==================== design 1
### Clock wiring as the flow saved it, design 1

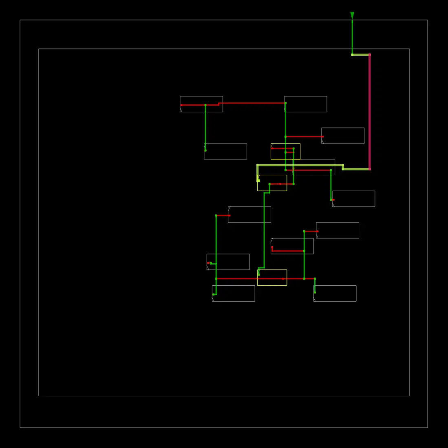

==> config.mk <==
export PLATFORM = sky130hd
export DESIGN_NAME = priority_mux_pipe
export DESIGN_NICKNAME = d
export VERILOG_FILES = /design/src/rtl/priority_mux_pipe.sv
export SDC_FILE = /design/constraint.sdc
export NUM_CORES = 1
export LEC_CHECK = 0
export CAP_MARGIN = 40
export CELL_PAD_IN_SITES_DETAIL_PLACEMENT = 0
export CELL_PAD_IN_SITES_GLOBAL_PLACEMENT = 1
export CORE_MARGIN = 3
export CORE_UTILIZATION = 26
export DETAILED_ROUTE_END_ITERATION = 8
export PLACE_DENSITY_LB_ADDON = 0.1
export SYNTH_ARGS = -nofsm -noshare
export SYNTH_HDL_FRONTEND = slang
export SYNTH_SLANG_ARGS = --single-unit
==> constraint.sdc <==
create_clock -name clk -period 2.93 [get_ports clk]
set_input_delay 0.586 -clock clk [delete_from_list [all_inputs] [get_ports clk]]
set_output_delay 0.586 -clock clk [all_outputs]
set_load 0.01 [all_outputs]
==> src/rtl/priority_mux_pipe.sv <==
// priority_mux_pipe: leading-one priority mux feeding a single-stage valid/ready output register.
// Optional feature macro: PRIO_MUX_COLL_CNT_EN adds a saturating 16-bit priority-collision counter.
module priority_mux_pipe #(
    parameter int NUM_IN = 6,
    parameter int WIDTH  = 8,
    localparam int CH_W  = $clog2(NUM_IN)
) (
    input  logic                    clk,
    input  logic                    rst,
    input  logic [NUM_IN*WIDTH-1:0] d_in,
    input  logic [NUM_IN-2:0]       sel,
    input  logic                    in_valid,
    output logic                    in_ready,
    output logic [WIDTH-1:0]        d_out,
    output logic [CH_W-1:0]         ch_idx,
    output logic                    out_valid,
    input  logic                    out_ready
`ifdef PRIO_MUX_COLL_CNT_EN
    ,
    output logic [15:0]             coll_cnt
`endif
);

    generate
        if (NUM_IN < 2 || NUM_IN > 32) begin : g_bad_num_in
            $error("priority_mux_pipe: NUM_IN must be in 2..32");
        end
    endgenerate

    logic [WIDTH-1:0] ch_data [NUM_IN];

    genvar gi;
    generate
        for (gi = 0; gi < NUM_IN; gi++) begin : g_unpack
            assign ch_data[gi] = d_in[gi*WIDTH +: WIDTH];
        end
    endgenerate

    // Later iterations overwrite earlier ones, so the highest set bit wins.
    logic [CH_W-1:0] sel_ch;
    always_comb begin
        sel_ch = '0;
        for (int i = 0; i < NUM_IN - 1; i++) begin
            if (sel[i]) begin
                sel_ch = CH_W'(i + 1);
            end
        end
    end

    logic [WIDTH-1:0] d_out_q, d_out_d;
    logic [CH_W-1:0]  ch_idx_q, ch_idx_d;
    logic             out_valid_q, out_valid_d;
    logic             accept;
    logic             pop;

    assign in_ready = !out_valid_q || out_ready;
    assign accept   = in_valid && in_ready;
    assign pop      = out_valid_q && out_ready;

    always_comb begin
        d_out_d     = d_out_q;
        ch_idx_d    = ch_idx_q;
        out_valid_d = out_valid_q;
        if (accept) begin
            d_out_d     = ch_data[sel_ch];
            ch_idx_d    = sel_ch;
            out_valid_d = 1'b1;
        end else if (pop) begin
            out_valid_d = 1'b0;
        end
    end

    always_ff @(posedge clk) begin
        if (rst) begin
            d_out_q     <= '0;
            ch_idx_q    <= '0;
            out_valid_q <= 1'b0;
        end else begin
            d_out_q     <= d_out_d;
            ch_idx_q    <= ch_idx_d;
            out_valid_q <= out_valid_d;
        end
    end

    assign d_out     = d_out_q;
    assign ch_idx    = ch_idx_q;
    assign out_valid = out_valid_q;

`ifdef PRIO_MUX_COLL_CNT_EN
    localparam logic [NUM_IN-2:0] SEL_ONE = (NUM_IN-1)'(1);

    // Clearing the lowest set bit leaves something only if two or more bits were set.
    logic        sel_multi;
    logic [15:0] coll_cnt_q, coll_cnt_d;

    assign sel_multi = (sel & (sel - SEL_ONE)) != '0;

    always_comb begin
        coll_cnt_d = coll_cnt_q;
        if (accept && sel_multi && coll_cnt_q != 16'hFFFF) begin
            coll_cnt_d = coll_cnt_q + 16'd1;
        end
    end

    always_ff @(posedge clk) begin
        if (rst) begin
            coll_cnt_q <= '0;
        end else begin
            coll_cnt_q <= coll_cnt_d;
        end
    end

    assign coll_cnt = coll_cnt_q;
`endif

endmodule

==================== design 2
### src/rtl/mem_arbiter_if.sv
// Bus bundle between the two requesters (C = control FSM, D = debug loader),
// the arbiter and the single-port data memory.
interface mem_arbiter_if #(
  parameter int AW = 8,
  parameter int DW = 8
);
  logic          c_req,   d_req;
  logic          c_we,    d_we;
  logic [AW-1:0] c_addr,  d_addr;
  logic [DW-1:0] c_wdata, d_wdata;
  logic          c_gnt,   d_gnt;
  logic          c_done,  d_done;
  logic [DW-1:0] c_rdata, d_rdata;
  logic [AW-1:0] mem_addr;
  logic [DW-1:0] mem_data;
  logic          mem_rden;
  logic          mem_wren;
  logic [DW-1:0] mem_q;

  // Arbiter side
  modport slave (
    input  c_req, d_req, c_we, d_we, c_addr, d_addr, c_wdata, d_wdata, mem_q,
    output c_gnt, d_gnt, c_done, d_done, c_rdata, d_rdata,
           mem_addr, mem_data, mem_rden, mem_wren
  );

  // Requester/memory side
  modport master (
    output c_req, d_req, c_we, d_we, c_addr, d_addr, c_wdata, d_wdata, mem_q,
    input  c_gnt, d_gnt, c_done, d_done, c_rdata, d_rdata,
           mem_addr, mem_data, mem_rden, mem_wren
  );
endinterface

### src/rtl/mem_arbiter.sv
// Round-robin arbiter sharing one synchronous single-port memory between
// the control FSM (port C) and the debug/program loader (port D).
module mem_arbiter #(
  parameter int AW = 8,
  parameter int DW = 8
) (
  input  logic           clock,
  input  logic           reset,
  mem_arbiter_if.slave   io_bus
);

  typedef enum logic [1:0] {
    IDLE    = 2'd0,
    ISSUE   = 2'd1,
    CAPTURE = 2'd2
  } state_t;

  localparam logic PORT_C = 1'b0;
  localparam logic PORT_D = 1'b1;

  state_t        r_state, w_state_next;
  logic          r_sel, r_last, r_we_l;
  logic [AW-1:0] r_addr_l;
  logic [DW-1:0] r_wdata_l;
  logic          r_c_done, r_d_done;
  logic [DW-1:0] r_c_rdata, r_d_rdata;

  logic          w_c_elig, w_d_elig, w_pick, w_start, w_finish;
  logic          w_we;
  logic [AW-1:0] w_addr;
  logic [DW-1:0] w_wdata;

  always_comb begin
    w_state_next = r_state;
    w_start      = 1'b0;
    w_finish     = 1'b0;
    w_pick       = PORT_C;
    // A port whose done is pulsing is still dropping req; don't reissue it.
    w_c_elig     = io_bus.c_req & ~r_c_done;
    w_d_elig     = io_bus.d_req & ~r_d_done;
    case (r_state)
      IDLE: begin
        if (w_c_elig || w_d_elig) begin
          w_start      = 1'b1;
          w_state_next = ISSUE;
          w_pick       = (w_c_elig && w_d_elig) ? ~r_last : w_d_elig;
        end
      end
      ISSUE: begin
        if (r_we_l) begin
          w_finish     = 1'b1;
          w_state_next = IDLE;
        end else begin
          w_state_next = CAPTURE;
        end
      end
      CAPTURE: begin
        w_finish     = 1'b1;
        w_state_next = IDLE;
      end
      default: w_state_next = IDLE;
    endcase
  end

  always_comb begin
    w_we    = (w_pick == PORT_D) ? io_bus.d_we    : io_bus.c_we;
    w_addr  = (w_pick == PORT_D) ? io_bus.d_addr  : io_bus.c_addr;
    w_wdata = (w_pick == PORT_D) ? io_bus.d_wdata : io_bus.c_wdata;
  end

  always_ff @(posedge clock or posedge reset) begin
    if (reset) begin
      r_state   <= IDLE;
      r_sel     <= PORT_C;
      r_last    <= PORT_D;
      r_we_l    <= 1'b0;
      r_addr_l  <= '0;
      r_wdata_l <= '0;
      r_c_done  <= 1'b0;
      r_d_done  <= 1'b0;
      r_c_rdata <= '0;
      r_d_rdata <= '0;
    end else begin
      r_state  <= w_state_next;
      r_c_done <= w_finish & (r_sel == PORT_C);
      r_d_done <= w_finish & (r_sel == PORT_D);
      if (w_start) begin
        r_sel     <= w_pick;
        r_last    <= w_pick;
        r_we_l    <= w_we;
        r_addr_l  <= w_addr;
        r_wdata_l <= w_wdata;
      end
      if (r_state == CAPTURE) begin
        if (r_sel == PORT_D) r_d_rdata <= io_bus.mem_q;
        else                 r_c_rdata <= io_bus.mem_q;
      end
    end
  end

  // Everything below is decoded from registers only; reset clears it at once.
  assign io_bus.c_gnt    = (r_state == ISSUE) & (r_sel == PORT_C);
  assign io_bus.d_gnt    = (r_state == ISSUE) & (r_sel == PORT_D);
  assign io_bus.mem_wren = (r_state == ISSUE) &  r_we_l;
  assign io_bus.mem_rden = (r_state == ISSUE) & ~r_we_l;
  assign io_bus.mem_addr = r_addr_l;
  assign io_bus.mem_data = r_wdata_l;
  assign io_bus.c_done   = r_c_done;
  assign io_bus.d_done   = r_d_done;
  assign io_bus.c_rdata  = r_c_rdata;
  assign io_bus.d_rdata  = r_d_rdata;

endmodule

### src/flat_wrapper.sv
// flat-port wrapper written by rule: the top's interface ports become plain ports
module mem_arbiter_flat 
#(
  parameter int AW = 8,
  parameter int DW = 8
)
  (clock, reset, io_bus_c_req, io_bus_d_req, io_bus_c_we, io_bus_d_we, io_bus_c_addr, io_bus_d_addr, io_bus_c_wdata, io_bus_d_wdata, io_bus_mem_q, io_bus_c_gnt, io_bus_d_gnt, io_bus_c_done, io_bus_d_done, io_bus_c_rdata, io_bus_d_rdata, io_bus_mem_addr, io_bus_mem_data, io_bus_mem_rden, io_bus_mem_wren);
  mem_arbiter_if #(.AW(AW), .DW(DW)) io_bus_i ();
  input  logic clock;
  input  logic reset;
  input wire logic [$bits(io_bus_i.c_req)-1:0] io_bus_c_req;
  input wire logic [$bits(io_bus_i.d_req)-1:0] io_bus_d_req;
  input wire logic [$bits(io_bus_i.c_we)-1:0] io_bus_c_we;
  input wire logic [$bits(io_bus_i.d_we)-1:0] io_bus_d_we;
  input wire logic [$bits(io_bus_i.c_addr)-1:0] io_bus_c_addr;
  input wire logic [$bits(io_bus_i.d_addr)-1:0] io_bus_d_addr;
  input wire logic [$bits(io_bus_i.c_wdata)-1:0] io_bus_c_wdata;
  input wire logic [$bits(io_bus_i.d_wdata)-1:0] io_bus_d_wdata;
  input wire logic [$bits(io_bus_i.mem_q)-1:0] io_bus_mem_q;
  output wire logic [$bits(io_bus_i.c_gnt)-1:0] io_bus_c_gnt;
  output wire logic [$bits(io_bus_i.d_gnt)-1:0] io_bus_d_gnt;
  output wire logic [$bits(io_bus_i.c_done)-1:0] io_bus_c_done;
  output wire logic [$bits(io_bus_i.d_done)-1:0] io_bus_d_done;
  output wire logic [$bits(io_bus_i.c_rdata)-1:0] io_bus_c_rdata;
  output wire logic [$bits(io_bus_i.d_rdata)-1:0] io_bus_d_rdata;
  output wire logic [$bits(io_bus_i.mem_addr)-1:0] io_bus_mem_addr;
  output wire logic [$bits(io_bus_i.mem_data)-1:0] io_bus_mem_data;
  output wire logic [$bits(io_bus_i.mem_rden)-1:0] io_bus_mem_rden;
  output wire logic [$bits(io_bus_i.mem_wren)-1:0] io_bus_mem_wren;
  assign io_bus_i.c_req = io_bus_c_req;
  assign io_bus_i.d_req = io_bus_d_req;
  assign io_bus_i.c_we = io_bus_c_we;
  assign io_bus_i.d_we = io_bus_d_we;
  assign io_bus_i.c_addr = io_bus_c_addr;
  assign io_bus_i.d_addr = io_bus_d_addr;
  assign io_bus_i.c_wdata = io_bus_c_wdata;
  assign io_bus_i.d_wdata = io_bus_d_wdata;
  assign io_bus_i.mem_q = io_bus_mem_q;
  assign io_bus_c_gnt = io_bus_i.c_gnt;
  assign io_bus_d_gnt = io_bus_i.d_gnt;
  assign io_bus_c_done = io_bus_i.c_done;
  assign io_bus_d_done = io_bus_i.d_done;
  assign io_bus_c_rdata = io_bus_i.c_rdata;
  assign io_bus_d_rdata = io_bus_i.d_rdata;
  assign io_bus_mem_addr = io_bus_i.mem_addr;
  assign io_bus_mem_data = io_bus_i.mem_data;
  assign io_bus_mem_rden = io_bus_i.mem_rden;
  assign io_bus_mem_wren = io_bus_i.mem_wren;
  mem_arbiter #(.AW(AW), .DW(DW)) u_core (.clock(clock), .reset(reset), .io_bus(io_bus_i));
endmodule
### config.mk
export PLATFORM = sky130hd
export DESIGN_NAME = mem_arbiter_flat
export DESIGN_NICKNAME = d
export VERILOG_FILES = /design/src/rtl/mem_arbiter_if.sv /design/src/rtl/mem_arbiter.sv /design/src/flat_wrapper.sv
export SDC_FILE = /design/constraint.sdc
export NUM_CORES = 1
export LEC_CHECK = 0
export ABC_CLOCK_PERIOD_IN_PS = 1500
export CORE_UTILIZATION = 57
export DETAILED_ROUTE_END_ITERATION = 6
export DONT_BUFFER_PORTS = 1
export PLACE_DENSITY = 0.76
export SLEW_MARGIN = 20
export SYNTH_ARGS = -nofsm -noshare
export SYNTH_HDL_FRONTEND = slang
export SYNTH_SLANG_ARGS = --single-unit
### constraint.sdc
create_clock -name clock -period 1.5 [get_ports clock]
set_input_delay 0.3 -clock clock [delete_from_list [all_inputs] [get_ports clock]]
set_output_delay 0.3 -clock clock [all_outputs]
set_load 0.005 [all_outputs]
==================== design 3
## src/rtl/vga_pkg.sv

```systemverilog
// rtl/vga_pkg.sv - shared raster timing defaults and types for the VGA frame fetcher
package vga_pkg;

    localparam int DEF_H_ACTIVE = 640;
    localparam int DEF_H_FP     = 16;
    localparam int DEF_H_SYNC   = 96;
    localparam int DEF_H_BP     = 48;
    localparam int DEF_V_ACTIVE = 480;
    localparam int DEF_V_FP     = 10;
    localparam int DEF_V_SYNC   = 2;
    localparam int DEF_V_BP     = 33;

    localparam int H_TOTAL = DEF_H_ACTIVE + DEF_H_FP + DEF_H_SYNC + DEF_H_BP;
    localparam int V_TOTAL = DEF_V_ACTIVE + DEF_V_FP + DEF_V_SYNC + DEF_V_BP;

    typedef logic [7:0] pix_idx_t;

    typedef struct packed {
        logic videoOn;
        logic hsync;
        logic vsync;
        logic frame_start;
    } vga_ctrl_t;

endpackage

```

## src/rtl/vga_timing_gen.sv

```systemverilog
// rtl/vga_timing_gen.sv - free-running h/v raster counters with active, sync and frame-start decode
module vga_timing_gen
    import vga_pkg::*;
#(
    parameter int   H_ACTIVE = DEF_H_ACTIVE,
    parameter int   H_FP     = DEF_H_FP,
    parameter int   H_SYNC   = DEF_H_SYNC,
    parameter int   H_BP     = DEF_H_BP,
    parameter int   V_ACTIVE = DEF_V_ACTIVE,
    parameter int   V_FP     = DEF_V_FP,
    parameter int   V_SYNC   = DEF_V_SYNC,
    parameter int   V_BP     = DEF_V_BP,
    parameter logic SYNC_POL = 1'b0,
    parameter int   HW       = $clog2(H_ACTIVE + H_FP + H_SYNC + H_BP),
    parameter int   VW       = $clog2(V_ACTIVE + V_FP + V_SYNC + V_BP)
) (
    input  logic            clk,
    input  logic            rst,
    output logic [HW-1:0]   h_cnt,
    output logic [VW-1:0]   v_cnt,
    output logic            line_end,
    output logic            frame_end,
    output vga_ctrl_t       ctrl
);

    localparam int H_TOT = H_ACTIVE + H_FP + H_SYNC + H_BP;
    localparam int V_TOT = V_ACTIVE + V_FP + V_SYNC + V_BP;

    localparam logic [HW-1:0] H_LAST   = HW'(H_TOT - 1);
    localparam logic [HW-1:0] H_ACT_C  = HW'(H_ACTIVE);
    localparam logic [HW-1:0] H_SYNC_S = HW'(H_ACTIVE + H_FP);
    localparam logic [HW-1:0] H_SYNC_E = HW'(H_ACTIVE + H_FP + H_SYNC);
    localparam logic [VW-1:0] V_LAST   = VW'(V_TOT - 1);
    localparam logic [VW-1:0] V_ACT_C  = VW'(V_ACTIVE);
    localparam logic [VW-1:0] V_SYNC_S = VW'(V_ACTIVE + V_FP);
    localparam logic [VW-1:0] V_SYNC_E = VW'(V_ACTIVE + V_FP + V_SYNC);

    assign line_end  = (h_cnt == H_LAST);
    assign frame_end = line_end && (v_cnt == V_LAST);

    always_ff @(posedge clk) begin
        if (rst) begin
            h_cnt <= '0;
            v_cnt <= '0;
        end else if (line_end) begin
            h_cnt <= '0;
            v_cnt <= frame_end ? '0 : v_cnt + 1'b1;
        end else begin
            h_cnt <= h_cnt + 1'b1;
        end
    end

    // Decode is purely from the counter state; the top delays it to match the read path.
    always_comb begin
        ctrl             = '0;
        ctrl.videoOn     = (h_cnt < H_ACT_C) && (v_cnt < V_ACT_C);
        ctrl.hsync       = ((h_cnt >= H_SYNC_S) && (h_cnt < H_SYNC_E)) ? SYNC_POL : ~SYNC_POL;
        ctrl.vsync       = ((v_cnt >= V_SYNC_S) && (v_cnt < V_SYNC_E)) ? SYNC_POL : ~SYNC_POL;
        ctrl.frame_start = (h_cnt == '0) && (v_cnt == '0);
    end

endmodule

```

## src/rtl/vga_frame_fetcher.sv

```systemverilog
// rtl/vga_frame_fetcher.sv - raster timing, upscaled framebuffer fetch and palette-index clamp; VGA_TEST_PATTERN_EN adds colour bars
module vga_frame_fetcher
    import vga_pkg::*;
#(
    parameter int   H_ACTIVE     = DEF_H_ACTIVE,
    parameter int   H_FP         = DEF_H_FP,
    parameter int   H_SYNC       = DEF_H_SYNC,
    parameter int   H_BP         = DEF_H_BP,
    parameter int   V_ACTIVE     = DEF_V_ACTIVE,
    parameter int   V_FP         = DEF_V_FP,
    parameter int   V_SYNC       = DEF_V_SYNC,
    parameter int   V_BP         = DEF_V_BP,
    parameter logic SYNC_POL     = 1'b0,
    parameter int   SCALE_SHIFT  = 1,
    parameter int   FB_ADDR_W    = 17,
    parameter int   MEM_LAT      = 1,
    parameter int   PALETTE_SIZE = 18
) (
    input  logic                 vgaClk,
    input  logic                 rst,
`ifdef VGA_TEST_PATTERN_EN
    input  logic                 test_en,
`endif
    output logic [FB_ADDR_W-1:0] fb_addr,
    input  logic [7:0]           fb_rdata,
    output pix_idx_t             color_index,
    output logic                 videoOn,
    output logic                 hsync,
    output logic                 vsync,
    output logic                 frame_start
);

    localparam int H_TOT = H_ACTIVE + H_FP + H_SYNC + H_BP;
    localparam int V_TOT = V_ACTIVE + V_FP + V_SYNC + V_BP;
    localparam int HW    = $clog2(H_TOT);
    localparam int VW    = $clog2(V_TOT);
    localparam int D     = MEM_LAT + 2;

    localparam logic [FB_ADDR_W-1:0] LINE_STEP = FB_ADDR_W'(H_ACTIVE >> SCALE_SHIFT);
    localparam logic [VW-1:0]        SUB_MASK  = VW'((1 << SCALE_SHIFT) - 1);
    localparam logic [8:0]           PAL_LIMIT = 9'(PALETTE_SIZE);
    localparam vga_ctrl_t            CTRL_IDLE = vga_ctrl_t'({1'b0, ~SYNC_POL, ~SYNC_POL, 1'b0});

    logic [HW-1:0]        h_cnt;
    logic [VW-1:0]        v_cnt;
    logic                 line_end;
    logic                 frame_end;
    vga_ctrl_t            ctrl;
    logic [FB_ADDR_W-1:0] line_base;
    logic                 v_roll;
    vga_ctrl_t            ctrl_pipe [D];
    pix_idx_t             color_next;
    logic                 fb_in_range;

    vga_timing_gen #(
        .H_ACTIVE (H_ACTIVE),
        .H_FP     (H_FP),
        .H_SYNC   (H_SYNC),
        .H_BP     (H_BP),
        .V_ACTIVE (V_ACTIVE),
        .V_FP     (V_FP),
        .V_SYNC   (V_SYNC),
        .V_BP     (V_BP),
        .SYNC_POL (SYNC_POL),
        .HW       (HW),
        .VW       (VW)
    ) u_timing (
        .clk       (vgaClk),
        .rst       (rst),
        .h_cnt     (h_cnt),
        .v_cnt     (v_cnt),
        .line_end  (line_end),
        .frame_end (frame_end),
        .ctrl      (ctrl)
    );

    // Line base tracks (v_cnt >> SCALE_SHIFT) * framebuffer width; it steps after the
    // last replicated display line of each framebuffer row.
    assign v_roll = ((v_cnt & SUB_MASK) == SUB_MASK);

    always_ff @(posedge vgaClk) begin
        if (rst) begin
            line_base <= '0;
        end else if (line_end) begin
            if (frame_end) begin
                line_base <= '0;
            end else if (v_roll) begin
                line_base <= line_base + LINE_STEP;
            end
        end
    end

    always_ff @(posedge vgaClk) begin
        if (rst) begin
            fb_addr <= '0;
        end else if (ctrl.videoOn) begin
            fb_addr <= line_base + FB_ADDR_W'(h_cnt >> SCALE_SHIFT);
        end else begin
            fb_addr <= '0;
        end
    end

    always_ff @(posedge vgaClk) begin
        if (rst) begin
            for (int i = 0; i < D; i++) begin
                ctrl_pipe[i] <= CTRL_IDLE;
            end
        end else begin
            ctrl_pipe[0] <= ctrl;
            for (int i = 1; i < D; i++) begin
                ctrl_pipe[i] <= ctrl_pipe[i-1];
            end
        end
    end

`ifdef VGA_TEST_PATTERN_EN
    // Pattern value and its enable ride alongside the fetch so they land on the same output cycle.
    logic     tp_en_pipe  [MEM_LAT+1];
    pix_idx_t tp_val_pipe [MEM_LAT+1];
    pix_idx_t tp_val;

    assign tp_val = pix_idx_t'(32'(h_cnt >> 6) % PALETTE_SIZE);

    always_ff @(posedge vgaClk) begin
        if (rst) begin
            for (int i = 0; i <= MEM_LAT; i++) begin
                tp_en_pipe[i]  <= 1'b0;
                tp_val_pipe[i] <= '0;
            end
        end else begin
            tp_en_pipe[0]  <= test_en;
            tp_val_pipe[0] <= tp_val;
            for (int i = 1; i <= MEM_LAT; i++) begin
                tp_en_pipe[i]  <= tp_en_pipe[i-1];
                tp_val_pipe[i] <= tp_val_pipe[i-1];
            end
        end
    end
`endif

    assign fb_in_range = ({1'b0, fb_rdata} < PAL_LIMIT);

    // ctrl_pipe[MEM_LAT] is the stage whose pixel matches the fb_rdata arriving now.
    always_comb begin
        color_next = '0;
        if (ctrl_pipe[MEM_LAT].videoOn) begin
`ifdef VGA_TEST_PATTERN_EN
            if (tp_en_pipe[MEM_LAT]) begin
                color_next = tp_val_pipe[MEM_LAT];
            end else if (fb_in_range) begin
                color_next = fb_rdata;
            end
`else
            if (fb_in_range) begin
                color_next = fb_rdata;
            end
`endif
        end
    end

    always_ff @(posedge vgaClk) begin
        if (rst) begin
            color_index <= '0;
        end else begin
            color_index <= color_next;
        end
    end

    assign videoOn     = ctrl_pipe[D-1].videoOn;
    assign hsync       = ctrl_pipe[D-1].hsync;
    assign vsync       = ctrl_pipe[D-1].vsync;
    assign frame_start = ctrl_pipe[D-1].frame_start;

endmodule
```

## config.mk

```make
export PLATFORM = sky130hd
export DESIGN_NAME = vga_frame_fetcher
export DESIGN_NICKNAME = d
export VERILOG_FILES = /design/src/rtl/vga_pkg.sv /design/src/rtl/vga_timing_gen.sv /design/src/rtl/vga_frame_fetcher.sv
export SDC_FILE = /design/constraint.sdc
export NUM_CORES = 1
export LEC_CHECK = 0
export CAP_MARGIN = 10
export CORE_ASPECT_RATIO = 1.5
export CORE_UTILIZATION = 41
export DETAILED_ROUTE_END_ITERATION = 8
export GPL_TIMING_DRIVEN = 0
export PLACE_DENSITY_LB_ADDON = 0.3
export REMOVE_ABC_BUFFERS = 1
export SLEW_MARGIN = 20
export SYNTH_ARGS = -nofsm -noshare
export SYNTH_HDL_FRONTEND = slang
export SYNTH_SLANG_ARGS = --single-unit
```

## constraint.sdc

```tcl
create_clock -name vgaClk -period 2.5 [get_ports vgaClk]
set_input_delay 0.25 -clock vgaClk [delete_from_list [all_inputs] [get_ports vgaClk]]
set_output_delay 0.25 -clock vgaClk [all_outputs]
set_load 0.05 [all_outputs]
```

### Clock wiring as the flow saved it, design 2

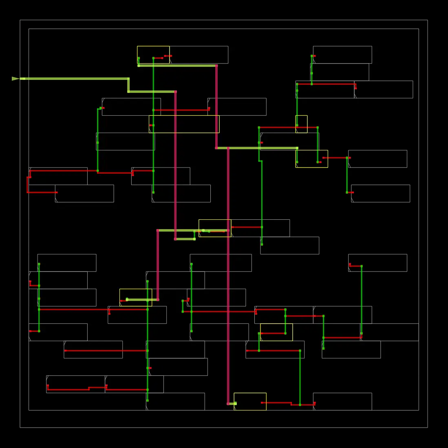
clock latency (worst-skew pair): 0.31 ns
Layout Skew: 0.008144 ns

### Nets reached from selected ports, design 2

Drawn at 8 px/um.
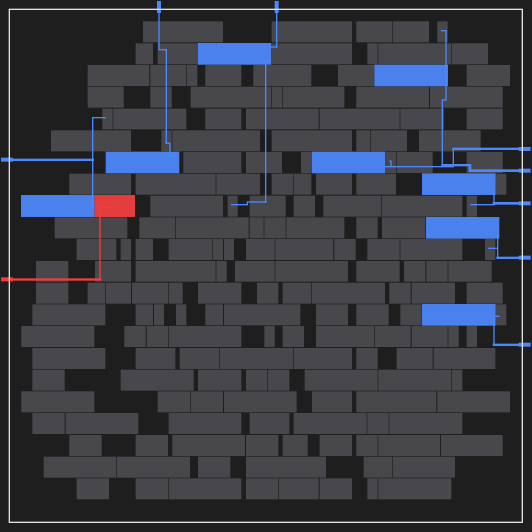
color	port	bits	direction	end cells	wire
red	io_bus_c_gnt	1	output	1	21.7 um
blue	io_bus_mem_addr	8	output	8	140 um

==> flow_summary.ini, design 2 <==
; implementation run metrics
[hold_path]
hold_end = u_core.io_bus.d_rdata[4]
hp-class = input pin to flip-flop

[power_and_ir_drop]
power_mw = 6.450
leakagePower_nw = 1.067

[timing]
fin_crit_ns = 1.508
finalSetupViolCount = 1
period_used_share = 1.005
timing.final.ws_setup_ns = -0.008021

[global_route]
antenna_found_initial = 0

[synth]
ys_seq_share = 0.4468
yosysWarningCount = 0

[die]
coreArea_um2 = 3661

[worst_setup_path]
crit_family = flip-flops
worstSetupStartpointType = flip-flop
path_class = flip-flop to flip-flop

[routing]
drt_wl_total_um = 5748

[clock_network]
postCtsSetupRepairBufs = 0

[status]
violations = setup timing
outcome = complete, but fails checks

[cells_and_area]
syn2layout_area_growth_pct = 29.29
### Where the registers sit, design 3

Drawn at 3 px/um. Other sequential cells in the stronger gray, the rest of the logic in the fainter gray.
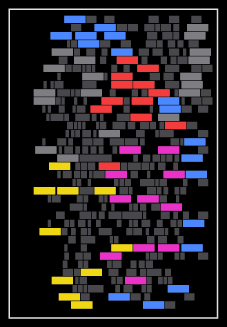
color	name in the netlist	flops
red	ctrl_pipe	12
yellow	u_timing.v_cnt	10
blue	fb_addr	17
magenta	line_base	11

==> flow_summary.ini, design 3 <==
; implementation run metrics
[worst_setup_path]
cp-endpoint = line_base[16]
r2r_cells = 6

[synth]
synth.most_common_cell = dfxtp_1
edf_count = 0

[power_and_ir_drop]
power.density_nw_per_um2 = 615.4
peakVddDrop_uv = 257.2

[global_route]
first_global_vias = 2047

[routing]
dr.pass1.iters = 4
antenna_left = 0
wl_met1_um = 2194
wl_per_cell_um = 12.88

[clock_network]
cts_tree = yes
cts_max_path_buffers = 2
postCtsSetupRepairBufs = 0

[status]
outcome = complete, no violations

[cells_and_area]
fin_nets = 356
final_cells = 419
flop-count = 68
final_common_cell = dfxtp_1
logic_area_um2 = 1309

[die]
taps = 76

[place]
routabilityCongestion = 0.7746
### Nets reached from selected ports, design 1

Drawn at 6 px/um.
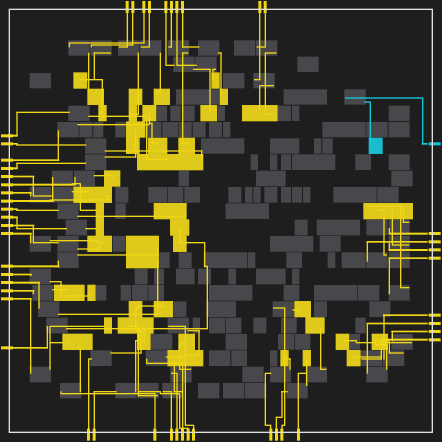
color	port	bits	direction	end cells	wire
yellow	d_in	48	input	54	1040 um
cyan	out_ready	1	input	1	29.3 um

### Metal layers overlaid, design 1

Drawn at 6 px/um.
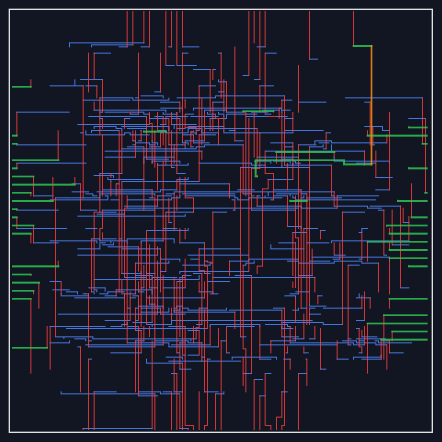
color	layer	wire length
blue	metal 1	1760 um
green	metal 3	217 um
red	metal 2	1800 um
orange	metal 4	19.7 um

Notes on 'Clock wiring as the flow saved it' of design 1 above:
clkbuf count: 3
TritonCTS Buffers: 3
Clk power: 0.146 mW

==> flow_summary.ini, design 1 <==
; implementation run metrics
[status]
outcome = complete, no violations

[worst_setup_path]
cp-end-kind = flip-flop
crit_slowest_cell = a2111oi_0
worstPathArrival_ns = 2.42
crit_buf_inv = 1
worstSetupStartpointType = input pin

[clock_network]
postCtsSetupRepairBufs = 0
cts_max_path_buffers = 2
cts_tree = yes

[global_route]
grt_util_met3 = 0.02878
grt_usage = 0.1545
first_global_vias = 1313
grt_pass1_wl_um = 6251

[cells_and_area]
largest_class = combinational gates
final_cells = 256
comb_share = 0.4077
n_fill_cell = 381
buf_share = 0.3962

[routing]
routed.top_layer = met4
drt_wl_total_um = 3795

[power_and_ir_drop]
leakagePower_nw = 0.6922
p_comb_mw = 0.221
power_mw = 0.5512

[synth]
top_area_frac = 0.2238
topCombFamilyByArea = simple AND/OR/NAND/NOR gates
topCellsByArea = dfxtp_1, nor4b_2, nor2b_1, a211oi_1, nor2_1
yosysTopAreaCell = dfxtp_1
syn-num-nets = 198
top_cells_by_count = nor2_1, dfxtp_1, nor2b_1
ys_cells = 141
ys_sh_simple = 0.4056

[timing]
fmax_mhz = 438.3
finalHoldViolCount = 0

[place]
post-dp-hpwl_um = 3101
placed_area_um2 = 1815

[die]
die_h_um = 70.26

==================== design 4
### Where the registers sit, design 4

Drawn at 6 px/um. Other sequential cells in the stronger gray, the rest of the logic in the fainter gray.
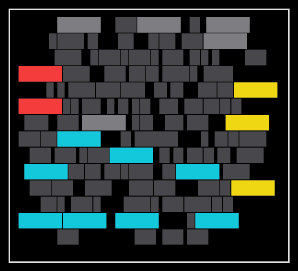

[config.mk]
export PLATFORM = sky130hd
export DESIGN_NAME = serial_tx
export DESIGN_NICKNAME = d
export VERILOG_FILES = /design/src/rtl/serial_tx.sv
export SDC_FILE = /design/constraint.sdc
export NUM_CORES = 1
export LEC_CHECK = 0
export CORE_ASPECT_RATIO = 0.9
export CORE_UTILIZATION = 56
export DETAILED_ROUTE_END_ITERATION = 10
export GPL_TIMING_DRIVEN = 0
export PLACE_DENSITY_LB_ADDON = 0.25
export SKIP_CTS_REPAIR_TIMING = 1
export SLEW_MARGIN = 20
export SYNTH_ARGS = -nofsm -noshare
export SYNTH_HDL_FRONTEND = slang
export SYNTH_SLANG_ARGS = --single-unit
export TNS_END_PERCENT = 20
[constraint.sdc]
create_clock -name CK -period 2.6 [get_ports CK]
set_input_delay 0.78 -clock CK [delete_from_list [all_inputs] [get_ports CK]]
set_output_delay 0.78 -clock CK [all_outputs]
set_load 0.05 [all_outputs]
[src/rtl/serial_tx.sv]
// Parallel-load serial transmitter with start/stop framing.
// Each bit is held DIV clocks; all outputs are registered.
module serial_tx #(
  parameter int WIDTH     = 8,
  parameter int DIV       = 4,
  parameter bit LSB_FIRST = 1'b1
) (
  input  logic             CK,
  input  logic             RES,
  input  logic             LD,
  input  logic [WIDTH-1:0] D,
  output logic             Q,
  output logic             BUSY,
  output logic             DONE
);

  localparam int DW = (DIV > 1) ? $clog2(DIV) : 1;
  localparam int BW = (WIDTH > 1) ? $clog2(WIDTH) : 1;
  localparam logic [DW-1:0] DIV_LAST = DW'(DIV - 1);
  localparam logic [BW-1:0] BIT_LAST = BW'(WIDTH - 1);

  typedef enum logic [1:0] {
    IDLE,
    START,
    DATA,
    STOP
  } state_t;

  state_t           state;
  state_t           state_n;
  logic [WIDTH-1:0] sh;
  logic [WIDTH-1:0] sh_n;
  logic [WIDTH-1:0] sh_adv;
  logic [DW-1:0]    div_cnt;
  logic [DW-1:0]    div_n;
  logic [BW-1:0]    bit_cnt;
  logic [BW-1:0]    bit_n;
  logic             q_n;
  logic             busy_n;
  logic             done_n;
  logic             div_end;

  function automatic logic first_bit(
    input logic [WIDTH-1:0] s
  );
    return LSB_FIRST ? s[0] : s[WIDTH-1];
  endfunction

  assign div_end = (div_cnt == DIV_LAST);
  // The next data bit always sits at the outgoing end.
  assign sh_adv  = LSB_FIRST ? (sh >> 1)
                             : (sh << 1);

  always_comb begin
    state_n = state;
    sh_n    = sh;
    div_n   = div_cnt;
    bit_n   = bit_cnt;
    q_n     = Q;
    busy_n  = BUSY;
    done_n  = 1'b0;
    unique case (state)
      IDLE: begin
        q_n    = 1'b1;
        busy_n = 1'b0;
        if (LD) begin
          state_n = START;
          sh_n    = D;
          div_n   = '0;
          bit_n   = '0;
          q_n     = 1'b0;
          busy_n  = 1'b1;
        end
      end
      START: begin
        if (div_end) begin
          state_n = DATA;
          div_n   = '0;
          bit_n   = '0;
          q_n     = first_bit(sh);
        end else begin
          div_n = div_cnt + 1'b1;
        end
      end
      DATA: begin
        if (div_end) begin
          div_n = '0;
          if (bit_cnt == BIT_LAST) begin
            state_n = STOP;
            q_n     = 1'b1;
          end else begin
            bit_n = bit_cnt + 1'b1;
            sh_n  = sh_adv;
            q_n   = first_bit(sh_adv);
          end
        end else begin
          div_n = div_cnt + 1'b1;
        end
      end
      STOP: begin
        if (div_end) begin
          state_n = IDLE;
          div_n   = '0;
          q_n     = 1'b1;
          busy_n  = 1'b0;
          done_n  = 1'b1;
        end else begin
          div_n = div_cnt + 1'b1;
        end
      end
      default: begin
        state_n = IDLE;
        q_n     = 1'b1;
        busy_n  = 1'b0;
      end
    endcase
  end

  always_ff @(posedge CK) begin
    if (RES) begin
      state   <= IDLE;
      sh      <= '0;
      div_cnt <= '0;
      bit_cnt <= '0;
      Q       <= 1'b1;
      BUSY    <= 1'b0;
      DONE    <= 1'b0;
    end else begin
      state   <= state_n;
      sh      <= sh_n;
      div_cnt <= div_n;
      bit_cnt <= bit_n;
      Q       <= q_n;
      BUSY    <= busy_n;
      DONE    <= done_n;
    end
  end

endmodule

==================== design 5
### config.mk
export PLATFORM = sky130hd
export DESIGN_NAME = mac_accumulator
export DESIGN_NICKNAME = d
export VERILOG_FILES = /design/src/rtl/mac_accumulator.sv
export SDC_FILE = /design/constraint.sdc
export NUM_CORES = 1
export LEC_CHECK = 0
export CAP_MARGIN = 20
export CORE_UTILIZATION = 46
export DETAILED_ROUTE_END_ITERATION = 12
export PLACE_DENSITY_LB_ADDON = 0.05
export REMOVE_ABC_BUFFERS = 1
export SETUP_SLACK_MARGIN = 0.1
export SYNTH_ARGS = -nofsm -noshare
export SYNTH_HDL_FRONTEND = slang
export SYNTH_SLANG_ARGS = --single-unit
### constraint.sdc
create_clock -name clk -period 1.8 [get_ports clk]
set_input_delay 0.36 -clock clk [delete_from_list [all_inputs] [get_ports clk]]
set_output_delay 0.36 -clock clk [all_outputs]
set_load 0.01 [all_outputs]
### src/rtl/mac_accumulator.sv
// rtl/mac_accumulator.sv - sums M consecutive multiplier products into one dot-product result
//
// Purpose:
//   Takes each product from the upstream shift-add multiplier on its done
//   strobe and accumulates M of them into a dot product. The finished result
//   is held in an output register with a valid/ready handshake. A sticky
//   overrun flag records results lost because the consumer stalled.
//
// Ports:
//   clk        - clock, rising edge active
//   rst_n      - asynchronous active-low reset
//   P          - product from the multiplier (2N bits), qualified by done
//   done       - product-valid strobe, one product per high cycle
//   clear      - synchronous flush of partial sum, count, output valid, flags
//   sum        - completed dot product (ACC_W bits)
//   sum_valid  - sum holds an unconsumed result
//   sum_ready  - consumer accepts sum when sum_valid is high
//   term_count - products in the current partial sum, 0..M-1
//   overrun    - sticky, set when a completed result had to be discarded

module mac_accumulator #(
  parameter int N     = 4,
  parameter int M     = 4,
  parameter int ACC_W = 2 * N + $clog2(M)
) (
  input  logic                 clk,
  input  logic                 rst_n,
  input  logic [2*N-1:0]       P,
  input  logic                 done,
  input  logic                 clear,
  output logic [ACC_W-1:0]     sum,
  output logic                 sum_valid,
  input  logic                 sum_ready,
  output logic [$clog2(M)-1:0] term_count,
  output logic                 overrun
);

  localparam int TC_W = $clog2(M);
  localparam logic [TC_W-1:0] LAST_TERM = TC_W'(M - 1);

  logic [ACC_W-1:0] acc;
  logic [ACC_W-1:0] p_ext;
  logic [ACC_W-1:0] acc_next;
  logic             complete;
  logic             accept;

  assign p_ext    = ACC_W'(P);
  // The first term loads P directly, so a stale acc never leaks into a new sum.
  assign acc_next = (term_count == '0) ? p_ext : acc + p_ext;
  assign complete = done && (term_count == LAST_TERM);
  assign accept   = sum_valid && sum_ready;

  always_ff @(posedge clk or negedge rst_n) begin
    if (!rst_n) begin
      acc        <= '0;
      term_count <= '0;
      sum        <= '0;
      sum_valid  <= 1'b0;
      overrun    <= 1'b0;
    end else if (clear) begin
      // sum keeps its last value; only the valid qualifier is dropped.
      acc        <= '0;
      term_count <= '0;
      sum_valid  <= 1'b0;
      overrun    <= 1'b0;
    end else begin
      if (done) begin
        if (complete) begin
          acc        <= '0;
          term_count <= '0;
        end else begin
          acc        <= acc_next;
          term_count <= term_count + 1'b1;
        end
      end

      if (complete) begin
        // The output slot is free if empty or being drained this very cycle.
        if (!sum_valid || accept) begin
          sum       <= acc_next;
          sum_valid <= 1'b1;
        end else begin
          overrun <= 1'b1;
        end
      end else if (accept) begin
        sum_valid <= 1'b0;
      end
    end
  end

endmodule
==================== design 6
`config.mk`:
```
export PLATFORM = sky130hd
export DESIGN_NAME = doodle_sprite_draw
export DESIGN_NICKNAME = d
export VERILOG_FILES = /design/src/rtl/doodle_sprite_draw.sv
export SDC_FILE = /design/constraint.sdc
export NUM_CORES = 1
export LEC_CHECK = 0
export CORE_ASPECT_RATIO = 1.4
export CORE_MARGIN = 3
export CORE_UTILIZATION = 50
export DETAILED_ROUTE_END_ITERATION = 8
export PLACE_DENSITY = 0.73
export SYNTH_ARGS = -nofsm -noshare
export SYNTH_HDL_FRONTEND = slang
export SYNTH_SLANG_ARGS = --single-unit
```
`constraint.sdc`:
```
create_clock -name Clk -period 5.82 [get_ports Clk]
set_input_delay 1.455 -clock Clk [delete_from_list [all_inputs] [get_ports Clk]]
set_output_delay 1.455 -clock Clk [all_outputs]
set_load 0.05 [all_outputs]
```
`src/rtl/doodle_sprite_draw.sv`:
```
// Doodle sprite hit-test: latches the physics position once per frame at the VSYNC falling edge,
// then emits a 2-cycle pipelined sprite-ROM address and doodle_on. Optional macro: DOODLE_SPRITE_MIRROR_EN.
module doodle_sprite_draw #(
  parameter int RESET_X   = 320,
  parameter int RESET_Y   = 240,
  parameter int RESET_S   = 12,
  parameter int MAX_S     = 16,
  parameter int BLINK_BIT = 3
) (
  input  logic       Clk,
  input  logic       Reset,
  input  logic       VGA_VS,
  input  logic [9:0] DrawX,
  input  logic [9:0] DrawY,
  input  logic [9:0] DoodleX,
  input  logic [9:0] DoodleY,
  input  logic [9:0] DoodleS,
  input  logic [2:0] outstate,
  output logic [9:0] sprite_addr,
  output logic       doodle_on,
  output logic       facing_left
);

  localparam logic [2:0] ST_OVER = 3'b010;
  localparam logic [9:0] MAX_S_V = MAX_S[9:0];

  typedef enum logic {FACE_RIGHT, FACE_LEFT} face_e;

  logic        vs_q;
  logic [9:0]  sx_q, sy_q, ss_q;
  logic [2:0]  st_q;
  logic [7:0]  blink_q;
  face_e       face_q;

  logic        hit1_q;
  logic [4:0]  row1_q, col1_q;
  logic [9:0]  sprite_addr_q;
  logic        doodle_on_q;

  logic        frame_start;
  logic [9:0]  s_new;
  logic signed [10:0] d;
  logic [10:0] abs_d;
  logic        wrap_jump;

  assign frame_start = vs_q & ~VGA_VS;
  assign s_new       = (DoodleS > MAX_S_V) ? MAX_S_V : DoodleS;
  assign d           = $signed({1'b0, DoodleX}) - $signed({1'b0, sx_q});
  assign abs_d       = d[10] ? 11'(-d) : 11'(d);
  // A jump bigger than four half-sizes is a screen wrap, not real motion.
  assign wrap_jump   = {1'b0, abs_d} > {s_new, 2'b00};

  always_ff @(posedge Clk or posedge Reset) begin
    if (Reset) begin
      vs_q    <= 1'b1;
      sx_q    <= RESET_X[9:0];
      sy_q    <= RESET_Y[9:0];
      ss_q    <= RESET_S[9:0];
      st_q    <= 3'b000;
      blink_q <= 8'd0;
    end else begin
      vs_q <= VGA_VS;
      if (frame_start) begin
        sx_q <= DoodleX;
        sy_q <= DoodleY;
        ss_q <= s_new;
        st_q <= outstate;
        if (outstate != ST_OVER)  blink_q <= 8'd0;
        else if (st_q == ST_OVER) blink_q <= blink_q + 8'd1;
      end
    end
  end

  always_ff @(posedge Clk or posedge Reset) begin
    if (Reset) begin
      face_q <= FACE_RIGHT;
    end else if (frame_start && !wrap_jump) begin
      if (d[10])          face_q <= FACE_LEFT;
      else if (d != '0)   face_q <= FACE_RIGHT;
    end
  end

  assign facing_left = (face_q == FACE_LEFT);

  // Stage 1: box test in 12-bit signed space so boxes past the left/top edge clip instead of wrapping.
  logic [11:0] left_d, top_d, dx_d, dy_d, size_d;
  logic        hit_d;
  logic [4:0]  col_d;

  assign left_d = {2'b00, sx_q} - {2'b00, ss_q};
  assign top_d  = {2'b00, sy_q} - {2'b00, ss_q};
  assign dx_d   = {2'b00, DrawX} - left_d;
  assign dy_d   = {2'b00, DrawY} - top_d;
  assign size_d = {1'b0, ss_q, 1'b0};
  assign hit_d  = !dx_d[11] && (dx_d < size_d) && !dy_d[11] && (dy_d < size_d);

`ifdef DOODLE_SPRITE_MIRROR_EN
  logic [11:0] mcol_d;
  assign mcol_d = size_d - 12'd1 - dx_d;
  assign col_d  = (face_q == FACE_LEFT) ? mcol_d[4:0] : dx_d[4:0];
`else
  assign col_d  = dx_d[4:0];
`endif

  always_ff @(posedge Clk or posedge Reset) begin
    if (Reset) begin
      hit1_q <= 1'b0;
      row1_q <= 5'd0;
      col1_q <= 5'd0;
    end else begin
      hit1_q <= hit_d;
      row1_q <= dy_d[4:0];
      col1_q <= col_d;
    end
  end

  // Stage 2: blink gating; address only advances on a drawn pixel.
  logic visible;
  assign visible = !((st_q == ST_OVER) && blink_q[BLINK_BIT]);

  always_ff @(posedge Clk or posedge Reset) begin
    if (Reset) begin
      sprite_addr_q <= 10'd0;
      doodle_on_q   <= 1'b0;
    end else begin
      doodle_on_q <= hit1_q & visible;
      if (hit1_q & visible) sprite_addr_q <= {row1_q, col1_q};
    end
  end

  assign sprite_addr = sprite_addr_q;
  assign doodle_on   = doodle_on_q;

endmodule

```
==================== design 7
`config.mk`:
```
export PLATFORM = sky130hd
export DESIGN_NAME = thread_sched
export DESIGN_NICKNAME = d
export VERILOG_FILES = /design/src/rtl/thread_sched.sv
export SDC_FILE = /design/constraint.sdc
export NUM_CORES = 1
export LEC_CHECK = 0
export CAP_MARGIN = 20
export CORE_ASPECT_RATIO = 0.6
export CORE_MARGIN = 1.5
export CORE_UTILIZATION = 50
export DETAILED_ROUTE_END_ITERATION = 10
export DONT_BUFFER_PORTS = 1
export PLACE_DENSITY = 0.72
export RECOVER_POWER = 50
export SLEW_MARGIN = 20
export SYNTH_ARGS = -nofsm -noshare
export SYNTH_HDL_FRONTEND = slang
export SYNTH_SLANG_ARGS = --single-unit
```
`constraint.sdc`:
```
create_clock -name CLK -period 3.3 [get_ports CLK]
set_clock_uncertainty 0.1 [all_clocks]
set_input_delay 0.66 -clock CLK [delete_from_list [all_inputs] [get_ports CLK]]
set_output_delay 0.66 -clock CLK [all_outputs]
set_load 0.01 [all_outputs]
```
`src/rtl/thread_sched.sv`:
```
// rtl/thread_sched.sv - round-robin READY-thread scheduler with registered issue handshake
module thread_sched #(
    parameter int N_CORES       = 2,
    parameter int N_THREADS     = 4 * N_CORES,
    parameter int N_THREADS_MSB = $clog2(N_THREADS) - 1
) (
    input  logic                     CLK,
    input  logic                     reset,
    input  logic                     ready_en,
    input  logic [N_THREADS_MSB:0]   ready_num,
    input  logic                     done_en,
    input  logic [N_THREADS_MSB:0]   done_num,
    input  logic                     out_rd,
    output logic                     out_valid,
    output logic [N_THREADS_MSB:0]   out_num,
    output logic [N_THREADS_MSB+1:0] ready_cnt,
    output logic                     err
);

    localparam int NUM_W  = N_THREADS_MSB + 1;
    localparam int CORE_W = N_THREADS_MSB;
    localparam int CNT_W  = N_THREADS_MSB + 2;
    localparam logic [CORE_W-1:0] CORE_LAST = CORE_W'(2 * N_CORES - 1);
    localparam logic [CNT_W-1:0]  THREAD_LIMIT = CNT_W'(N_THREADS);

    typedef enum logic [1:0] {
        ST_IDLE  = 2'd0,
        ST_READY = 2'd1,
        ST_BUSY  = 2'd2
    } tstate_t;

    tstate_t           state [N_THREADS];
    logic [NUM_W-1:0]  ptr;
    logic [NUM_W-1:0]  ptr_next;
    logic              slot_free;
    logic              issue;
    logic              ready_ok;
    logic              done_ok;
    logic              ready_in_range;
    logic              done_in_range;

    // Decisions for this cycle, all taken from registered state
    always_comb begin
        slot_free      = !out_valid || out_rd;
        issue          = slot_free && (state[ptr] == ST_READY);
        ready_in_range = {1'b0, ready_num} < THREAD_LIMIT;
        done_in_range  = {1'b0, done_num} < THREAD_LIMIT;
        ready_ok       = ready_en && ready_in_range && (state[ready_num] == ST_IDLE);
        done_ok        = done_en && done_in_range && (state[done_num] == ST_BUSY);
    end

    // Next scan position: step the core field, flip the sequence bit on core wrap
    always_comb begin
        ptr_next = ptr;
        if (ptr[NUM_W-1:1] == CORE_LAST) begin
            ptr_next = {{CORE_W{1'b0}}, ~ptr[0]};
        end else begin
            ptr_next = {ptr[NUM_W-1:1] + 1'b1, ptr[0]};
        end
    end

    // Thread states, scan pointer, issue slot, READY count and sticky error
    always_ff @(posedge CLK) begin
        if (reset) begin
            for (int i = 0; i < N_THREADS; i++) begin
                state[i] <= ST_IDLE;
            end
            ptr       <= '0;
            out_valid <= 1'b0;
            out_num   <= '0;
            ready_cnt <= '0;
            err       <= 1'b0;
        end else begin
            // ready_ok needs IDLE, done_ok needs BUSY, issue needs READY: never the same thread
            for (int i = 0; i < N_THREADS; i++) begin
                if (issue && ptr == NUM_W'(i)) begin
                    state[i] <= ST_BUSY;
                end
                if (ready_ok && ready_num == NUM_W'(i)) begin
                    state[i] <= ST_READY;
                end
                if (done_ok && done_num == NUM_W'(i)) begin
                    state[i] <= ST_IDLE;
                end
            end

            if (slot_free) begin
                ptr <= ptr_next;
                if (issue) begin
                    out_num   <= ptr;
                    out_valid <= 1'b1;
                end else if (out_rd) begin
                    out_valid <= 1'b0;
                end
            end

            case ({ready_ok, issue})
                2'b10:   ready_cnt <= ready_cnt + 1'b1;
                2'b01:   ready_cnt <= ready_cnt - 1'b1;
                default: ready_cnt <= ready_cnt;
            endcase

            if ((ready_en && !ready_ok) || (done_en && !done_ok)) begin
                err <= 1'b1;
            end
        end
    end

endmodule
```
### Metal layers overlaid, design 5

Drawn at 6 px/um.
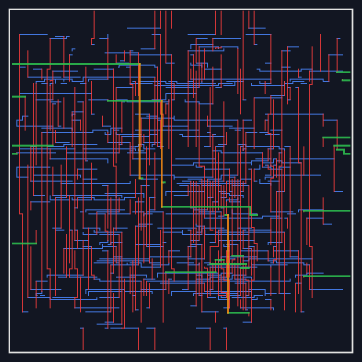
color	layer	wire length
orange	metal 4	53.0 um
blue	metal 1	1320 um
red	metal 2	1840 um
green	metal 3	112 um

### Where the registers sit, design 5

Drawn at 4 px/um. Other sequential cells in the stronger gray, the rest of the logic in the fainter gray.
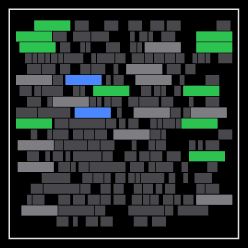
color	name in the netlist	flops
green	sum	10
blue	term_count	2
not colored	12

==> flow_summary.ini, design 5 <==
; implementation run metrics
[worst_setup_path]
crit_slowest_cell = dfrtp_1
worstPathArrival_ns = 2.11
crit_family = AND-OR/OR-AND gates
worstPathMaxFanout = 3
cp-endpoint = sum[8]

[synth]
synth.distinct_cells = 31
ff_type = dfrtp_1
synth_area_per_cell_um2 = 9.781
ys_seq_share = 0.4324
postSynthCellCount = 142
topCellsByArea = dfrtp_1, ha_1, o21ai_0, nand2_1, mux2i_1
ys_async_sr_fraction = 1.000
adder_share = 0.1045
yosysWarningCount = 0

[timing]
timing.final.ws_setup_ns = -0.06785
finalSetupViolCount = 8

[status]
outcome = complete, but fails checks
violations = DRC, setup timing

[cells_and_area]
fin_area_um2 = 2016
final_common_cell = buf_4

[power_and_ir_drop]
clkPwrFrac = 0.193
power_mw = 1.483

[routing]
drcViolationCount = 2
wl_per_cell_um = 14.87
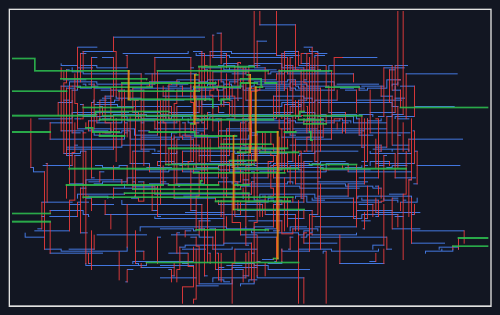
*Metal layers overlaid, design 7*
Drawn at 6 px/um.
color	layer	wire length
blue	metal 1	2080 um
orange	metal 4	71.4 um
red	metal 2	1830 um
green	metal 3	649 um

==> flow_summary.ini, design 7 <==
; implementation run metrics
[status]
outcome = complete, no violations

[hold_path]
hold_end = ptr[2]
holdPathStages = 1
hp-class = input pin to flip-flop

[synth]
synth_area_per_cell_um2 = 9.131
compound_area_frac = 0.1855
ys_cells = 195
top_cells_by_count = nor2_1, edfxtp_1, nand2_1

[die]
chipArea_um2 = 3940
coreArea_um2 = 3323
rows = 16
die_w_um = 80.04

[cells_and_area]
clock_cell_area_share = 0.02447
largest_register_ffs = 16
area.sequential_um2 = 720.7
seq_share = 0.3916
comb_share = 0.5187
logic_area_um2 = 954.7
logic_gate_count = 145
final_cells = 237
n_fill_cell = 318

[routing]
drcViolationCount = 0
dr.pass1.iters = 7
wl_per_cell_um = 19.53

[timing]
setup_tns_ns = 0
max_slew_margin = 0.5243

[global_route]
grt_max_degree = 28
busiest_layer = met1
grt_usage = 0.2425
overflow = 0

[power_and_ir_drop]
combPwrFrac = 0.368
pwr-share-seq = 0.460
clkPwrFrac = 0.173
peakVddDrop_uv = 331.6
power_leader = registers
p_comb_mw = 0.415

[worst_setup_path]
crit_family = AND-OR/OR-AND gates

[clock_network]
htree_levels = 1
cts_max_path_buffers = 2

[job]
warning_count = 26

[place]
portBuffers = 0
dp.cells = 233
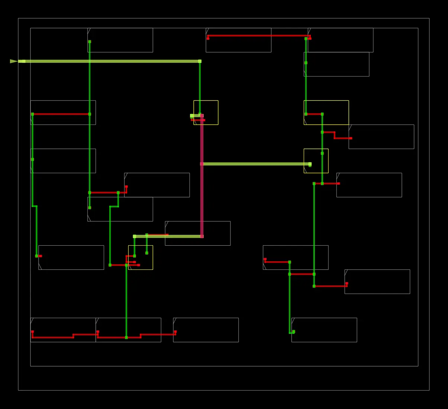
*Clock wiring as the flow saved it, design 4*
Layout Skew: 0.005350 ns
sequential cell count: 18
Clk power: 0.175 mW
clock sinks: 18

Notes on 'Where the registers sit' of design 4 above:
color	name in the netlist	flops
red	state	2
yellow	bit_cnt	3
cyan	sh	8

==> flow_summary.ini, design 4 <==
; implementation run metrics
[power_and_ir_drop]
peakVddDrop_uv = 780.3
pwr-share-seq = 0.311

[die]
rows = 14
die_h_um = 41.91
pin_count = 14

[synth]
yosysTopAreaCell = dfxtp_1
topCombFamilyByArea = AND-OR/OR-AND gates
ys_seq_share = 0.3636
compound_area_frac = 0.2159
ys_async_sr_fraction = 0
synth_area_per_cell_um2 = 9.621

[timing]
period_used_share = 0.8619

[cells_and_area]
syn2layout_area_growth_pct = 18.81
clock_cell_area_share = 0.03082
comb_share = 0.4676
final_core_util = 0.7075
largestRegisters = sh x8, bit_cnt x3

[routing]
routed_via_density = 5.385
antenna_left = 0
wl_met1_um = 834
met3_length_um = 65
wl_per_cell_um = 12.26
drt_iter0_markers = 6
met2_length_um = 820

[worst_setup_path]
r2r_cells = 7
cp_data_required_time_ns = 1.82
cp-end-kind = output port
crit_slowest_cell = clkdlybuf4s50_1

[clock_network]
insertion_delay_ns = 0.30
cts_tree = yes

[status]
outcome = complete, no violations
### Gate-type map, design 6

Drawn at 3 px/um.
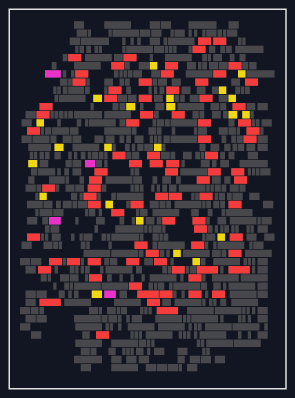
color	family	cells	most used
magenta	multiplexers	4	mux2_2
red	adder and majority cells	84	ha_1
yellow	AND-OR and OR-AND gates	22	a21o_1

### Clock wiring as the flow saved it, design 6

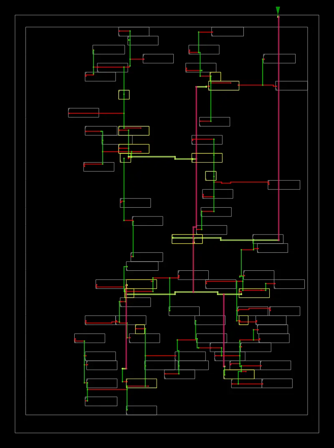
clock sinks: 61
Layout Skew: 0.003695 ns
TritonCTS Buffers: 9

==> flow_summary.ini, design 6 <==
; implementation run metrics
[worst_setup_path]
rrSetupSlack_ns = 0.89
worstPathArrival_ns = 5.35
path_class = input pin to flip-flop
worstPathMaxFanout = 4
worstReg2RegEnd = hit1_q

[cells_and_area]
flop-count = 61
n_fill_cell = 866
seq_share = 0.2461
nonClockInverterCount = 58
comb_share = 0.5358
drive_above_1_share = 0.07122
final_cells = 809

[status]
outcome = complete, no violations

[routing]
routed.top_layer = met4
wl_per_cell_um = 14.70
routed_via_density = 5.408

[synth]
top_cells_by_count = nand2_1, ha_1, inv_1
topCellsByArea = dfrtp_1, ha_1, nand2_1, xnor2_1, dfstp_2
compound_area_frac = 0.1530
adder_share = 0.2116
ys_cells = 596
ys_seq_elements = 61
ys_sh_mux = 0.009241

[power_and_ir_drop]
power_mw = 2.472
p_sw_frac = 0.4264
p_int_mw = 1.418
p_comb_mw = 1.40
seq_power_mw = 0.570

[die]
taps = 135
pin_count = 68

[timing]
fin_crit_ns = 5.135
grt_setup_unrepaired = false
finalHoldViolCount = 0
max_slew_margin = 0.4867
period_used_share = 0.8824
final_max_slew_viol_count = 0

[clock_network]
postCtsResizedCells = 0

[place]
dp.cells = 793

==================== design 8
### Gate-type map, design 8

Drawn at 3 px/um.
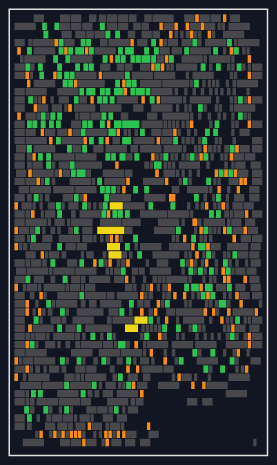

--- config.mk ---
export PLATFORM = sky130hd
export DESIGN_NAME = lsu_master
export DESIGN_NICKNAME = d
export VERILOG_FILES = /design/src/rtl/lsu_master.sv
export SDC_FILE = /design/constraint.sdc
export NUM_CORES = 1
export LEC_CHECK = 0
export ABC_AREA = 1
export CAP_MARGIN = 15
export CORE_ASPECT_RATIO = 1.75
export CORE_UTILIZATION = 49
export DETAILED_ROUTE_END_ITERATION = 10
export PLACE_DENSITY = 0.86
export SLEW_MARGIN = 30
export SYNTH_ARGS = -nofsm -noshare
export SYNTH_HDL_FRONTEND = slang
export SYNTH_SLANG_ARGS = --single-unit
--- constraint.sdc ---
create_clock -name clk -period 3.2 [get_ports clk]
set_input_delay 0.64 -clock clk [delete_from_list [all_inputs] [get_ports clk]]
set_output_delay 0.64 -clock clk [all_outputs]
set_load 0.03 [all_outputs]
--- src/rtl/lsu_master.sv ---
// Load/store unit bus master: takes one pipeline access at a time, runs a single
// memory transaction, aligns/extends load data and returns a response.
module lsu_master #(
  parameter int unsigned TIMEOUT = 255
) (
  input  logic        clk,
  input  logic        rst,
  input  logic        req_valid,
  output logic        req_ready,
  input  logic        req_we,
  input  logic [2:0]  req_type,
  input  logic [31:0] req_addr,
  input  logic [31:0] req_wdata,
  output logic        rsp_valid,
  input  logic        rsp_ready,
  output logic [31:0] rsp_rdata,
  output logic        rsp_err,
  output logic        mem_req,
  input  logic        mem_gnt,
  output logic        mem_we,
  output logic [31:0] mem_addr,
  output logic [3:0]  mem_be,
  output logic [31:0] mem_wdata,
  input  logic        mem_rvalid,
  input  logic [31:0] mem_rdata,
  input  logic        mem_err
);

  typedef enum logic [1:0] {StIdle, StReq, StWait, StResp} state_e;

  localparam logic [7:0] TimeoutLast = 8'(TIMEOUT - 1);

  state_e      state_q, state_d;
  logic        live_q;
  logic        we_q;
  logic [2:0]  type_q;
  logic [31:0] addr_q;
  logic [31:0] wdata_q;
  logic [7:0]  cnt_q, cnt_d;
  logic        err_q, err_d;
  logic [31:0] rdata_q, rdata_d;
  logic        capture;
  logic        req_bad;
  logic [7:0]  ld_byte;
  logic [15:0] ld_half;
  logic [31:0] ld_data;
  logic        in_req;

  // Rejected without touching memory: illegal encodings or misaligned h/w accesses.
  always_comb begin
    req_bad = (req_type == 3'b011) || (req_type == 3'b110) || (req_type == 3'b111) ||
              ((req_type[1:0] == 2'b01) && req_addr[0]) ||
              ((req_type[1:0] == 2'b10) && (req_addr[1:0] != 2'b00));
  end

  always_comb begin
    ld_byte = mem_rdata[8*addr_q[1:0] +: 8];
    ld_half = addr_q[1] ? mem_rdata[31:16] : mem_rdata[15:0];
    case (type_q[1:0])
      2'b00:   ld_data = {{24{~type_q[2] & ld_byte[7]}}, ld_byte};
      2'b01:   ld_data = {{16{~type_q[2] & ld_half[15]}}, ld_half};
      default: ld_data = mem_rdata;
    endcase
  end

  always_comb begin
    state_d = state_q;
    cnt_d   = cnt_q;
    err_d   = err_q;
    rdata_d = rdata_q;
    capture = 1'b0;
    unique case (state_q)
      StIdle: begin
        if (req_valid && live_q) begin
          capture = 1'b1;
          rdata_d = '0;
          err_d   = req_bad;
          state_d = req_bad ? StResp : StReq;
        end
      end
      StReq: begin
        if (mem_gnt) begin
          cnt_d   = '0;
          state_d = StWait;
        end
      end
      StWait: begin
        cnt_d = cnt_q + 8'd1;
        if (mem_rvalid) begin
          err_d   = mem_err;
          rdata_d = (mem_err || we_q) ? '0 : ld_data;
          state_d = StResp;
        end else if (cnt_q == TimeoutLast) begin
          err_d   = 1'b1;
          rdata_d = '0;
          state_d = StResp;
        end
      end
      StResp: begin
        if (rsp_ready) state_d = StIdle;
      end
      default: state_d = StIdle;
    endcase
  end

  always_ff @(posedge clk) begin
    if (rst) begin
      state_q <= StIdle;
      live_q  <= 1'b0;
      we_q    <= 1'b0;
      type_q  <= '0;
      addr_q  <= '0;
      wdata_q <= '0;
      cnt_q   <= '0;
      err_q   <= 1'b0;
      rdata_q <= '0;
    end else begin
      state_q <= state_d;
      live_q  <= 1'b1;
      cnt_q   <= cnt_d;
      err_q   <= err_d;
      rdata_q <= rdata_d;
      if (capture) begin
        we_q    <= req_we;
        type_q  <= req_type;
        addr_q  <= req_addr;
        wdata_q <= req_wdata;
      end
    end
  end

  // live_q keeps req_ready low until the first edge after reset is released.
  assign req_ready = (state_q == StIdle) && live_q;
  assign rsp_valid = (state_q == StResp);
  assign rsp_err   = rsp_valid & err_q;
  assign rsp_rdata = rsp_valid ? rdata_q : '0;
  assign in_req    = (state_q == StReq);
  assign mem_req   = in_req;
  assign mem_we    = in_req & we_q;
  assign mem_addr  = in_req ? {addr_q[31:2], 2'b00} : '0;

  always_comb begin
    mem_be    = '0;
    mem_wdata = '0;
    if (in_req) begin
      case (type_q[1:0])
        2'b00: begin
          mem_be    = 4'b0001 << addr_q[1:0];
          mem_wdata = {4{wdata_q[7:0]}};
        end
        2'b01: begin
          mem_be    = 4'b0011 << addr_q[1:0];
          mem_wdata = {2{wdata_q[15:0]}};
        end
        default: begin
          mem_be    = 4'b1111;
          mem_wdata = wdata_q;
        end
      endcase
    end
  end

endmodule

==================== design 9
$ cat config.mk
export PLATFORM = sky130hd
export DESIGN_NAME = pipeline_hazard_ctrl
export DESIGN_NICKNAME = d
export VERILOG_FILES = /design/src/rtl/pipeline_defs.sv /design/src/rtl/hilo_busy_timer.sv /design/src/rtl/pipeline_hazard_ctrl.sv
export SDC_FILE = /design/constraint.sdc
export NUM_CORES = 1
export LEC_CHECK = 0
export CAP_MARGIN = 10
export CORE_MARGIN = 1.5
export CORE_UTILIZATION = 33
export CTS_CLUSTER_SIZE = 16
export DETAILED_ROUTE_END_ITERATION = 12
export PLACE_DENSITY = 0.84
export RECOVER_POWER = 25
export REMOVE_ABC_BUFFERS = 1
export SYNTH_ARGS = -nofsm -noshare
export SYNTH_HDL_FRONTEND = slang
export SYNTH_HIERARCHICAL = 1
export SYNTH_SLANG_ARGS = --single-unit
$ cat constraint.sdc
create_clock -name clk -period 1.7 [get_ports clk]
set_input_delay 0.34 -clock clk [delete_from_list [all_inputs] [get_ports clk]]
set_output_delay 0.34 -clock clk [all_outputs]
set_load 0.05 [all_outputs]
$ cat src/rtl/pipeline_defs.sv
// Shared definitions for the pipeline hazard controller: forward-select codes,
// HI/LO busy-timer states and register-number width.
package pipeline_defs;

   localparam int unsigned REG_W      = 5;
   localparam int unsigned HILO_CNT_W = 4;

   typedef enum logic [1:0] {
      FWD_RF  = 2'b00,
      FWD_EX  = 2'b01,
      FWD_MEM = 2'b10,
      FWD_WB  = 2'b11
   } fwd_sel_e;

   typedef enum logic {
      RUN       = 1'b0,
      HILO_WAIT = 1'b1
   } hilo_state_e;

   // A stage supplies a source only if it writes a nonzero register equal to it.
   function automatic logic rd_match(input logic [REG_W-1:0] src,
                                     input logic [REG_W-1:0] rd,
                                     input logic             rf_enable);
      return rf_enable && (rd == src) && (rd != '0);
   endfunction

endpackage

$ cat src/rtl/hilo_busy_timer.sv
// HI/LO unit busy timer: holds hilo_busy for MULT_LAT cycles after a mult/div
// leaves EX; a new start while waiting reloads the count.
module hilo_busy_timer
   import pipeline_defs::*;
#(
   parameter int unsigned MULT_LAT = 4
) (
   input  logic clk,
   input  logic reset,
   input  logic ex_hilo_start,
   output logic hilo_busy
);

   localparam logic [HILO_CNT_W-1:0] LAT = HILO_CNT_W'(MULT_LAT);

   hilo_state_e           state, state_nxt;
   logic [HILO_CNT_W-1:0] cnt, cnt_nxt;

   always_ff @(posedge clk or negedge reset) begin
      if (!reset) begin
         state <= RUN;
         cnt   <= '0;
      end else begin
         state <= state_nxt;
         cnt   <= cnt_nxt;
      end
   end

   always_comb begin
      state_nxt = state;
      cnt_nxt   = cnt;
      if (ex_hilo_start) begin
         cnt_nxt   = LAT;
         state_nxt = HILO_WAIT;
      end else begin
         case (state)
            RUN: begin
               cnt_nxt = '0;
            end
            HILO_WAIT: begin
               cnt_nxt = cnt - 1'b1;
               if (cnt == HILO_CNT_W'(1)) state_nxt = RUN;
            end
            default: begin
               cnt_nxt   = '0;
               state_nxt = RUN;
            end
         endcase
      end
   end

   assign hilo_busy = (state == HILO_WAIT);

endmodule

$ cat src/rtl/pipeline_hazard_ctrl.sv
// Hazard/stall controller for the 5-stage pipeline: forwarding selects,
// load-use and HI/LO stalls. Optional stall statistics under HAZARD_STATS_EN.
module pipeline_hazard_ctrl
   import pipeline_defs::*;
#(
   parameter int unsigned MULT_LAT = 4,
   parameter int unsigned CNT_W    = 16
) (
   input  logic             clk,
   input  logic             reset,
   input  logic             id_valid,
   input  logic [REG_W-1:0] id_rs,
   input  logic [REG_W-1:0] id_rt,
   input  logic             id_use_rs,
   input  logic             id_use_rt,
   input  logic             id_hilo_rd,
   input  logic             id_hilo_op,
   input  logic [REG_W-1:0] ex_rd,
   input  logic             ex_rf_enable,
   input  logic             ex_load_instr,
   input  logic [REG_W-1:0] mem_rd,
   input  logic             mem_rf_enable,
   input  logic [REG_W-1:0] wb_rd,
   input  logic             wb_rf_enable,
   input  logic             ex_hilo_start,
   output logic             le_pc,
   output logic             le_npc,
   output logic             le_ifid,
   output logic             nop_idex,
   output logic [1:0]       fwd_a,
   output logic [1:0]       fwd_b,
   output logic             hilo_busy
`ifdef HAZARD_STATS_EN
   ,
   output logic [CNT_W-1:0] lu_stall_cnt,
   output logic [CNT_W-1:0] hilo_stall_cnt
`endif
);

   logic     rs_ex, rs_mem, rs_wb;
   logic     rt_ex, rt_mem, rt_wb;
   logic     lu, hs, stall;
   fwd_sel_e sel_a, sel_b;

   hilo_busy_timer #(
      .MULT_LAT (MULT_LAT)
   ) u_hilo_busy_timer (
      .clk           (clk),
      .reset         (reset),
      .ex_hilo_start (ex_hilo_start),
      .hilo_busy     (hilo_busy)
   );

   assign rs_ex  = id_use_rs && rd_match(id_rs, ex_rd,  ex_rf_enable);
   assign rs_mem = id_use_rs && rd_match(id_rs, mem_rd, mem_rf_enable);
   assign rs_wb  = id_use_rs && rd_match(id_rs, wb_rd,  wb_rf_enable);
   assign rt_ex  = id_use_rt && rd_match(id_rt, ex_rd,  ex_rf_enable);
   assign rt_mem = id_use_rt && rd_match(id_rt, mem_rd, mem_rf_enable);
   assign rt_wb  = id_use_rt && rd_match(id_rt, wb_rd,  wb_rf_enable);

   assign lu    = id_valid && ex_load_instr && (rs_ex || rt_ex);
   assign hs    = id_valid && (id_hilo_rd || id_hilo_op) && (hilo_busy || ex_hilo_start);
   assign stall = lu || hs;

   // Youngest producer wins; selects are parked at the register file while stalled.
   always_comb begin
      sel_a = FWD_RF;
      sel_b = FWD_RF;
      if (!stall) begin
         if (rs_ex)       sel_a = FWD_EX;
         else if (rs_mem) sel_a = FWD_MEM;
         else if (rs_wb)  sel_a = FWD_WB;
         if (rt_ex)       sel_b = FWD_EX;
         else if (rt_mem) sel_b = FWD_MEM;
         else if (rt_wb)  sel_b = FWD_WB;
      end
   end

   assign fwd_a    = sel_a;
   assign fwd_b    = sel_b;
   assign le_pc    = !stall;
   assign le_npc   = !stall;
   assign le_ifid  = !stall;
   assign nop_idex = stall;

`ifdef HAZARD_STATS_EN
   // A cycle with both stall causes is booked as load-use only.
   always_ff @(posedge clk or negedge reset) begin
      if (!reset) begin
         lu_stall_cnt   <= '0;
         hilo_stall_cnt <= '0;
      end else begin
         if (lu && (lu_stall_cnt != '1))
            lu_stall_cnt <= lu_stall_cnt + 1'b1;
         if (hs && !lu && (hilo_stall_cnt != '1))
            hilo_stall_cnt <= hilo_stall_cnt + 1'b1;
      end
   end
`endif

endmodule
==================== design 10
**src/rtl/xbr_arbiter_if.sv**
```systemverilog
// Port bundle for xbr_arbiter: three requester ports, the block RAM bus and status.
interface xbr_arbiter_if;
    // Requester ports (p0 = PDP cpu, p1 = ARM, p2 = DMA device)
    logic        p0req,   p1req,   p2req;
    logic        p0write, p1write, p2write;
    logic [14:0] p0addr,  p1addr,  p2addr;
    logic [11:0] p0wdat,  p1wdat,  p2wdat;
    logic        p0ack,   p1ack,   p2ack;
    logic [11:0] p0rdat,  p1rdat,  p2rdat;

    // External block RAM bus
    logic [14:0] xbraddr;
    logic [11:0] xbrwdat;
    logic [11:0] xbrrdat;
    logic        xbrenab;
    logic        xbrwena;

    // Status
    logic        busy;
    logic [1:0]  owner;

    // Arbiter side
    modport slave (
        input  p0req, p1req, p2req,
        input  p0write, p1write, p2write,
        input  p0addr, p1addr, p2addr,
        input  p0wdat, p1wdat, p2wdat,
        output p0ack, p1ack, p2ack,
        output p0rdat, p1rdat, p2rdat,
        output xbraddr, xbrwdat, xbrenab, xbrwena,
        input  xbrrdat,
        output busy, owner
    );

    // Requesters plus the RAM itself
    modport master (
        output p0req, p1req, p2req,
        output p0write, p1write, p2write,
        output p0addr, p1addr, p2addr,
        output p0wdat, p1wdat, p2wdat,
        input  p0ack, p1ack, p2ack,
        input  p0rdat, p1rdat, p2rdat,
        input  xbraddr, xbrwdat, xbrenab, xbrwena,
        output xbrrdat,
        input  busy, owner
    );
endinterface

```
**src/rtl/xbr_arbiter.sv**
```systemverilog
// Three-port arbiter in front of a single block RAM. p0 has fixed priority,
// p1/p2 share the remaining bandwidth round-robin. Each access holds the RAM
// enable for ACCLEN cycles, then pulses the owner's ack for one cycle.
module xbr_arbiter #(
    parameter int ACCLEN = 5
) (
    input  logic          CLOCK,
    input  logic          RESET,
    xbr_arbiter_if.slave  io_bus
);
    localparam logic [3:0] LP_LAST = 4'(ACCLEN - 1);

    typedef enum logic [1:0] {
        ST_IDLE   = 2'd0,
        ST_ACCESS = 2'd1,
        ST_DONE   = 2'd2
    } state_t;

    state_t      r_state;
    state_t      w_state_next;
    logic [3:0]  r_cnt;
    logic        r_p2_first;    // 1: p2 wins the next p1/p2 tie
    logic [1:0]  r_owner;
    logic        r_write;
    logic [14:0] r_addr;
    logic [11:0] r_wdat;
    logic [11:0] r_rdat [3];
    logic        w_grant;
    logic [1:0]  w_grant_id;
    logic        w_last;

    assign w_last = (r_cnt == LP_LAST);

    // Select the winner: p0 always, otherwise round-robin between p1 and p2.
    always_comb begin
        // NOTE: every output of a combinational block gets a default first so no latch is inferred.
        w_grant    = io_bus.p0req | io_bus.p1req | io_bus.p2req;
        w_grant_id = 2'd0;
        if (io_bus.p0req) begin
            w_grant_id = 2'd0;
        end else if (io_bus.p1req && !(io_bus.p2req && r_p2_first)) begin
            w_grant_id = 2'd1;
        end else if (io_bus.p2req) begin
            w_grant_id = 2'd2;
        end
    end

    // State register.
    always_ff @(posedge CLOCK) begin
        // NOTE: sequential state uses non-blocking assignments so all registers update together.
        if (RESET) r_state <= ST_IDLE;
        else       r_state <= w_state_next;
    end

    // Next state plus RAM strobes, acks and status decoded from the current state.
    always_comb begin
        w_state_next   = r_state;
        io_bus.xbrenab = 1'b0;
        io_bus.xbrwena = 1'b0;
        io_bus.busy    = 1'b0;
        io_bus.owner   = 2'd3;
        io_bus.p0ack   = 1'b0;
        io_bus.p1ack   = 1'b0;
        io_bus.p2ack   = 1'b0;
        case (r_state)
            ST_IDLE: begin
                if (w_grant) w_state_next = ST_ACCESS;
            end
            ST_ACCESS: begin
                io_bus.xbrenab = 1'b1;
                io_bus.xbrwena = r_write;
                io_bus.busy    = 1'b1;
                io_bus.owner   = r_owner;
                if (w_last) w_state_next = ST_DONE;
            end
            ST_DONE: begin
                io_bus.busy    = 1'b1;
                io_bus.owner   = r_owner;
                io_bus.p0ack   = (r_owner == 2'd0);
                io_bus.p1ack   = (r_owner == 2'd1);
                io_bus.p2ack   = (r_owner == 2'd2);
                w_state_next   = ST_IDLE;
            end
            default: w_state_next = ST_IDLE;
        endcase
    end

    // Latch the granted request, count access cycles, move the round-robin
    // pointer and capture read data on the last access edge.
    always_ff @(posedge CLOCK) begin
        if (RESET) begin
            r_cnt      <= 4'd0;
            r_p2_first <= 1'b0;
            r_owner    <= 2'd0;
            r_write    <= 1'b0;
            r_addr     <= 15'd0;
            r_wdat     <= 12'd0;
            // NOTE: read-data registers are visible outputs, so this small array is reset like any other register.
            for (int i = 0; i < 3; i++) r_rdat[i] <= 12'd0;
        end else begin
            case (r_state)
                ST_IDLE: begin
                    if (w_grant) begin
                        r_cnt   <= 4'd0;
                        r_owner <= w_grant_id;
                        case (w_grant_id)
                            2'd0: begin
                                r_write <= io_bus.p0write;
                                r_addr  <= io_bus.p0addr;
                                r_wdat  <= io_bus.p0wdat;
                            end
                            2'd1: begin
                                r_write    <= io_bus.p1write;
                                r_addr     <= io_bus.p1addr;
                                r_wdat     <= io_bus.p1wdat;
                                r_p2_first <= 1'b1;
                            end
                            default: begin
                                r_write    <= io_bus.p2write;
                                r_addr     <= io_bus.p2addr;
                                r_wdat     <= io_bus.p2wdat;
                                r_p2_first <= 1'b0;
                            end
                        endcase
                    end
                end
                ST_ACCESS: begin
                    if (!w_last) begin
                        r_cnt <= r_cnt + 4'd1;
                    end else if (!r_write) begin
                        case (r_owner)
                            2'd0:    r_rdat[0] <= io_bus.xbrrdat;
                            2'd1:    r_rdat[1] <= io_bus.xbrrdat;
                            default: r_rdat[2] <= io_bus.xbrrdat;
                        endcase
                    end
                end
                default: ;
            endcase
        end
    end

    assign io_bus.xbraddr = r_addr;
    assign io_bus.xbrwdat = r_wdat;
    assign io_bus.p0rdat  = r_rdat[0];
    assign io_bus.p1rdat  = r_rdat[1];
    assign io_bus.p2rdat  = r_rdat[2];
endmodule
```
**src/flat_wrapper.sv**
```systemverilog
// flat-port wrapper written by rule: the top's interface ports become plain ports
module xbr_arbiter_flat 
#(
    parameter int ACCLEN = 5
)
  (CLOCK, RESET, io_bus_p0req, io_bus_p1req, io_bus_p2req, io_bus_p0write, io_bus_p1write, io_bus_p2write, io_bus_p0addr, io_bus_p1addr, io_bus_p2addr, io_bus_p0wdat, io_bus_p1wdat, io_bus_p2wdat, io_bus_p0ack, io_bus_p1ack, io_bus_p2ack, io_bus_p0rdat, io_bus_p1rdat, io_bus_p2rdat, io_bus_xbraddr, io_bus_xbrwdat, io_bus_xbrenab, io_bus_xbrwena, io_bus_xbrrdat, io_bus_busy, io_bus_owner);
  xbr_arbiter_if io_bus_i ();
  input  logic CLOCK;
  input  logic RESET;
  input wire logic [$bits(io_bus_i.p0req)-1:0] io_bus_p0req;
  input wire logic [$bits(io_bus_i.p1req)-1:0] io_bus_p1req;
  input wire logic [$bits(io_bus_i.p2req)-1:0] io_bus_p2req;
  input wire logic [$bits(io_bus_i.p0write)-1:0] io_bus_p0write;
  input wire logic [$bits(io_bus_i.p1write)-1:0] io_bus_p1write;
  input wire logic [$bits(io_bus_i.p2write)-1:0] io_bus_p2write;
  input wire logic [$bits(io_bus_i.p0addr)-1:0] io_bus_p0addr;
  input wire logic [$bits(io_bus_i.p1addr)-1:0] io_bus_p1addr;
  input wire logic [$bits(io_bus_i.p2addr)-1:0] io_bus_p2addr;
  input wire logic [$bits(io_bus_i.p0wdat)-1:0] io_bus_p0wdat;
  input wire logic [$bits(io_bus_i.p1wdat)-1:0] io_bus_p1wdat;
  input wire logic [$bits(io_bus_i.p2wdat)-1:0] io_bus_p2wdat;
  output wire logic [$bits(io_bus_i.p0ack)-1:0] io_bus_p0ack;
  output wire logic [$bits(io_bus_i.p1ack)-1:0] io_bus_p1ack;
  output wire logic [$bits(io_bus_i.p2ack)-1:0] io_bus_p2ack;
  output wire logic [$bits(io_bus_i.p0rdat)-1:0] io_bus_p0rdat;
  output wire logic [$bits(io_bus_i.p1rdat)-1:0] io_bus_p1rdat;
  output wire logic [$bits(io_bus_i.p2rdat)-1:0] io_bus_p2rdat;
  output wire logic [$bits(io_bus_i.xbraddr)-1:0] io_bus_xbraddr;
  output wire logic [$bits(io_bus_i.xbrwdat)-1:0] io_bus_xbrwdat;
  output wire logic [$bits(io_bus_i.xbrenab)-1:0] io_bus_xbrenab;
  output wire logic [$bits(io_bus_i.xbrwena)-1:0] io_bus_xbrwena;
  input wire logic [$bits(io_bus_i.xbrrdat)-1:0] io_bus_xbrrdat;
  output wire logic [$bits(io_bus_i.busy)-1:0] io_bus_busy;
  output wire logic [$bits(io_bus_i.owner)-1:0] io_bus_owner;
  assign io_bus_i.p0req = io_bus_p0req;
  assign io_bus_i.p1req = io_bus_p1req;
  assign io_bus_i.p2req = io_bus_p2req;
  assign io_bus_i.p0write = io_bus_p0write;
  assign io_bus_i.p1write = io_bus_p1write;
  assign io_bus_i.p2write = io_bus_p2write;
  assign io_bus_i.p0addr = io_bus_p0addr;
  assign io_bus_i.p1addr = io_bus_p1addr;
  assign io_bus_i.p2addr = io_bus_p2addr;
  assign io_bus_i.p0wdat = io_bus_p0wdat;
  assign io_bus_i.p1wdat = io_bus_p1wdat;
  assign io_bus_i.p2wdat = io_bus_p2wdat;
  assign io_bus_p0ack = io_bus_i.p0ack;
  assign io_bus_p1ack = io_bus_i.p1ack;
  assign io_bus_p2ack = io_bus_i.p2ack;
  assign io_bus_p0rdat = io_bus_i.p0rdat;
  assign io_bus_p1rdat = io_bus_i.p1rdat;
  assign io_bus_p2rdat = io_bus_i.p2rdat;
  assign io_bus_xbraddr = io_bus_i.xbraddr;
  assign io_bus_xbrwdat = io_bus_i.xbrwdat;
  assign io_bus_xbrenab = io_bus_i.xbrenab;
  assign io_bus_xbrwena = io_bus_i.xbrwena;
  assign io_bus_i.xbrrdat = io_bus_xbrrdat;
  assign io_bus_busy = io_bus_i.busy;
  assign io_bus_owner = io_bus_i.owner;
  xbr_arbiter #(.ACCLEN(ACCLEN)) u_core (.CLOCK(CLOCK), .RESET(RESET), .io_bus(io_bus_i));
endmodule
```
**config.mk**
```make
export PLATFORM = sky130hd
export DESIGN_NAME = xbr_arbiter_flat
export DESIGN_NICKNAME = d
export VERILOG_FILES = /design/src/rtl/xbr_arbiter_if.sv /design/src/rtl/xbr_arbiter.sv /design/src/flat_wrapper.sv
export SDC_FILE = /design/constraint.sdc
export NUM_CORES = 1
export LEC_CHECK = 0
export ABC_CLOCK_PERIOD_IN_PS = 3800
export CAP_MARGIN = 5
export CORE_MARGIN = 8
export CORE_UTILIZATION = 40
export CTS_CLUSTER_DIAMETER = 30
export CTS_CLUSTER_SIZE = 24
export DETAILED_ROUTE_END_ITERATION = 10
export DONT_BUFFER_PORTS = 1
export GPL_ROUTABILITY_DRIVEN = 1
export GPL_TIMING_DRIVEN = 1
export RECOVER_POWER = 25
export SYNTH_ARGS = -nofsm -noshare
export SYNTH_HDL_FRONTEND = slang
export SYNTH_SLANG_ARGS = --single-unit
```
**constraint.sdc**
```tcl
create_clock -name CLOCK -period 3.8 [get_ports CLOCK]
set_clock_uncertainty 0.15 [all_clocks]
set_input_delay 0.57 -clock CLOCK [delete_from_list [all_inputs] [get_ports CLOCK]]
set_output_delay 0.57 -clock CLOCK [all_outputs]
set_load 0.05 [all_outputs]
```
==================== design 11
<file path="src/rtl/alu_op_pkg.sv">
// rtl/alu_op_pkg.sv - function codes, FSM state type and opcode legality for the ALU op scheduler
package alu_op_pkg;

  localparam logic [5:0] OP_AND   = 6'd36;
  localparam logic [5:0] OP_OR    = 6'd37;
  localparam logic [5:0] OP_ADD   = 6'd32;
  localparam logic [5:0] OP_SUB   = 6'd34;
  localparam logic [5:0] OP_SLT   = 6'd42;
  localparam logic [5:0] OP_SRL   = 6'd2;
  localparam logic [5:0] OP_MULTU = 6'd25;
  localparam logic [5:0] OP_MFHI  = 6'd16;
  localparam logic [5:0] OP_MFLO  = 6'd18;
  localparam logic [5:0] OP_NOP   = 6'd0;

  typedef enum logic [1:0] {IDLE, EXEC, RESP} state_e;

  function automatic logic op_legal(input logic [5:0] op);
    case (op)
      OP_AND, OP_OR, OP_ADD, OP_SUB, OP_SLT, OP_SRL,
      OP_MULTU, OP_MFHI, OP_MFLO: return 1'b1;
      default:                    return 1'b0;
    endcase
  endfunction

  function automatic logic op_reads_hilo(input logic [5:0] op);
    return (op == OP_MFHI) || (op == OP_MFLO);
  endfunction

endpackage

</file>
<file path="src/rtl/alu_op_arbiter.sv">
// rtl/alu_op_arbiter.sv - two-way grant; round-robin pointer built only with ALU_OP_SCHED_RR_EN
module alu_op_arbiter
  import alu_op_pkg::*;
(
  input  logic clk,
  input  logic reset,
  input  logic req0_valid,
  input  logic req1_valid,
  input  logic grant_take,
  output logic gnt0,
  output logic gnt1
);

`ifdef ALU_OP_SCHED_RR_EN
  logic ptr_q, ptr_d;

  // ptr_q names the requester preferred on a tie; it moves past each winner
  always_comb begin
    gnt0  = req0_valid && (!req1_valid || !ptr_q);
    gnt1  = req1_valid && !gnt0;
    ptr_d = ptr_q;
    if (grant_take) ptr_d = gnt0;
  end

  always_ff @(posedge clk or posedge reset) begin
    if (reset) ptr_q <= 1'b0;
    else       ptr_q <= ptr_d;
  end
`else
  logic unused_arb;
  assign unused_arb = ^{clk, reset, grant_take};
  assign gnt0       = req0_valid;
  assign gnt1       = req1_valid && !req0_valid;
`endif

endmodule

</file>
<file path="src/rtl/alu_op_scheduler.sv">
// rtl/alu_op_scheduler.sv - shares one TotalALU between two requesters; ALU_OP_SCHED_RR_EN selects round-robin
module alu_op_scheduler
  import alu_op_pkg::*;
#(
  parameter int RES_LAT    = 1,
  parameter int MUL_CYCLES = 33
) (
  input  logic        clk,
  input  logic        reset,
  input  logic        req0_valid,
  output logic        req0_ready,
  input  logic [5:0]  req0_op,
  input  logic [31:0] req0_a,
  input  logic [31:0] req0_b,
  input  logic        req1_valid,
  output logic        req1_ready,
  input  logic [5:0]  req1_op,
  input  logic [31:0] req1_a,
  input  logic [31:0] req1_b,
  output logic [5:0]  alu_signal,
  output logic [31:0] alu_a,
  output logic [31:0] alu_b,
  input  logic [31:0] alu_result,
  output logic        rsp_valid,
  input  logic        rsp_ready,
  output logic        rsp_id,
  output logic [31:0] rsp_data,
  output logic        rsp_err
);

  localparam int CNT_MAX = (MUL_CYCLES > RES_LAT) ? MUL_CYCLES : RES_LAT;
  localparam int CNT_W   = $clog2(CNT_MAX + 1);

  state_e            state_q, state_d;
  logic [CNT_W-1:0]  cnt_q, cnt_d;
  logic [5:0]        op_q, op_d;
  logic [31:0]       a_q, a_d, b_q, b_d, data_q, data_d;
  logic              id_q, id_d, err_q, err_d;
  logic              own_q, own_d, own_vld_q, own_vld_d;

  logic              gnt0, gnt1, idle, take, sel_id, hilo_ok;
  logic [5:0]        sel_op;

  assign idle    = (state_q == IDLE);
  assign take    = idle && (gnt0 || gnt1);
  assign sel_id  = gnt1;
  assign sel_op  = gnt1 ? req1_op : req0_op;
  assign hilo_ok = own_vld_q && (own_q == sel_id);

  alu_op_arbiter u_arb (
    .clk        (clk),
    .reset      (reset),
    .req0_valid (req0_valid),
    .req1_valid (req1_valid),
    .grant_take (take),
    .gnt0       (gnt0),
    .gnt1       (gnt1)
  );

  assign req0_ready = idle && gnt0;
  assign req1_ready = idle && gnt1;
  assign alu_signal = (state_q == EXEC) ? op_q : OP_NOP;
  assign alu_a      = (state_q == EXEC) ? a_q : 32'd0;
  assign alu_b      = (state_q == EXEC) ? b_q : 32'd0;
  assign rsp_valid  = (state_q == RESP);
  assign rsp_id     = id_q;
  assign rsp_data   = data_q;
  assign rsp_err    = err_q;

  always_comb begin
    state_d   = state_q;
    cnt_d     = cnt_q;
    op_d      = op_q;
    a_d       = a_q;
    b_d       = b_q;
    id_d      = id_q;
    data_d    = data_q;
    err_d     = err_q;
    own_d     = own_q;
    own_vld_d = own_vld_q;
    case (state_q)
      IDLE: begin
        if (take) begin
          op_d = sel_op;
          a_d  = gnt1 ? req1_a : req0_a;
          b_d  = gnt1 ? req1_b : req0_b;
          id_d = sel_id;
          // HI/LO reads are only honoured for the requester whose MULTU produced them
          if (!op_legal(sel_op) || (op_reads_hilo(sel_op) && !hilo_ok)) begin
            data_d  = 32'd0;
            err_d   = 1'b1;
            state_d = RESP;
          end else begin
            err_d   = 1'b0;
            cnt_d   = (sel_op == OP_MULTU) ? CNT_W'(MUL_CYCLES) : CNT_W'(RES_LAT);
            state_d = EXEC;
          end
        end
      end
      EXEC: begin
        if (cnt_q <= CNT_W'(1)) begin
          cnt_d   = '0;
          data_d  = (op_q == OP_MULTU) ? 32'd0 : alu_result;
          state_d = RESP;
          if (op_q == OP_MULTU) begin
            own_d     = id_q;
            own_vld_d = 1'b1;
          end
        end else begin
          cnt_d = cnt_q - CNT_W'(1);
        end
      end
      RESP: begin
        if (rsp_ready) state_d = IDLE;
      end
      default: state_d = IDLE;
    endcase
  end

  always_ff @(posedge clk or posedge reset) begin
    if (reset) begin
      state_q   <= IDLE;
      cnt_q     <= '0;
      op_q      <= OP_NOP;
      a_q       <= 32'd0;
      b_q       <= 32'd0;
      id_q      <= 1'b0;
      data_q    <= 32'd0;
      err_q     <= 1'b0;
      own_q     <= 1'b0;
      own_vld_q <= 1'b0;
    end else begin
      state_q   <= state_d;
      cnt_q     <= cnt_d;
      op_q      <= op_d;
      a_q       <= a_d;
      b_q       <= b_d;
      id_q      <= id_d;
      data_q    <= data_d;
      err_q     <= err_d;
      own_q     <= own_d;
      own_vld_q <= own_vld_d;
    end
  end

endmodule

</file>
<file path="config.mk">
export PLATFORM = sky130hd
export DESIGN_NAME = alu_op_scheduler
export DESIGN_NICKNAME = d
export VERILOG_FILES = /design/src/rtl/alu_op_pkg.sv /design/src/rtl/alu_op_arbiter.sv /design/src/rtl/alu_op_scheduler.sv
export SDC_FILE = /design/constraint.sdc
export NUM_CORES = 1
export LEC_CHECK = 0
export ABC_AREA = 1
export CAP_MARGIN = 20
export CORE_AREA = 2 2 118 120
export CTS_CLUSTER_SIZE = 8
export DETAILED_ROUTE_END_ITERATION = 6
export DIE_AREA = 0 0 120 122
export PLACE_DENSITY = 0.86
export SYNTH_ARGS = -nofsm -noshare
export SYNTH_HDL_FRONTEND = slang
export SYNTH_SLANG_ARGS = --single-unit
</file>
<file path="constraint.sdc">
create_clock -name clk -period 5.4 [get_ports clk]
set_input_delay 0.81 -clock clk [delete_from_list [all_inputs] [get_ports clk]]
set_output_delay 0.81 -clock clk [all_outputs]
set_load 0.005 [all_outputs]
</file>

## Gallery

Where the registers sit.
Drawn at 2 px/um. Other sequential cells in the stronger gray, the rest of the logic in the fainter gray.
image #1
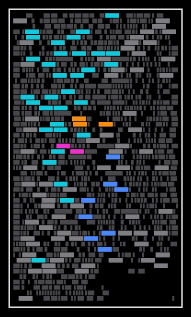
image #2
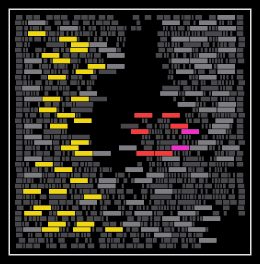
image #3
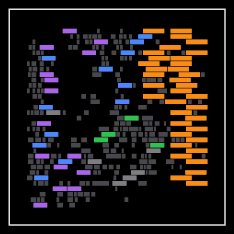
| from | picture |
|---|---|
| design 8 | image #1 |
| design 10 | image #3 |
| design 11 | image #2 |

Key to image #2:
color	name in the netlist	flops
magenta	state_q	2
red	cnt_q	6
yellow	b_q	32

### Clock wiring as the flow saved it, design 11

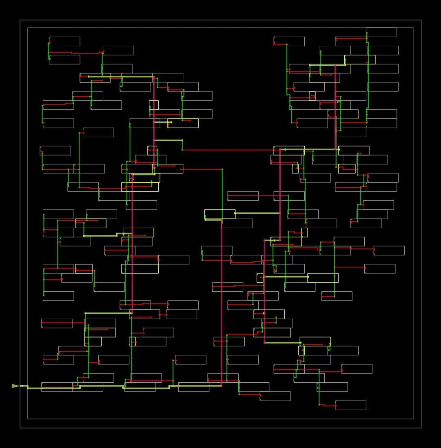
TritonCTS Buffers: 17
sequential cell count: 114

==> flow_summary.ini, design 11 <==
; implementation run metrics
[synth]
adder_share = 0.004236
ys_async_sr_fraction = 1.000
compound_area_frac = 0.1379
topCombFamilyByArea = simple AND/OR/NAND/NOR gates

[cells_and_area]
clock_cell_area_share = 0.06395
final_cell_mix = clkdlybuf4s50_1, nor2_1, nand2_1
final_common_cell = clkdlybuf4s50_1
clock_buffers = 20
largest_class = buffers
nNonClkBuffers = 290
final_cells = 1249
buf_share = 0.3066

[global_route]
use_met1 = 0.3033
grtUsageMet2 = 0.4308

[status]
outcome = complete, no violations

[timing]
fin_skew_ns = 0.007612
final_max_slew_viol_count = 0

[worst_setup_path]
r2r_cells = 9
cp-endpoint = alu_b[21]
cp-startpoint = state_q[0]

[die]
floorplan.core_util = 0.4374

[power_and_ir_drop]
peakVddDrop_uv = 227.9

[place]
post-place-ws_ns = 1.925
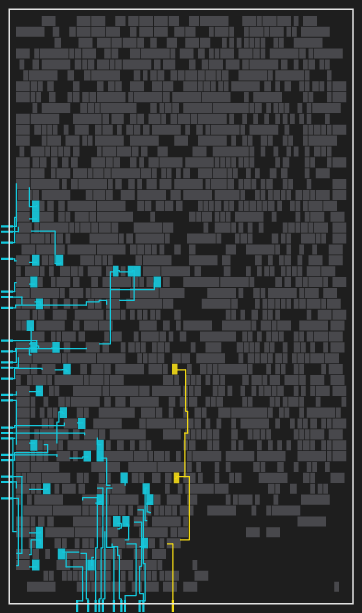
*Nets reached from selected ports, design 8*
Drawn at 4 px/um.
color	port	bits	direction	end cells	wire
cyan	req_addr	32	input	34	654 um
yellow	mem_rvalid	1	input	2	68.3 um

### Clock wiring as the flow saved it, design 8

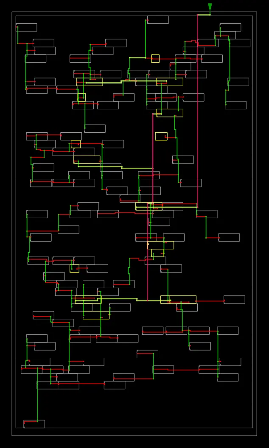
sequential cell count: 112
TritonCTS Buffers: 9

Notes on 'Gate-type map' of design 8 above:
color	family	cells	most used	where
yellow	adder and majority cells	6	ha_1	center
green	inverting AOI/OAI gates	220	a21oi_1	all over the die
orange	inverters	159	inv_1	all over the die

==> flow_summary.ini, design 8 <==
; implementation run metrics
[status]
outcome = complete, no violations

[timing]
period_used_share = 0.9160
grt_setup_unrepaired = false

[cells_and_area]
largest_class = combinational gates
fin_nets = 1236
antenna_cells = 0
largestRegisters = addr_q x32, rdata_q x32, wdata_q x32
logic_gate_count = 621
final_cell_mix = nand2_1, clkdlybuf4s50_1, inv_1
final_core_util = 0.6980
final_common_cell = nand2_1

[worst_setup_path]
r2r_cells = 9
path_class = flip-flop to output port
cp-end-kind = output port
crit_slowest_cell = clkdlybuf4s50_1
worstPathArrival_ns = 2.29
crit_family = buffers and inverters
crit_chain = inv_1 -> ha_4 -> inv_1 -> a221oi_1 -> clkdlybuf4s50_1
crit_buf_inv = 3

[clock_network]
cts_max_path_buffers = 2
insertion_delay_ns = 0.35
htree_levels = 3
clock-sinks = 112

[routing]
wl_met1_um = 6952
antenna_left = 0
wl_per_cell_um = 14.56
dr.pass1.iters = 5

[power_and_ir_drop]
seq_power_mw = 1.64
clkPwrFrac = 0.253
pwr-share-seq = 0.381
p_sw_frac = 0.3926

[global_route]
overflow = 0

[place]
placed_area_um2 = 8033
dp.cells = 1249

[synth]
postSynthCellCount = 951
topCombFamilyByArea = simple AND/OR/NAND/NOR gates
adder_share = 0.01253
ys_sh_mux = 0

[die]
taps = 137
die_w_um = 85.58

[hold_path]
hp-class = flip-flop to flip-flop
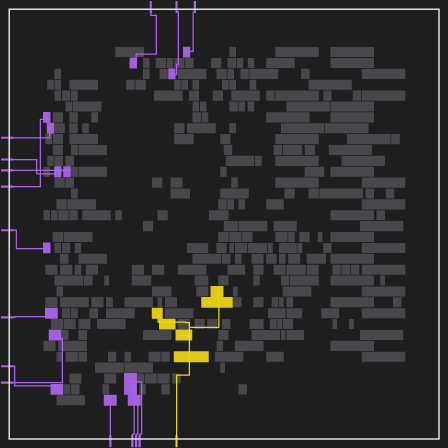
*Nets reached from selected ports, design 10*
Drawn at 4 px/um.
color	port	bits	direction	end cells	wire
yellow	io_bus_p1req	1	input	7	60.9 um
purple	io_bus_p2addr	15	input	15	234 um

### Gate-type map, design 10

Drawn at 3 px/um.
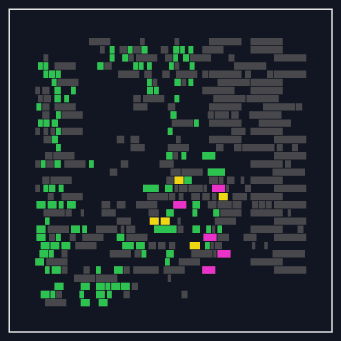
color	family	cells	most used
magenta	adder and majority cells	5	ha_1
green	inverting AOI/OAI gates	104	o21ai_0
yellow	AND-OR and OR-AND gates	5	a211o_1

==> flow_summary.ini, design 10 <==
; implementation run metrics
[synth]
topCellsByArea = edfxtp_1, dfxtp_1, a32oi_1, o21ai_0, nand3b_1
synth.most_common_cell = dfxtp_1
ys_sh_mux = 0.006033
ff_type = dfxtp_1
syn-num-nets = 415

[power_and_ir_drop]
p_int_mw = 1.245
p_comb_mw = 0.311

[cells_and_area]
final_core_util = 0.4427
final_cell_mix = dfxtp_1, edfxtp_1, o21ai_0
logic_area_um2 = 1384

[routing]
dr.pass1.iters = 4
drt_wl_total_um = 9838
wl_per_cell_um = 24.05

[global_route]
first_global_vias = 2701
grt_pass1_wl_um = 14750

[job]
warning_count = 29

[timing]
max_slew_margin = 0.1744
finalHoldViolCount = 0
fin_crit_ns = 2.557

[die]
die_w_um = 107.1
chipArea_um2 = 11470

[status]
outcome = complete, no violations
### Clock wiring as the flow saved it, design 9

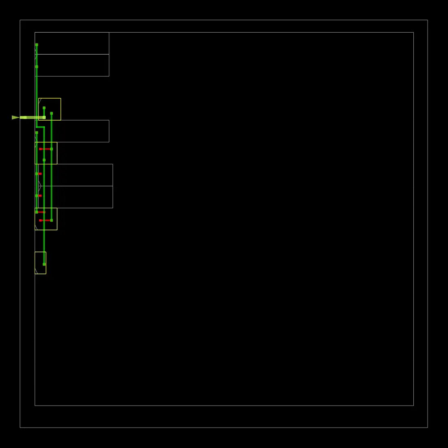
Clk power: 0.132 mW
clock latency (worst-skew pair): 0.23 ns
Layout Skew: 0.005113 ns
sequential cell count: 5
TritonCTS Buffers: 3

### Metal layers overlaid, design 9

Drawn at 8 px/um.
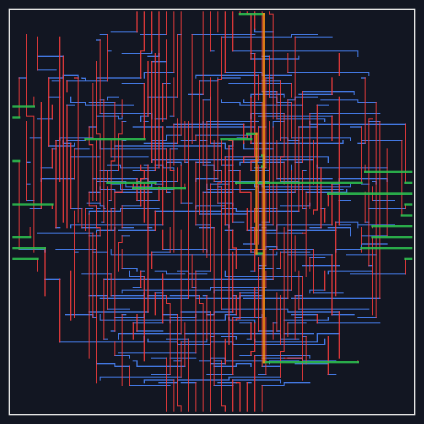
color	layer	wire length
red	metal 2	1790 um
green	metal 3	110 um
blue	metal 1	1360 um
orange	metal 4	58.5 um

==> flow_summary.ini, design 9 <==
; implementation run metrics
[cells_and_area]
seq_share = 0.06983
buf_share = 0.4560
largest_register_ffs = 4
final_cell_mix = buf_4, xor2_1, xnor2_1

[timing]
timing.final.ws_setup_ns = -0.6585
setup_tns_ns = -4.524
max_slew_margin = 0.7475
final_max_slew_viol_count = 0
finalSetupViolCount = 8

[status]
violations = setup timing
outcome = complete, but fails checks

[global_route]
grt_usage = 0.2698
busiest_layer = met2

[power_and_ir_drop]
peakVddDrop_uv = 646.7
clkPwrFrac = 0.169
p_comb_mw = 0.478
power.density_nw_per_um2 = 435.2

[synth]
synth_area_per_cell_um2 = 8.365
top_area_frac = 0.2000
ys_sh_simple = 0.2689
synth.distinct_cells = 30
ff_type = dfrtp_1
ys_async_sr_fraction = 1.000

[worst_setup_path]
worstReg2RegEnd = u_hilo_busy_timer/hilo_busy
cp_data_required_time_ns = 1.36

[routing]
num_vias = 1020
met2_length_um = 1786
wl_met1_um = 1356

[clock_network]
hold_buffers = 0
htree_levels = 1

[die]
coreArea_um2 = 2170
chipArea_um2 = 2550
die_w_um = 50.50

==================== design 12
### Metal layers overlaid, design 12

Drawn at 3 px/um.
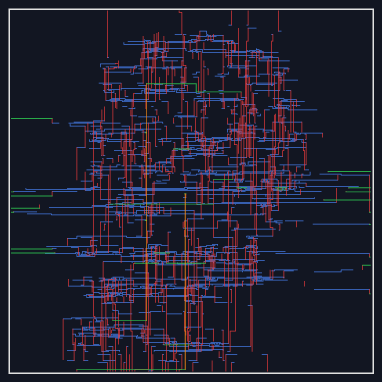

**src/rtl/audio_fir_sequencer.sv**
```systemverilog
// audio_fir_sequencer
//
// Sweeps a DEPTH-sample record out of the sample BRAM in address order. Each sample
// goes through a causal 5-tap weighted moving average (1,2,2,2,1)/8, and one result
// is written per address into the output BRAM. History before address 0 reads as
// zero, because the window is cleared when a sweep starts.
//
// Ports:
//   clk, rst    rising-edge clock; synchronous active-high reset
//   start       one-cycle pulse; begins a sweep (accepted only while idle)
//   bypass      latched at start; 1 = copy the input to the output unfiltered
//   rd_en       read strobe to the sample BRAM
//   rd_addr     read address
//   rd_data     BRAM read data, valid the cycle after rd_en
//   wr_en       write strobe to the output BRAM
//   wr_addr     write address
//   wr_data     filtered sample
//   busy        high from the cycle after start until the last write
//   done        one-cycle pulse after the last write
module audio_fir_sequencer #(
  parameter int unsigned DEPTH = 1024,
  parameter int unsigned AW    = 10,
  parameter int unsigned DW    = 8
) (
  input  logic          clk,
  input  logic          rst,
  input  logic          start,
  input  logic          bypass,
  output logic          rd_en,
  output logic [AW-1:0] rd_addr,
  input  logic [DW-1:0] rd_data,
  output logic          wr_en,
  output logic [AW-1:0] wr_addr,
  output logic [DW-1:0] wr_data,
  output logic          busy,
  output logic          done
);

  typedef enum logic [2:0] {StIdle, StRd, StCap, StWr, StDone} state_e;

  localparam logic [AW-1:0] LastAddr = AW'(DEPTH - 1);

  state_e             stateQ, stateD;
  logic [AW-1:0]      nQ, nD;
  logic [4:0][DW-1:0] winQ, winD;
  logic               bypassQ, bypassD;
  logic               rdEnD, wrEnD, busyD, doneD;
  logic [AW-1:0]      rdAddrD, wrAddrD;
  logic [DW-1:0]      wrDataD;
  logic [DW+2:0]      acc;

  // The sum covers the window as it will look after the shift: the incoming sample
  // becomes the newest tap and the old x3 becomes the oldest (x4) tap.
  always_comb begin
    acc = (DW+3)'(rd_data)
        + ((DW+3)'(winQ[0]) << 1)
        + ((DW+3)'(winQ[1]) << 1)
        + ((DW+3)'(winQ[2]) << 1)
        + (DW+3)'(winQ[3]);
  end

  // Every output is registered. The next-state logic therefore also computes the
  // output values that belong to the state being entered.
  always_comb begin
    stateD  = stateQ;
    nD      = nQ;
    winD    = winQ;
    bypassD = bypassQ;
    rdEnD   = 1'b0;
    wrEnD   = 1'b0;
    busyD   = 1'b0;
    doneD   = 1'b0;
    rdAddrD = rd_addr;
    wrAddrD = wr_addr;
    wrDataD = wr_data;

    unique case (stateQ)
      StIdle: begin
        if (start) begin
          stateD  = StRd;
          nD      = '0;
          winD    = '0;
          bypassD = bypass;
          rdEnD   = 1'b1;
          rdAddrD = '0;
          busyD   = 1'b1;
        end
      end
      StRd: begin
        stateD = StCap;
        busyD  = 1'b1;
      end
      StCap: begin
        stateD  = StWr;
        winD    = {winQ[3:0], rd_data};
        wrDataD = bypassQ ? rd_data : acc[DW+2:3];
        wrEnD   = 1'b1;
        wrAddrD = nQ;
        busyD   = 1'b1;
      end
      StWr: begin
        if (nQ == LastAddr) begin
          stateD = StDone;
          doneD  = 1'b1;
        end else begin
          stateD  = StRd;
          nD      = nQ + 1'b1;
          rdEnD   = 1'b1;
          rdAddrD = nQ + 1'b1;
          busyD   = 1'b1;
        end
      end
      StDone: begin
        stateD = StIdle;
      end
      default: begin
        stateD = StIdle;
      end
    endcase
  end

  always_ff @(posedge clk) begin
    if (rst) begin
      stateQ  <= StIdle;
      nQ      <= '0;
      winQ    <= '0;
      bypassQ <= 1'b0;
      rd_en   <= 1'b0;
      rd_addr <= '0;
      wr_en   <= 1'b0;
      wr_addr <= '0;
      wr_data <= '0;
      busy    <= 1'b0;
      done    <= 1'b0;
    end else begin
      stateQ  <= stateD;
      nQ      <= nD;
      winQ    <= winD;
      bypassQ <= bypassD;
      rd_en   <= rdEnD;
      rd_addr <= rdAddrD;
      wr_en   <= wrEnD;
      wr_addr <= wrAddrD;
      wr_data <= wrDataD;
      busy    <= busyD;
      done    <= doneD;
    end
  end

endmodule
```
**config.mk**
```make
export PLATFORM = sky130hd
export DESIGN_NAME = audio_fir_sequencer
export DESIGN_NICKNAME = d
export VERILOG_FILES = /design/src/rtl/audio_fir_sequencer.sv
export SDC_FILE = /design/constraint.sdc
export NUM_CORES = 1
export LEC_CHECK = 0
export CORE_MARGIN = 1.5
export CORE_UTILIZATION = 25
export CTS_CLUSTER_SIZE = 16
export DETAILED_ROUTE_END_ITERATION = 12
export PLACE_DENSITY_LB_ADDON = 0.25
export SETUP_SLACK_MARGIN = 0.4
export SYNTH_ARGS = -nofsm -noshare
export SYNTH_HDL_FRONTEND = slang
export SYNTH_SLANG_ARGS = --single-unit
```
**constraint.sdc**
```tcl
create_clock -name clk -period 7.69 [get_ports clk]
set_input_delay 1.538 -clock clk [delete_from_list [all_inputs] [get_ports clk]]
set_output_delay 1.538 -clock clk [all_outputs]
set_load 0.03 [all_outputs]
```
==================== design 13
## config.mk

```make
export PLATFORM = sky130hd
export DESIGN_NAME = delay_tap_reader_flat
export DESIGN_NICKNAME = d
export VERILOG_FILES = /design/src/rtl/pedal_mem_pkg.sv /design/src/rtl/delay_tap_reader_if.sv /design/src/rtl/delay_tap_reader_tap_mac.sv /design/src/rtl/delay_tap_reader.sv /design/src/flat_wrapper.sv
export SDC_FILE = /design/constraint.sdc
export NUM_CORES = 1
export LEC_CHECK = 0
export CELL_PAD_IN_SITES_DETAIL_PLACEMENT = 0
export CELL_PAD_IN_SITES_GLOBAL_PLACEMENT = 1
export CORE_ASPECT_RATIO = 1.2
export CORE_MARGIN = 2
export CORE_UTILIZATION = 42
export CTS_CLUSTER_SIZE = 20
export DETAILED_ROUTE_END_ITERATION = 16
export HOLD_SLACK_MARGIN = 0.02
export PLACE_DENSITY_LB_ADDON = 0.1
export REMOVE_ABC_BUFFERS = 1
export SLEW_MARGIN = 10
export SYNTH_ARGS = -nofsm -noshare
export SYNTH_HDL_FRONTEND = slang
export SYNTH_SLANG_ARGS = --single-unit
```

## constraint.sdc

```tcl
create_clock -name clk -period 9.9 [get_ports clk]
set_clock_uncertainty 0.2 [all_clocks]
set_input_delay 2.97 -clock clk [delete_from_list [all_inputs] [get_ports clk]]
set_output_delay 2.97 -clock clk [all_outputs]
set_load 0.05 [all_outputs]
```

## src/rtl/pedal_mem_pkg.sv

```systemverilog
// pedal_mem_pkg: shared definitions for the pedal sample memory (reader and
// memory controller): FSM state encodings, sample limits and the Q1.15 helpers.
package pedal_mem_pkg;

  typedef enum logic [1:0] {
    ST_IDLE = 2'd0,
    ST_REQ  = 2'd1,
    ST_MAC  = 2'd2,
    ST_OUT  = 2'd3
  } tap_state_t;

  // Q1.15: 0x7FFF is the largest representable gain, just below 1.0
  localparam logic [15:0] Q15_ONE    = 16'h7FFF;
  localparam int          Q_FRAC     = 15;
  localparam int          SAMPLE_MAX = int'(Q15_ONE);
  localparam int          SAMPLE_MIN = -32768;

  // Clamp a wide signed value into the 16-bit sample range
  function automatic logic [15:0] sat16(input logic signed [31:0] value);
    logic [15:0] res;
    if (value > SAMPLE_MAX) begin
      res = 16'h7FFF;
    end else if (value < SAMPLE_MIN) begin
      res = 16'h8000;
    end else begin
      res = value[15:0];
    end
    return res;
  endfunction

endpackage

```

## src/rtl/delay_tap_reader_if.sv

```systemverilog
// delay_tap_reader_if: read port of the pedal sample memory.
// master = tap reader (issues requests), slave = memory controller.
interface delay_tap_reader_if #(
  parameter int ADDR_W = 16,
  parameter int DATA_W = 16
);
  logic              mem_re;
  logic [ADDR_W-1:0] mem_addr;
  logic              mem_ready;
  logic [DATA_W-1:0] mem_rdata;

  modport master (output mem_re, mem_addr, input mem_ready, mem_rdata);
  modport slave  (input mem_re, mem_addr, output mem_ready, mem_rdata);
endinterface

```

## src/rtl/delay_tap_reader_tap_mac.sv

```systemverilog
// tap_mac: signed DATA_W x DATA_W multiply, Q1.15 rescale (arithmetic shift)
// and add to a wide accumulator. The reader time-shares one instance between
// the weight update (addend = 0) and the tap accumulate.
module tap_mac
  import pedal_mem_pkg::*;
#(
  parameter int DATA_W = 16,
  parameter int ACC_W  = 21
) (
  input  logic signed [DATA_W-1:0] mul_a,
  input  logic signed [DATA_W-1:0] mul_b,
  input  logic signed [ACC_W-1:0]  addend,
  output logic signed [ACC_W-1:0]  result
);
  logic signed [2*DATA_W-1:0] product;
  logic signed [2*DATA_W-1:0] scaled;

  // Rescaled product fits in DATA_W+1 bits, so truncating to ACC_W is lossless
  always_comb begin
    product = mul_a * mul_b;
    scaled  = product >>> Q_FRAC;
    result  = addend + ACC_W'(scaled);
  end
endmodule

```

## src/rtl/delay_tap_reader.sv

```systemverilog
// delay_tap_reader: once per adc_clock tick, reads up to MAX_TAPS delayed
// samples behind the write pointer, weights tap k by gain^k (Q1.15) and mixes
// them with the dry sample. Optional read timeout: DELAY_TAP_READER_TIMEOUT_EN.
module delay_tap_reader
  import pedal_mem_pkg::*;
#(
  parameter int ADDR_W   = 16,
  parameter int DATA_W   = 16,
  parameter int MAX_TAPS = 8
`ifdef DELAY_TAP_READER_TIMEOUT_EN
  , parameter int TIMEOUT_CYCLES = 255
`endif
) (
  input  logic              clk,
  input  logic              rst_n,
  input  logic              adc_clock,
  input  logic              enable,
  input  logic [ADDR_W-1:0] wr_addr,
  input  logic [15:0]       delay_reverb,
  input  logic [15:0]       gain,
  input  logic [15:0]       impulses,
  input  logic [DATA_W-1:0] data_in,
  delay_tap_reader_if.master mem,
  output logic [DATA_W-1:0] data_out,
  output logic              data_valid,
  output logic              busy,
  output logic              overrun,
  output logic              mem_err
);
  localparam int ACC_W = DATA_W + $clog2(MAX_TAPS) + 2;
  localparam int N_W   = $clog2(MAX_TAPS + 1);

  tap_state_t               state;
  logic [2:0]               adc_sync;
  logic                     tick;
  logic signed [ACC_W-1:0]  acc;
  logic signed [ACC_W-1:0]  mac_add;
  logic signed [ACC_W-1:0]  mac_res;
  logic signed [DATA_W-1:0] w;
  logic signed [DATA_W-1:0] w_upd;
  logic signed [DATA_W-1:0] gain_s;
  logic signed [DATA_W-1:0] rdata;
  logic signed [DATA_W-1:0] mac_a;
  logic signed [DATA_W-1:0] mac_b;
  logic [ADDR_W-1:0]        delay_s;
  logic [ADDR_W-1:0]        rd_addr;
  logic [ADDR_W-1:0]        first_addr;
  logic [N_W-1:0]           n_taps;
  logic [N_W-1:0]           n_clamp;
  logic [N_W-1:0]           k;
  logic                     rd_req;
`ifdef DELAY_TAP_READER_TIMEOUT_EN
  localparam int TO_W = $clog2(TIMEOUT_CYCLES + 1);
  logic [TO_W-1:0]          wait_cnt;
`endif

  assign mem.mem_re   = rd_req;
  assign mem.mem_addr = rd_addr;
  assign tick         = adc_sync[1] & ~adc_sync[2];

  // Bring the asynchronous sample clock in through two flops plus an edge flop
  always_ff @(posedge clk or negedge rst_n) begin
    if (!rst_n) begin
      adc_sync <= '0;
    end else begin
      adc_sync <= {adc_sync[1:0], adc_clock};
    end
  end

  // Tap count clamp and first read address, evaluated on the live inputs at the tick
  always_comb begin
    n_clamp    = (impulses > 16'(MAX_TAPS)) ? N_W'(MAX_TAPS) : N_W'(impulses);
    first_addr = wr_addr - ADDR_W'(delay_reverb);
  end

  // Share one multiplier: REQ computes the next weight, MAC accumulates the tap
  always_comb begin
    mac_a   = w;
    mac_b   = gain_s;
    mac_add = '0;
    if (state == ST_MAC) begin
      mac_a   = rdata;
      mac_b   = w;
      mac_add = acc;
    end
  end

  tap_mac #(
    .DATA_W (DATA_W),
    .ACC_W  (ACC_W)
  ) u_tap_mac (
    .mul_a  (mac_a),
    .mul_b  (mac_b),
    .addend (mac_add),
    .result (mac_res)
  );

  // Sample sequencer: IDLE -> REQ -> MAC -> (REQ | OUT) -> IDLE, all outputs registered
  always_ff @(posedge clk or negedge rst_n) begin
    if (!rst_n) begin
      state      <= ST_IDLE;
      acc        <= '0;
      w          <= '0;
      w_upd      <= '0;
      gain_s     <= '0;
      rdata      <= '0;
      delay_s    <= '0;
      rd_addr    <= '0;
      n_taps     <= '0;
      k          <= '0;
      rd_req     <= 1'b0;
      data_out   <= '0;
      data_valid <= 1'b0;
      busy       <= 1'b0;
      overrun    <= 1'b0;
`ifdef DELAY_TAP_READER_TIMEOUT_EN
      mem_err    <= 1'b0;
      wait_cnt   <= '0;
`endif
    end else begin
      data_valid <= 1'b0;
      if (tick && state != ST_IDLE) begin
        overrun <= 1'b1;
      end
      case (state)
        ST_IDLE: begin
          if (tick) begin
            acc     <= ACC_W'($signed(data_in));
            w       <= DATA_W'(gain);
            gain_s  <= DATA_W'(gain);
            delay_s <= ADDR_W'(delay_reverb);
            n_taps  <= n_clamp;
            k       <= '0;
            busy    <= 1'b1;
            if (!enable || n_clamp == '0) begin
              state <= ST_OUT;
            end else begin
              state   <= ST_REQ;
              rd_req  <= 1'b1;
              rd_addr <= first_addr;
`ifdef DELAY_TAP_READER_TIMEOUT_EN
              wait_cnt <= '0;
`endif
            end
          end
        end
        ST_REQ: begin
          w_upd <= DATA_W'(mac_res);
          if (mem.mem_ready) begin
            rdata  <= mem.mem_rdata;
            rd_req <= 1'b0;
            state  <= ST_MAC;
          end
`ifdef DELAY_TAP_READER_TIMEOUT_EN
          else if (wait_cnt == TO_W'(TIMEOUT_CYCLES - 1)) begin
            // Give up on this tap: it contributes silence
            rdata   <= '0;
            rd_req  <= 1'b0;
            mem_err <= 1'b1;
            state   <= ST_MAC;
          end else begin
            wait_cnt <= wait_cnt + 1'b1;
          end
`endif
        end
        ST_MAC: begin
          acc <= mac_res;
          w   <= w_upd;
          k   <= k + 1'b1;
          if (k == n_taps - 1'b1) begin
            state <= ST_OUT;
          end else begin
            state   <= ST_REQ;
            rd_req  <= 1'b1;
            rd_addr <= rd_addr - delay_s;
`ifdef DELAY_TAP_READER_TIMEOUT_EN
            wait_cnt <= '0;
`endif
          end
        end
        ST_OUT: begin
          data_out   <= DATA_W'(sat16(32'(acc)));
          data_valid <= 1'b1;
          busy       <= 1'b0;
          state      <= ST_IDLE;
        end
        default: state <= ST_IDLE;
      endcase
    end
  end

`ifndef DELAY_TAP_READER_TIMEOUT_EN
  assign mem_err = 1'b0;
`endif

endmodule

```

## src/flat_wrapper.sv

```systemverilog
// flat-port wrapper written by rule: the top's interface ports become plain ports
module delay_tap_reader_flat import pedal_mem_pkg::*;
#(
  parameter int ADDR_W   = 16,
  parameter int DATA_W   = 16,
  parameter int MAX_TAPS = 8

)
  (clk, rst_n, adc_clock, enable, wr_addr, delay_reverb, gain, impulses, data_in, data_out, data_valid, busy, overrun, mem_err, mem_mem_re, mem_mem_addr, mem_mem_ready, mem_mem_rdata);
  delay_tap_reader_if #(.ADDR_W(ADDR_W), .DATA_W(DATA_W)) mem_i ();
  input  logic clk;
  input  logic rst_n;
  input  logic adc_clock;
  input  logic enable;
  input  logic [ADDR_W-1:0] wr_addr;
  input  logic [15:0] delay_reverb;
  input  logic [15:0] gain;
  input  logic [15:0] impulses;
  input  logic [DATA_W-1:0] data_in;
  output logic [DATA_W-1:0] data_out;
  output logic data_valid;
  output logic busy;
  output logic overrun;
  output logic mem_err;
  output wire logic [$bits(mem_i.mem_re)-1:0] mem_mem_re;
  output wire logic [$bits(mem_i.mem_addr)-1:0] mem_mem_addr;
  input wire logic [$bits(mem_i.mem_ready)-1:0] mem_mem_ready;
  input wire logic [$bits(mem_i.mem_rdata)-1:0] mem_mem_rdata;
  assign mem_mem_re = mem_i.mem_re;
  assign mem_mem_addr = mem_i.mem_addr;
  assign mem_i.mem_ready = mem_mem_ready;
  assign mem_i.mem_rdata = mem_mem_rdata;
  delay_tap_reader #(.ADDR_W(ADDR_W), .DATA_W(DATA_W), .MAX_TAPS(MAX_TAPS)) u_core (.clk(clk), .rst_n(rst_n), .adc_clock(adc_clock), .enable(enable), .wr_addr(wr_addr), .delay_reverb(delay_reverb), .gain(gain), .impulses(impulses), .data_in(data_in), .mem(mem_i), .data_out(data_out), .data_valid(data_valid), .busy(busy), .overrun(overrun), .mem_err(mem_err));
endmodule
```

### Clock wiring as the flow saved it, design 12

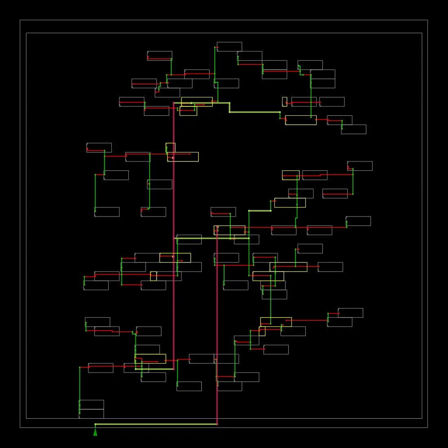
TritonCTS Buffers: 9
sequential cell count: 68
Layout Skew: 0.006325 ns

## Picture notes: 'Metal layers overlaid' of design 12
color	layer	wire length
orange	metal 4	137 um
green	metal 3	286 um
blue	metal 1	3780 um
red	metal 2	3380 um

==> flow_summary.ini, design 12 <==
; implementation run metrics
[status]
outcome = complete, no violations

[worst_setup_path]
path_class = input pin to flip-flop
cp.depth = 15

[cells_and_area]
final_common_cell = dfxtp_1
comb_share = 0.4131
nonClockInverterCount = 60
seq_share = 0.3135
buf_share = 0.1008
fin_area_um2 = 4343
drive_above_1_share = 0.06715

[timing]
fmax_mhz = 190.8
final_max_slew_viol_count = 0
period_used_share = 0.6816
timing.final.ws_setup_ns = 2.449

[clock_network]
cts_max_path_buffers = 2
clock-sinks = 68
hold_buffers = 0
insertion_delay_ns = 0.33

[synth]
synth.distinct_cells = 48
postSynthCellCount = 376
ys_seq_elements = 68
ys_area_um2 = 3470
yosysWarningCount = 0
ys_sh_mux = 0.01190

[global_route]
grtUsageMet2 = 0.1687
grt_max_degree = 37
grt_usage = 0.1129
grt_util_met3 = 0.02783

[die]
die_h_um = 120.8
die_w_um = 120.8
floorplan.core_util = 0.2589

[routing]
drt_iter0_markers = 118
routed_via_density = 4.415
wl_met1_um = 3784

[hold_path]
hp-class = flip-flop to flip-flop

[place]
post-place-ws_ns = 2.117
### Where the registers sit, design 13

Drawn at 1 px/um. Other sequential cells in the stronger gray, the rest of the logic in the fainter gray.
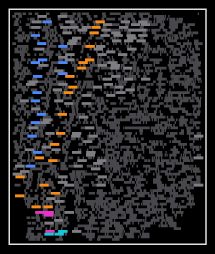
color	name in the netlist	flops
magenta	u_core.n_taps	4
blue	u_core.mem.mem_addr	16
orange	u_core.acc	21
cyan	u_core.adc_sync	3

==> flow_summary.ini, design 13 <==
; implementation run metrics
[worst_setup_path]
worstSetupStartpointType = flip-flop
worstReg2RegEnd = u_core.acc[19]
worstPathMaxFanout = 15
crit_buf_inv = 6

[timing]
fin_crit_ns = 9.511
fmax_mhz = 105.1
holdWs_ns = 0.1519
max_slew_margin = 0.3063

[place]
post-place-ws_ns = 0.2860
portBuffers = 136

[cells_and_area]
buf_share = 0.1091
clock_cell_area_share = 0.02506
fin_area_um2 = 21820
area.sequential_um2 = 3756
comb_share = 0.6039
fin_nets = 2825
final_cells = 2903

[die]
coreArea_um2 = 43620

[routing]
antenna_left = 0

[synth]
ff_type = dfrtp_1
yosysWarningCount = 0
xor_area_frac = 0.03228
topCombFamilyByArea = adder cells
yosysTopAreaCell = fa_1
postSynthCellCount = 2124
synth.most_common_cell = nand2_1

[job]
warning_count = 25

[status]
outcome = complete, no violations

==> layout pictures side by side <==
Gate-type map.
shot_01.png
Drawn at 1.5 px/um.
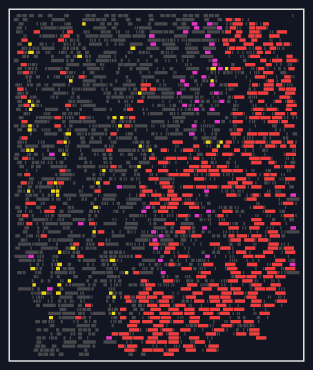
shot_02.png
Drawn at 3 px/um.
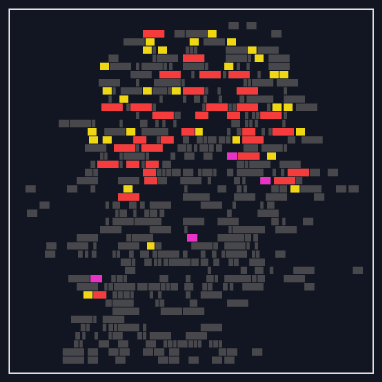
Design 12 is shot_02.png.
Design 13 is shot_01.png.
The one with the most cells is shot_01.png.
The one with the largest die is shot_01.png.



==> screenshots <==
Where the registers sit.
(a)
Drawn at 4 px/um. Other sequential cells in the stronger gray, the rest of the logic in the fainter gray.
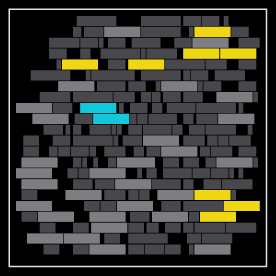
(b)
Drawn at 2 px/um. Other sequential cells in the stronger gray, the rest of the logic in the fainter gray.
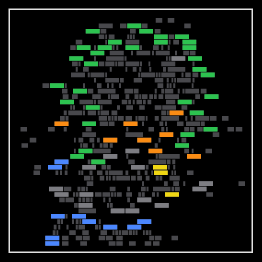
(c)
Drawn at 2 px/um. Other sequential cells in the stronger gray, the rest of the logic in the fainter gray.
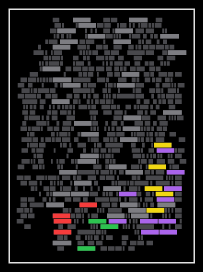
(d)
Drawn at 4 px/um. Other sequential cells in the stronger gray, the rest of the logic in the fainter gray.
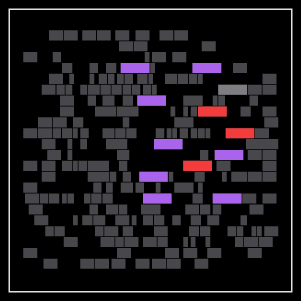
(e)
Drawn at 4 px/um. Other sequential cells in the stronger gray, the rest of the logic in the fainter gray.
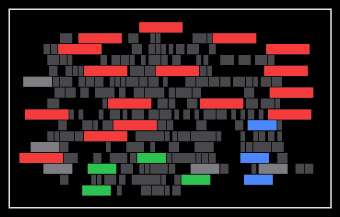
For design 1, see (d).
For design 2, see (a).
For design 12, see (b).
For design 6, see (c).
For design 7, see (e).


==> screenshots <==
Nets reached from selected ports.
picture 1
Drawn at 4 px/um.
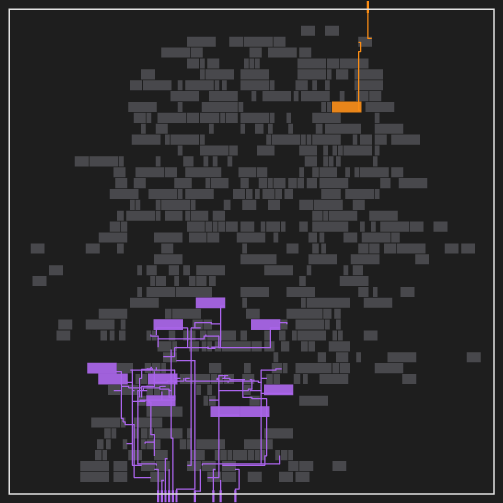
picture 2
Drawn at 10 px/um.
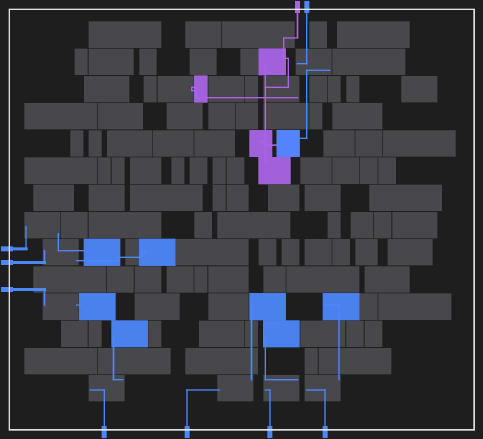
picture 3
Drawn at 4 px/um.
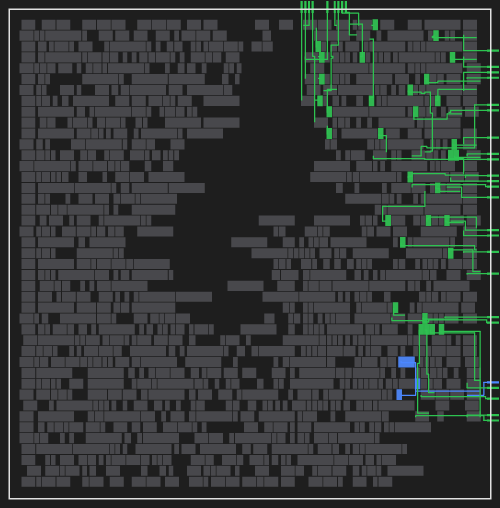
picture 4
Drawn at 2 px/um.
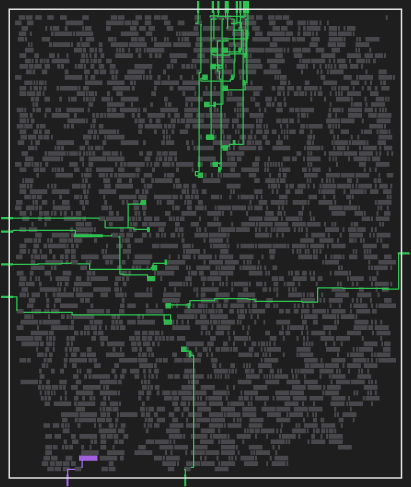
picture 5
Drawn at 4 px/um.
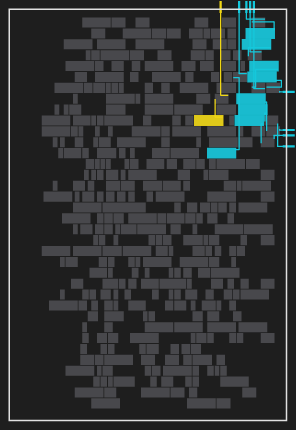
picture 6
Drawn at 8 px/um.
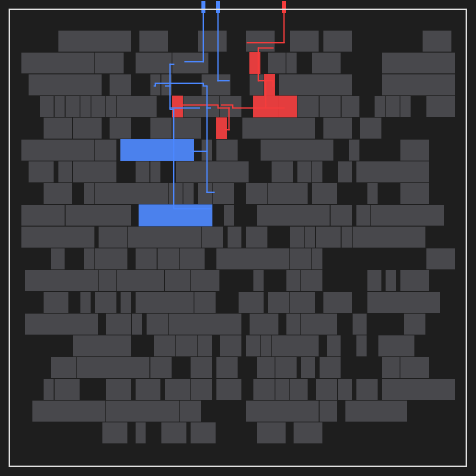
design 5: picture 6
design 4: picture 2
design 11: picture 3
design 3: picture 5
design 12: picture 1
design 13: picture 4
The one with the most cells is picture 4.

Power figures rest on the tool's default switching activity, not on a simulated workload.
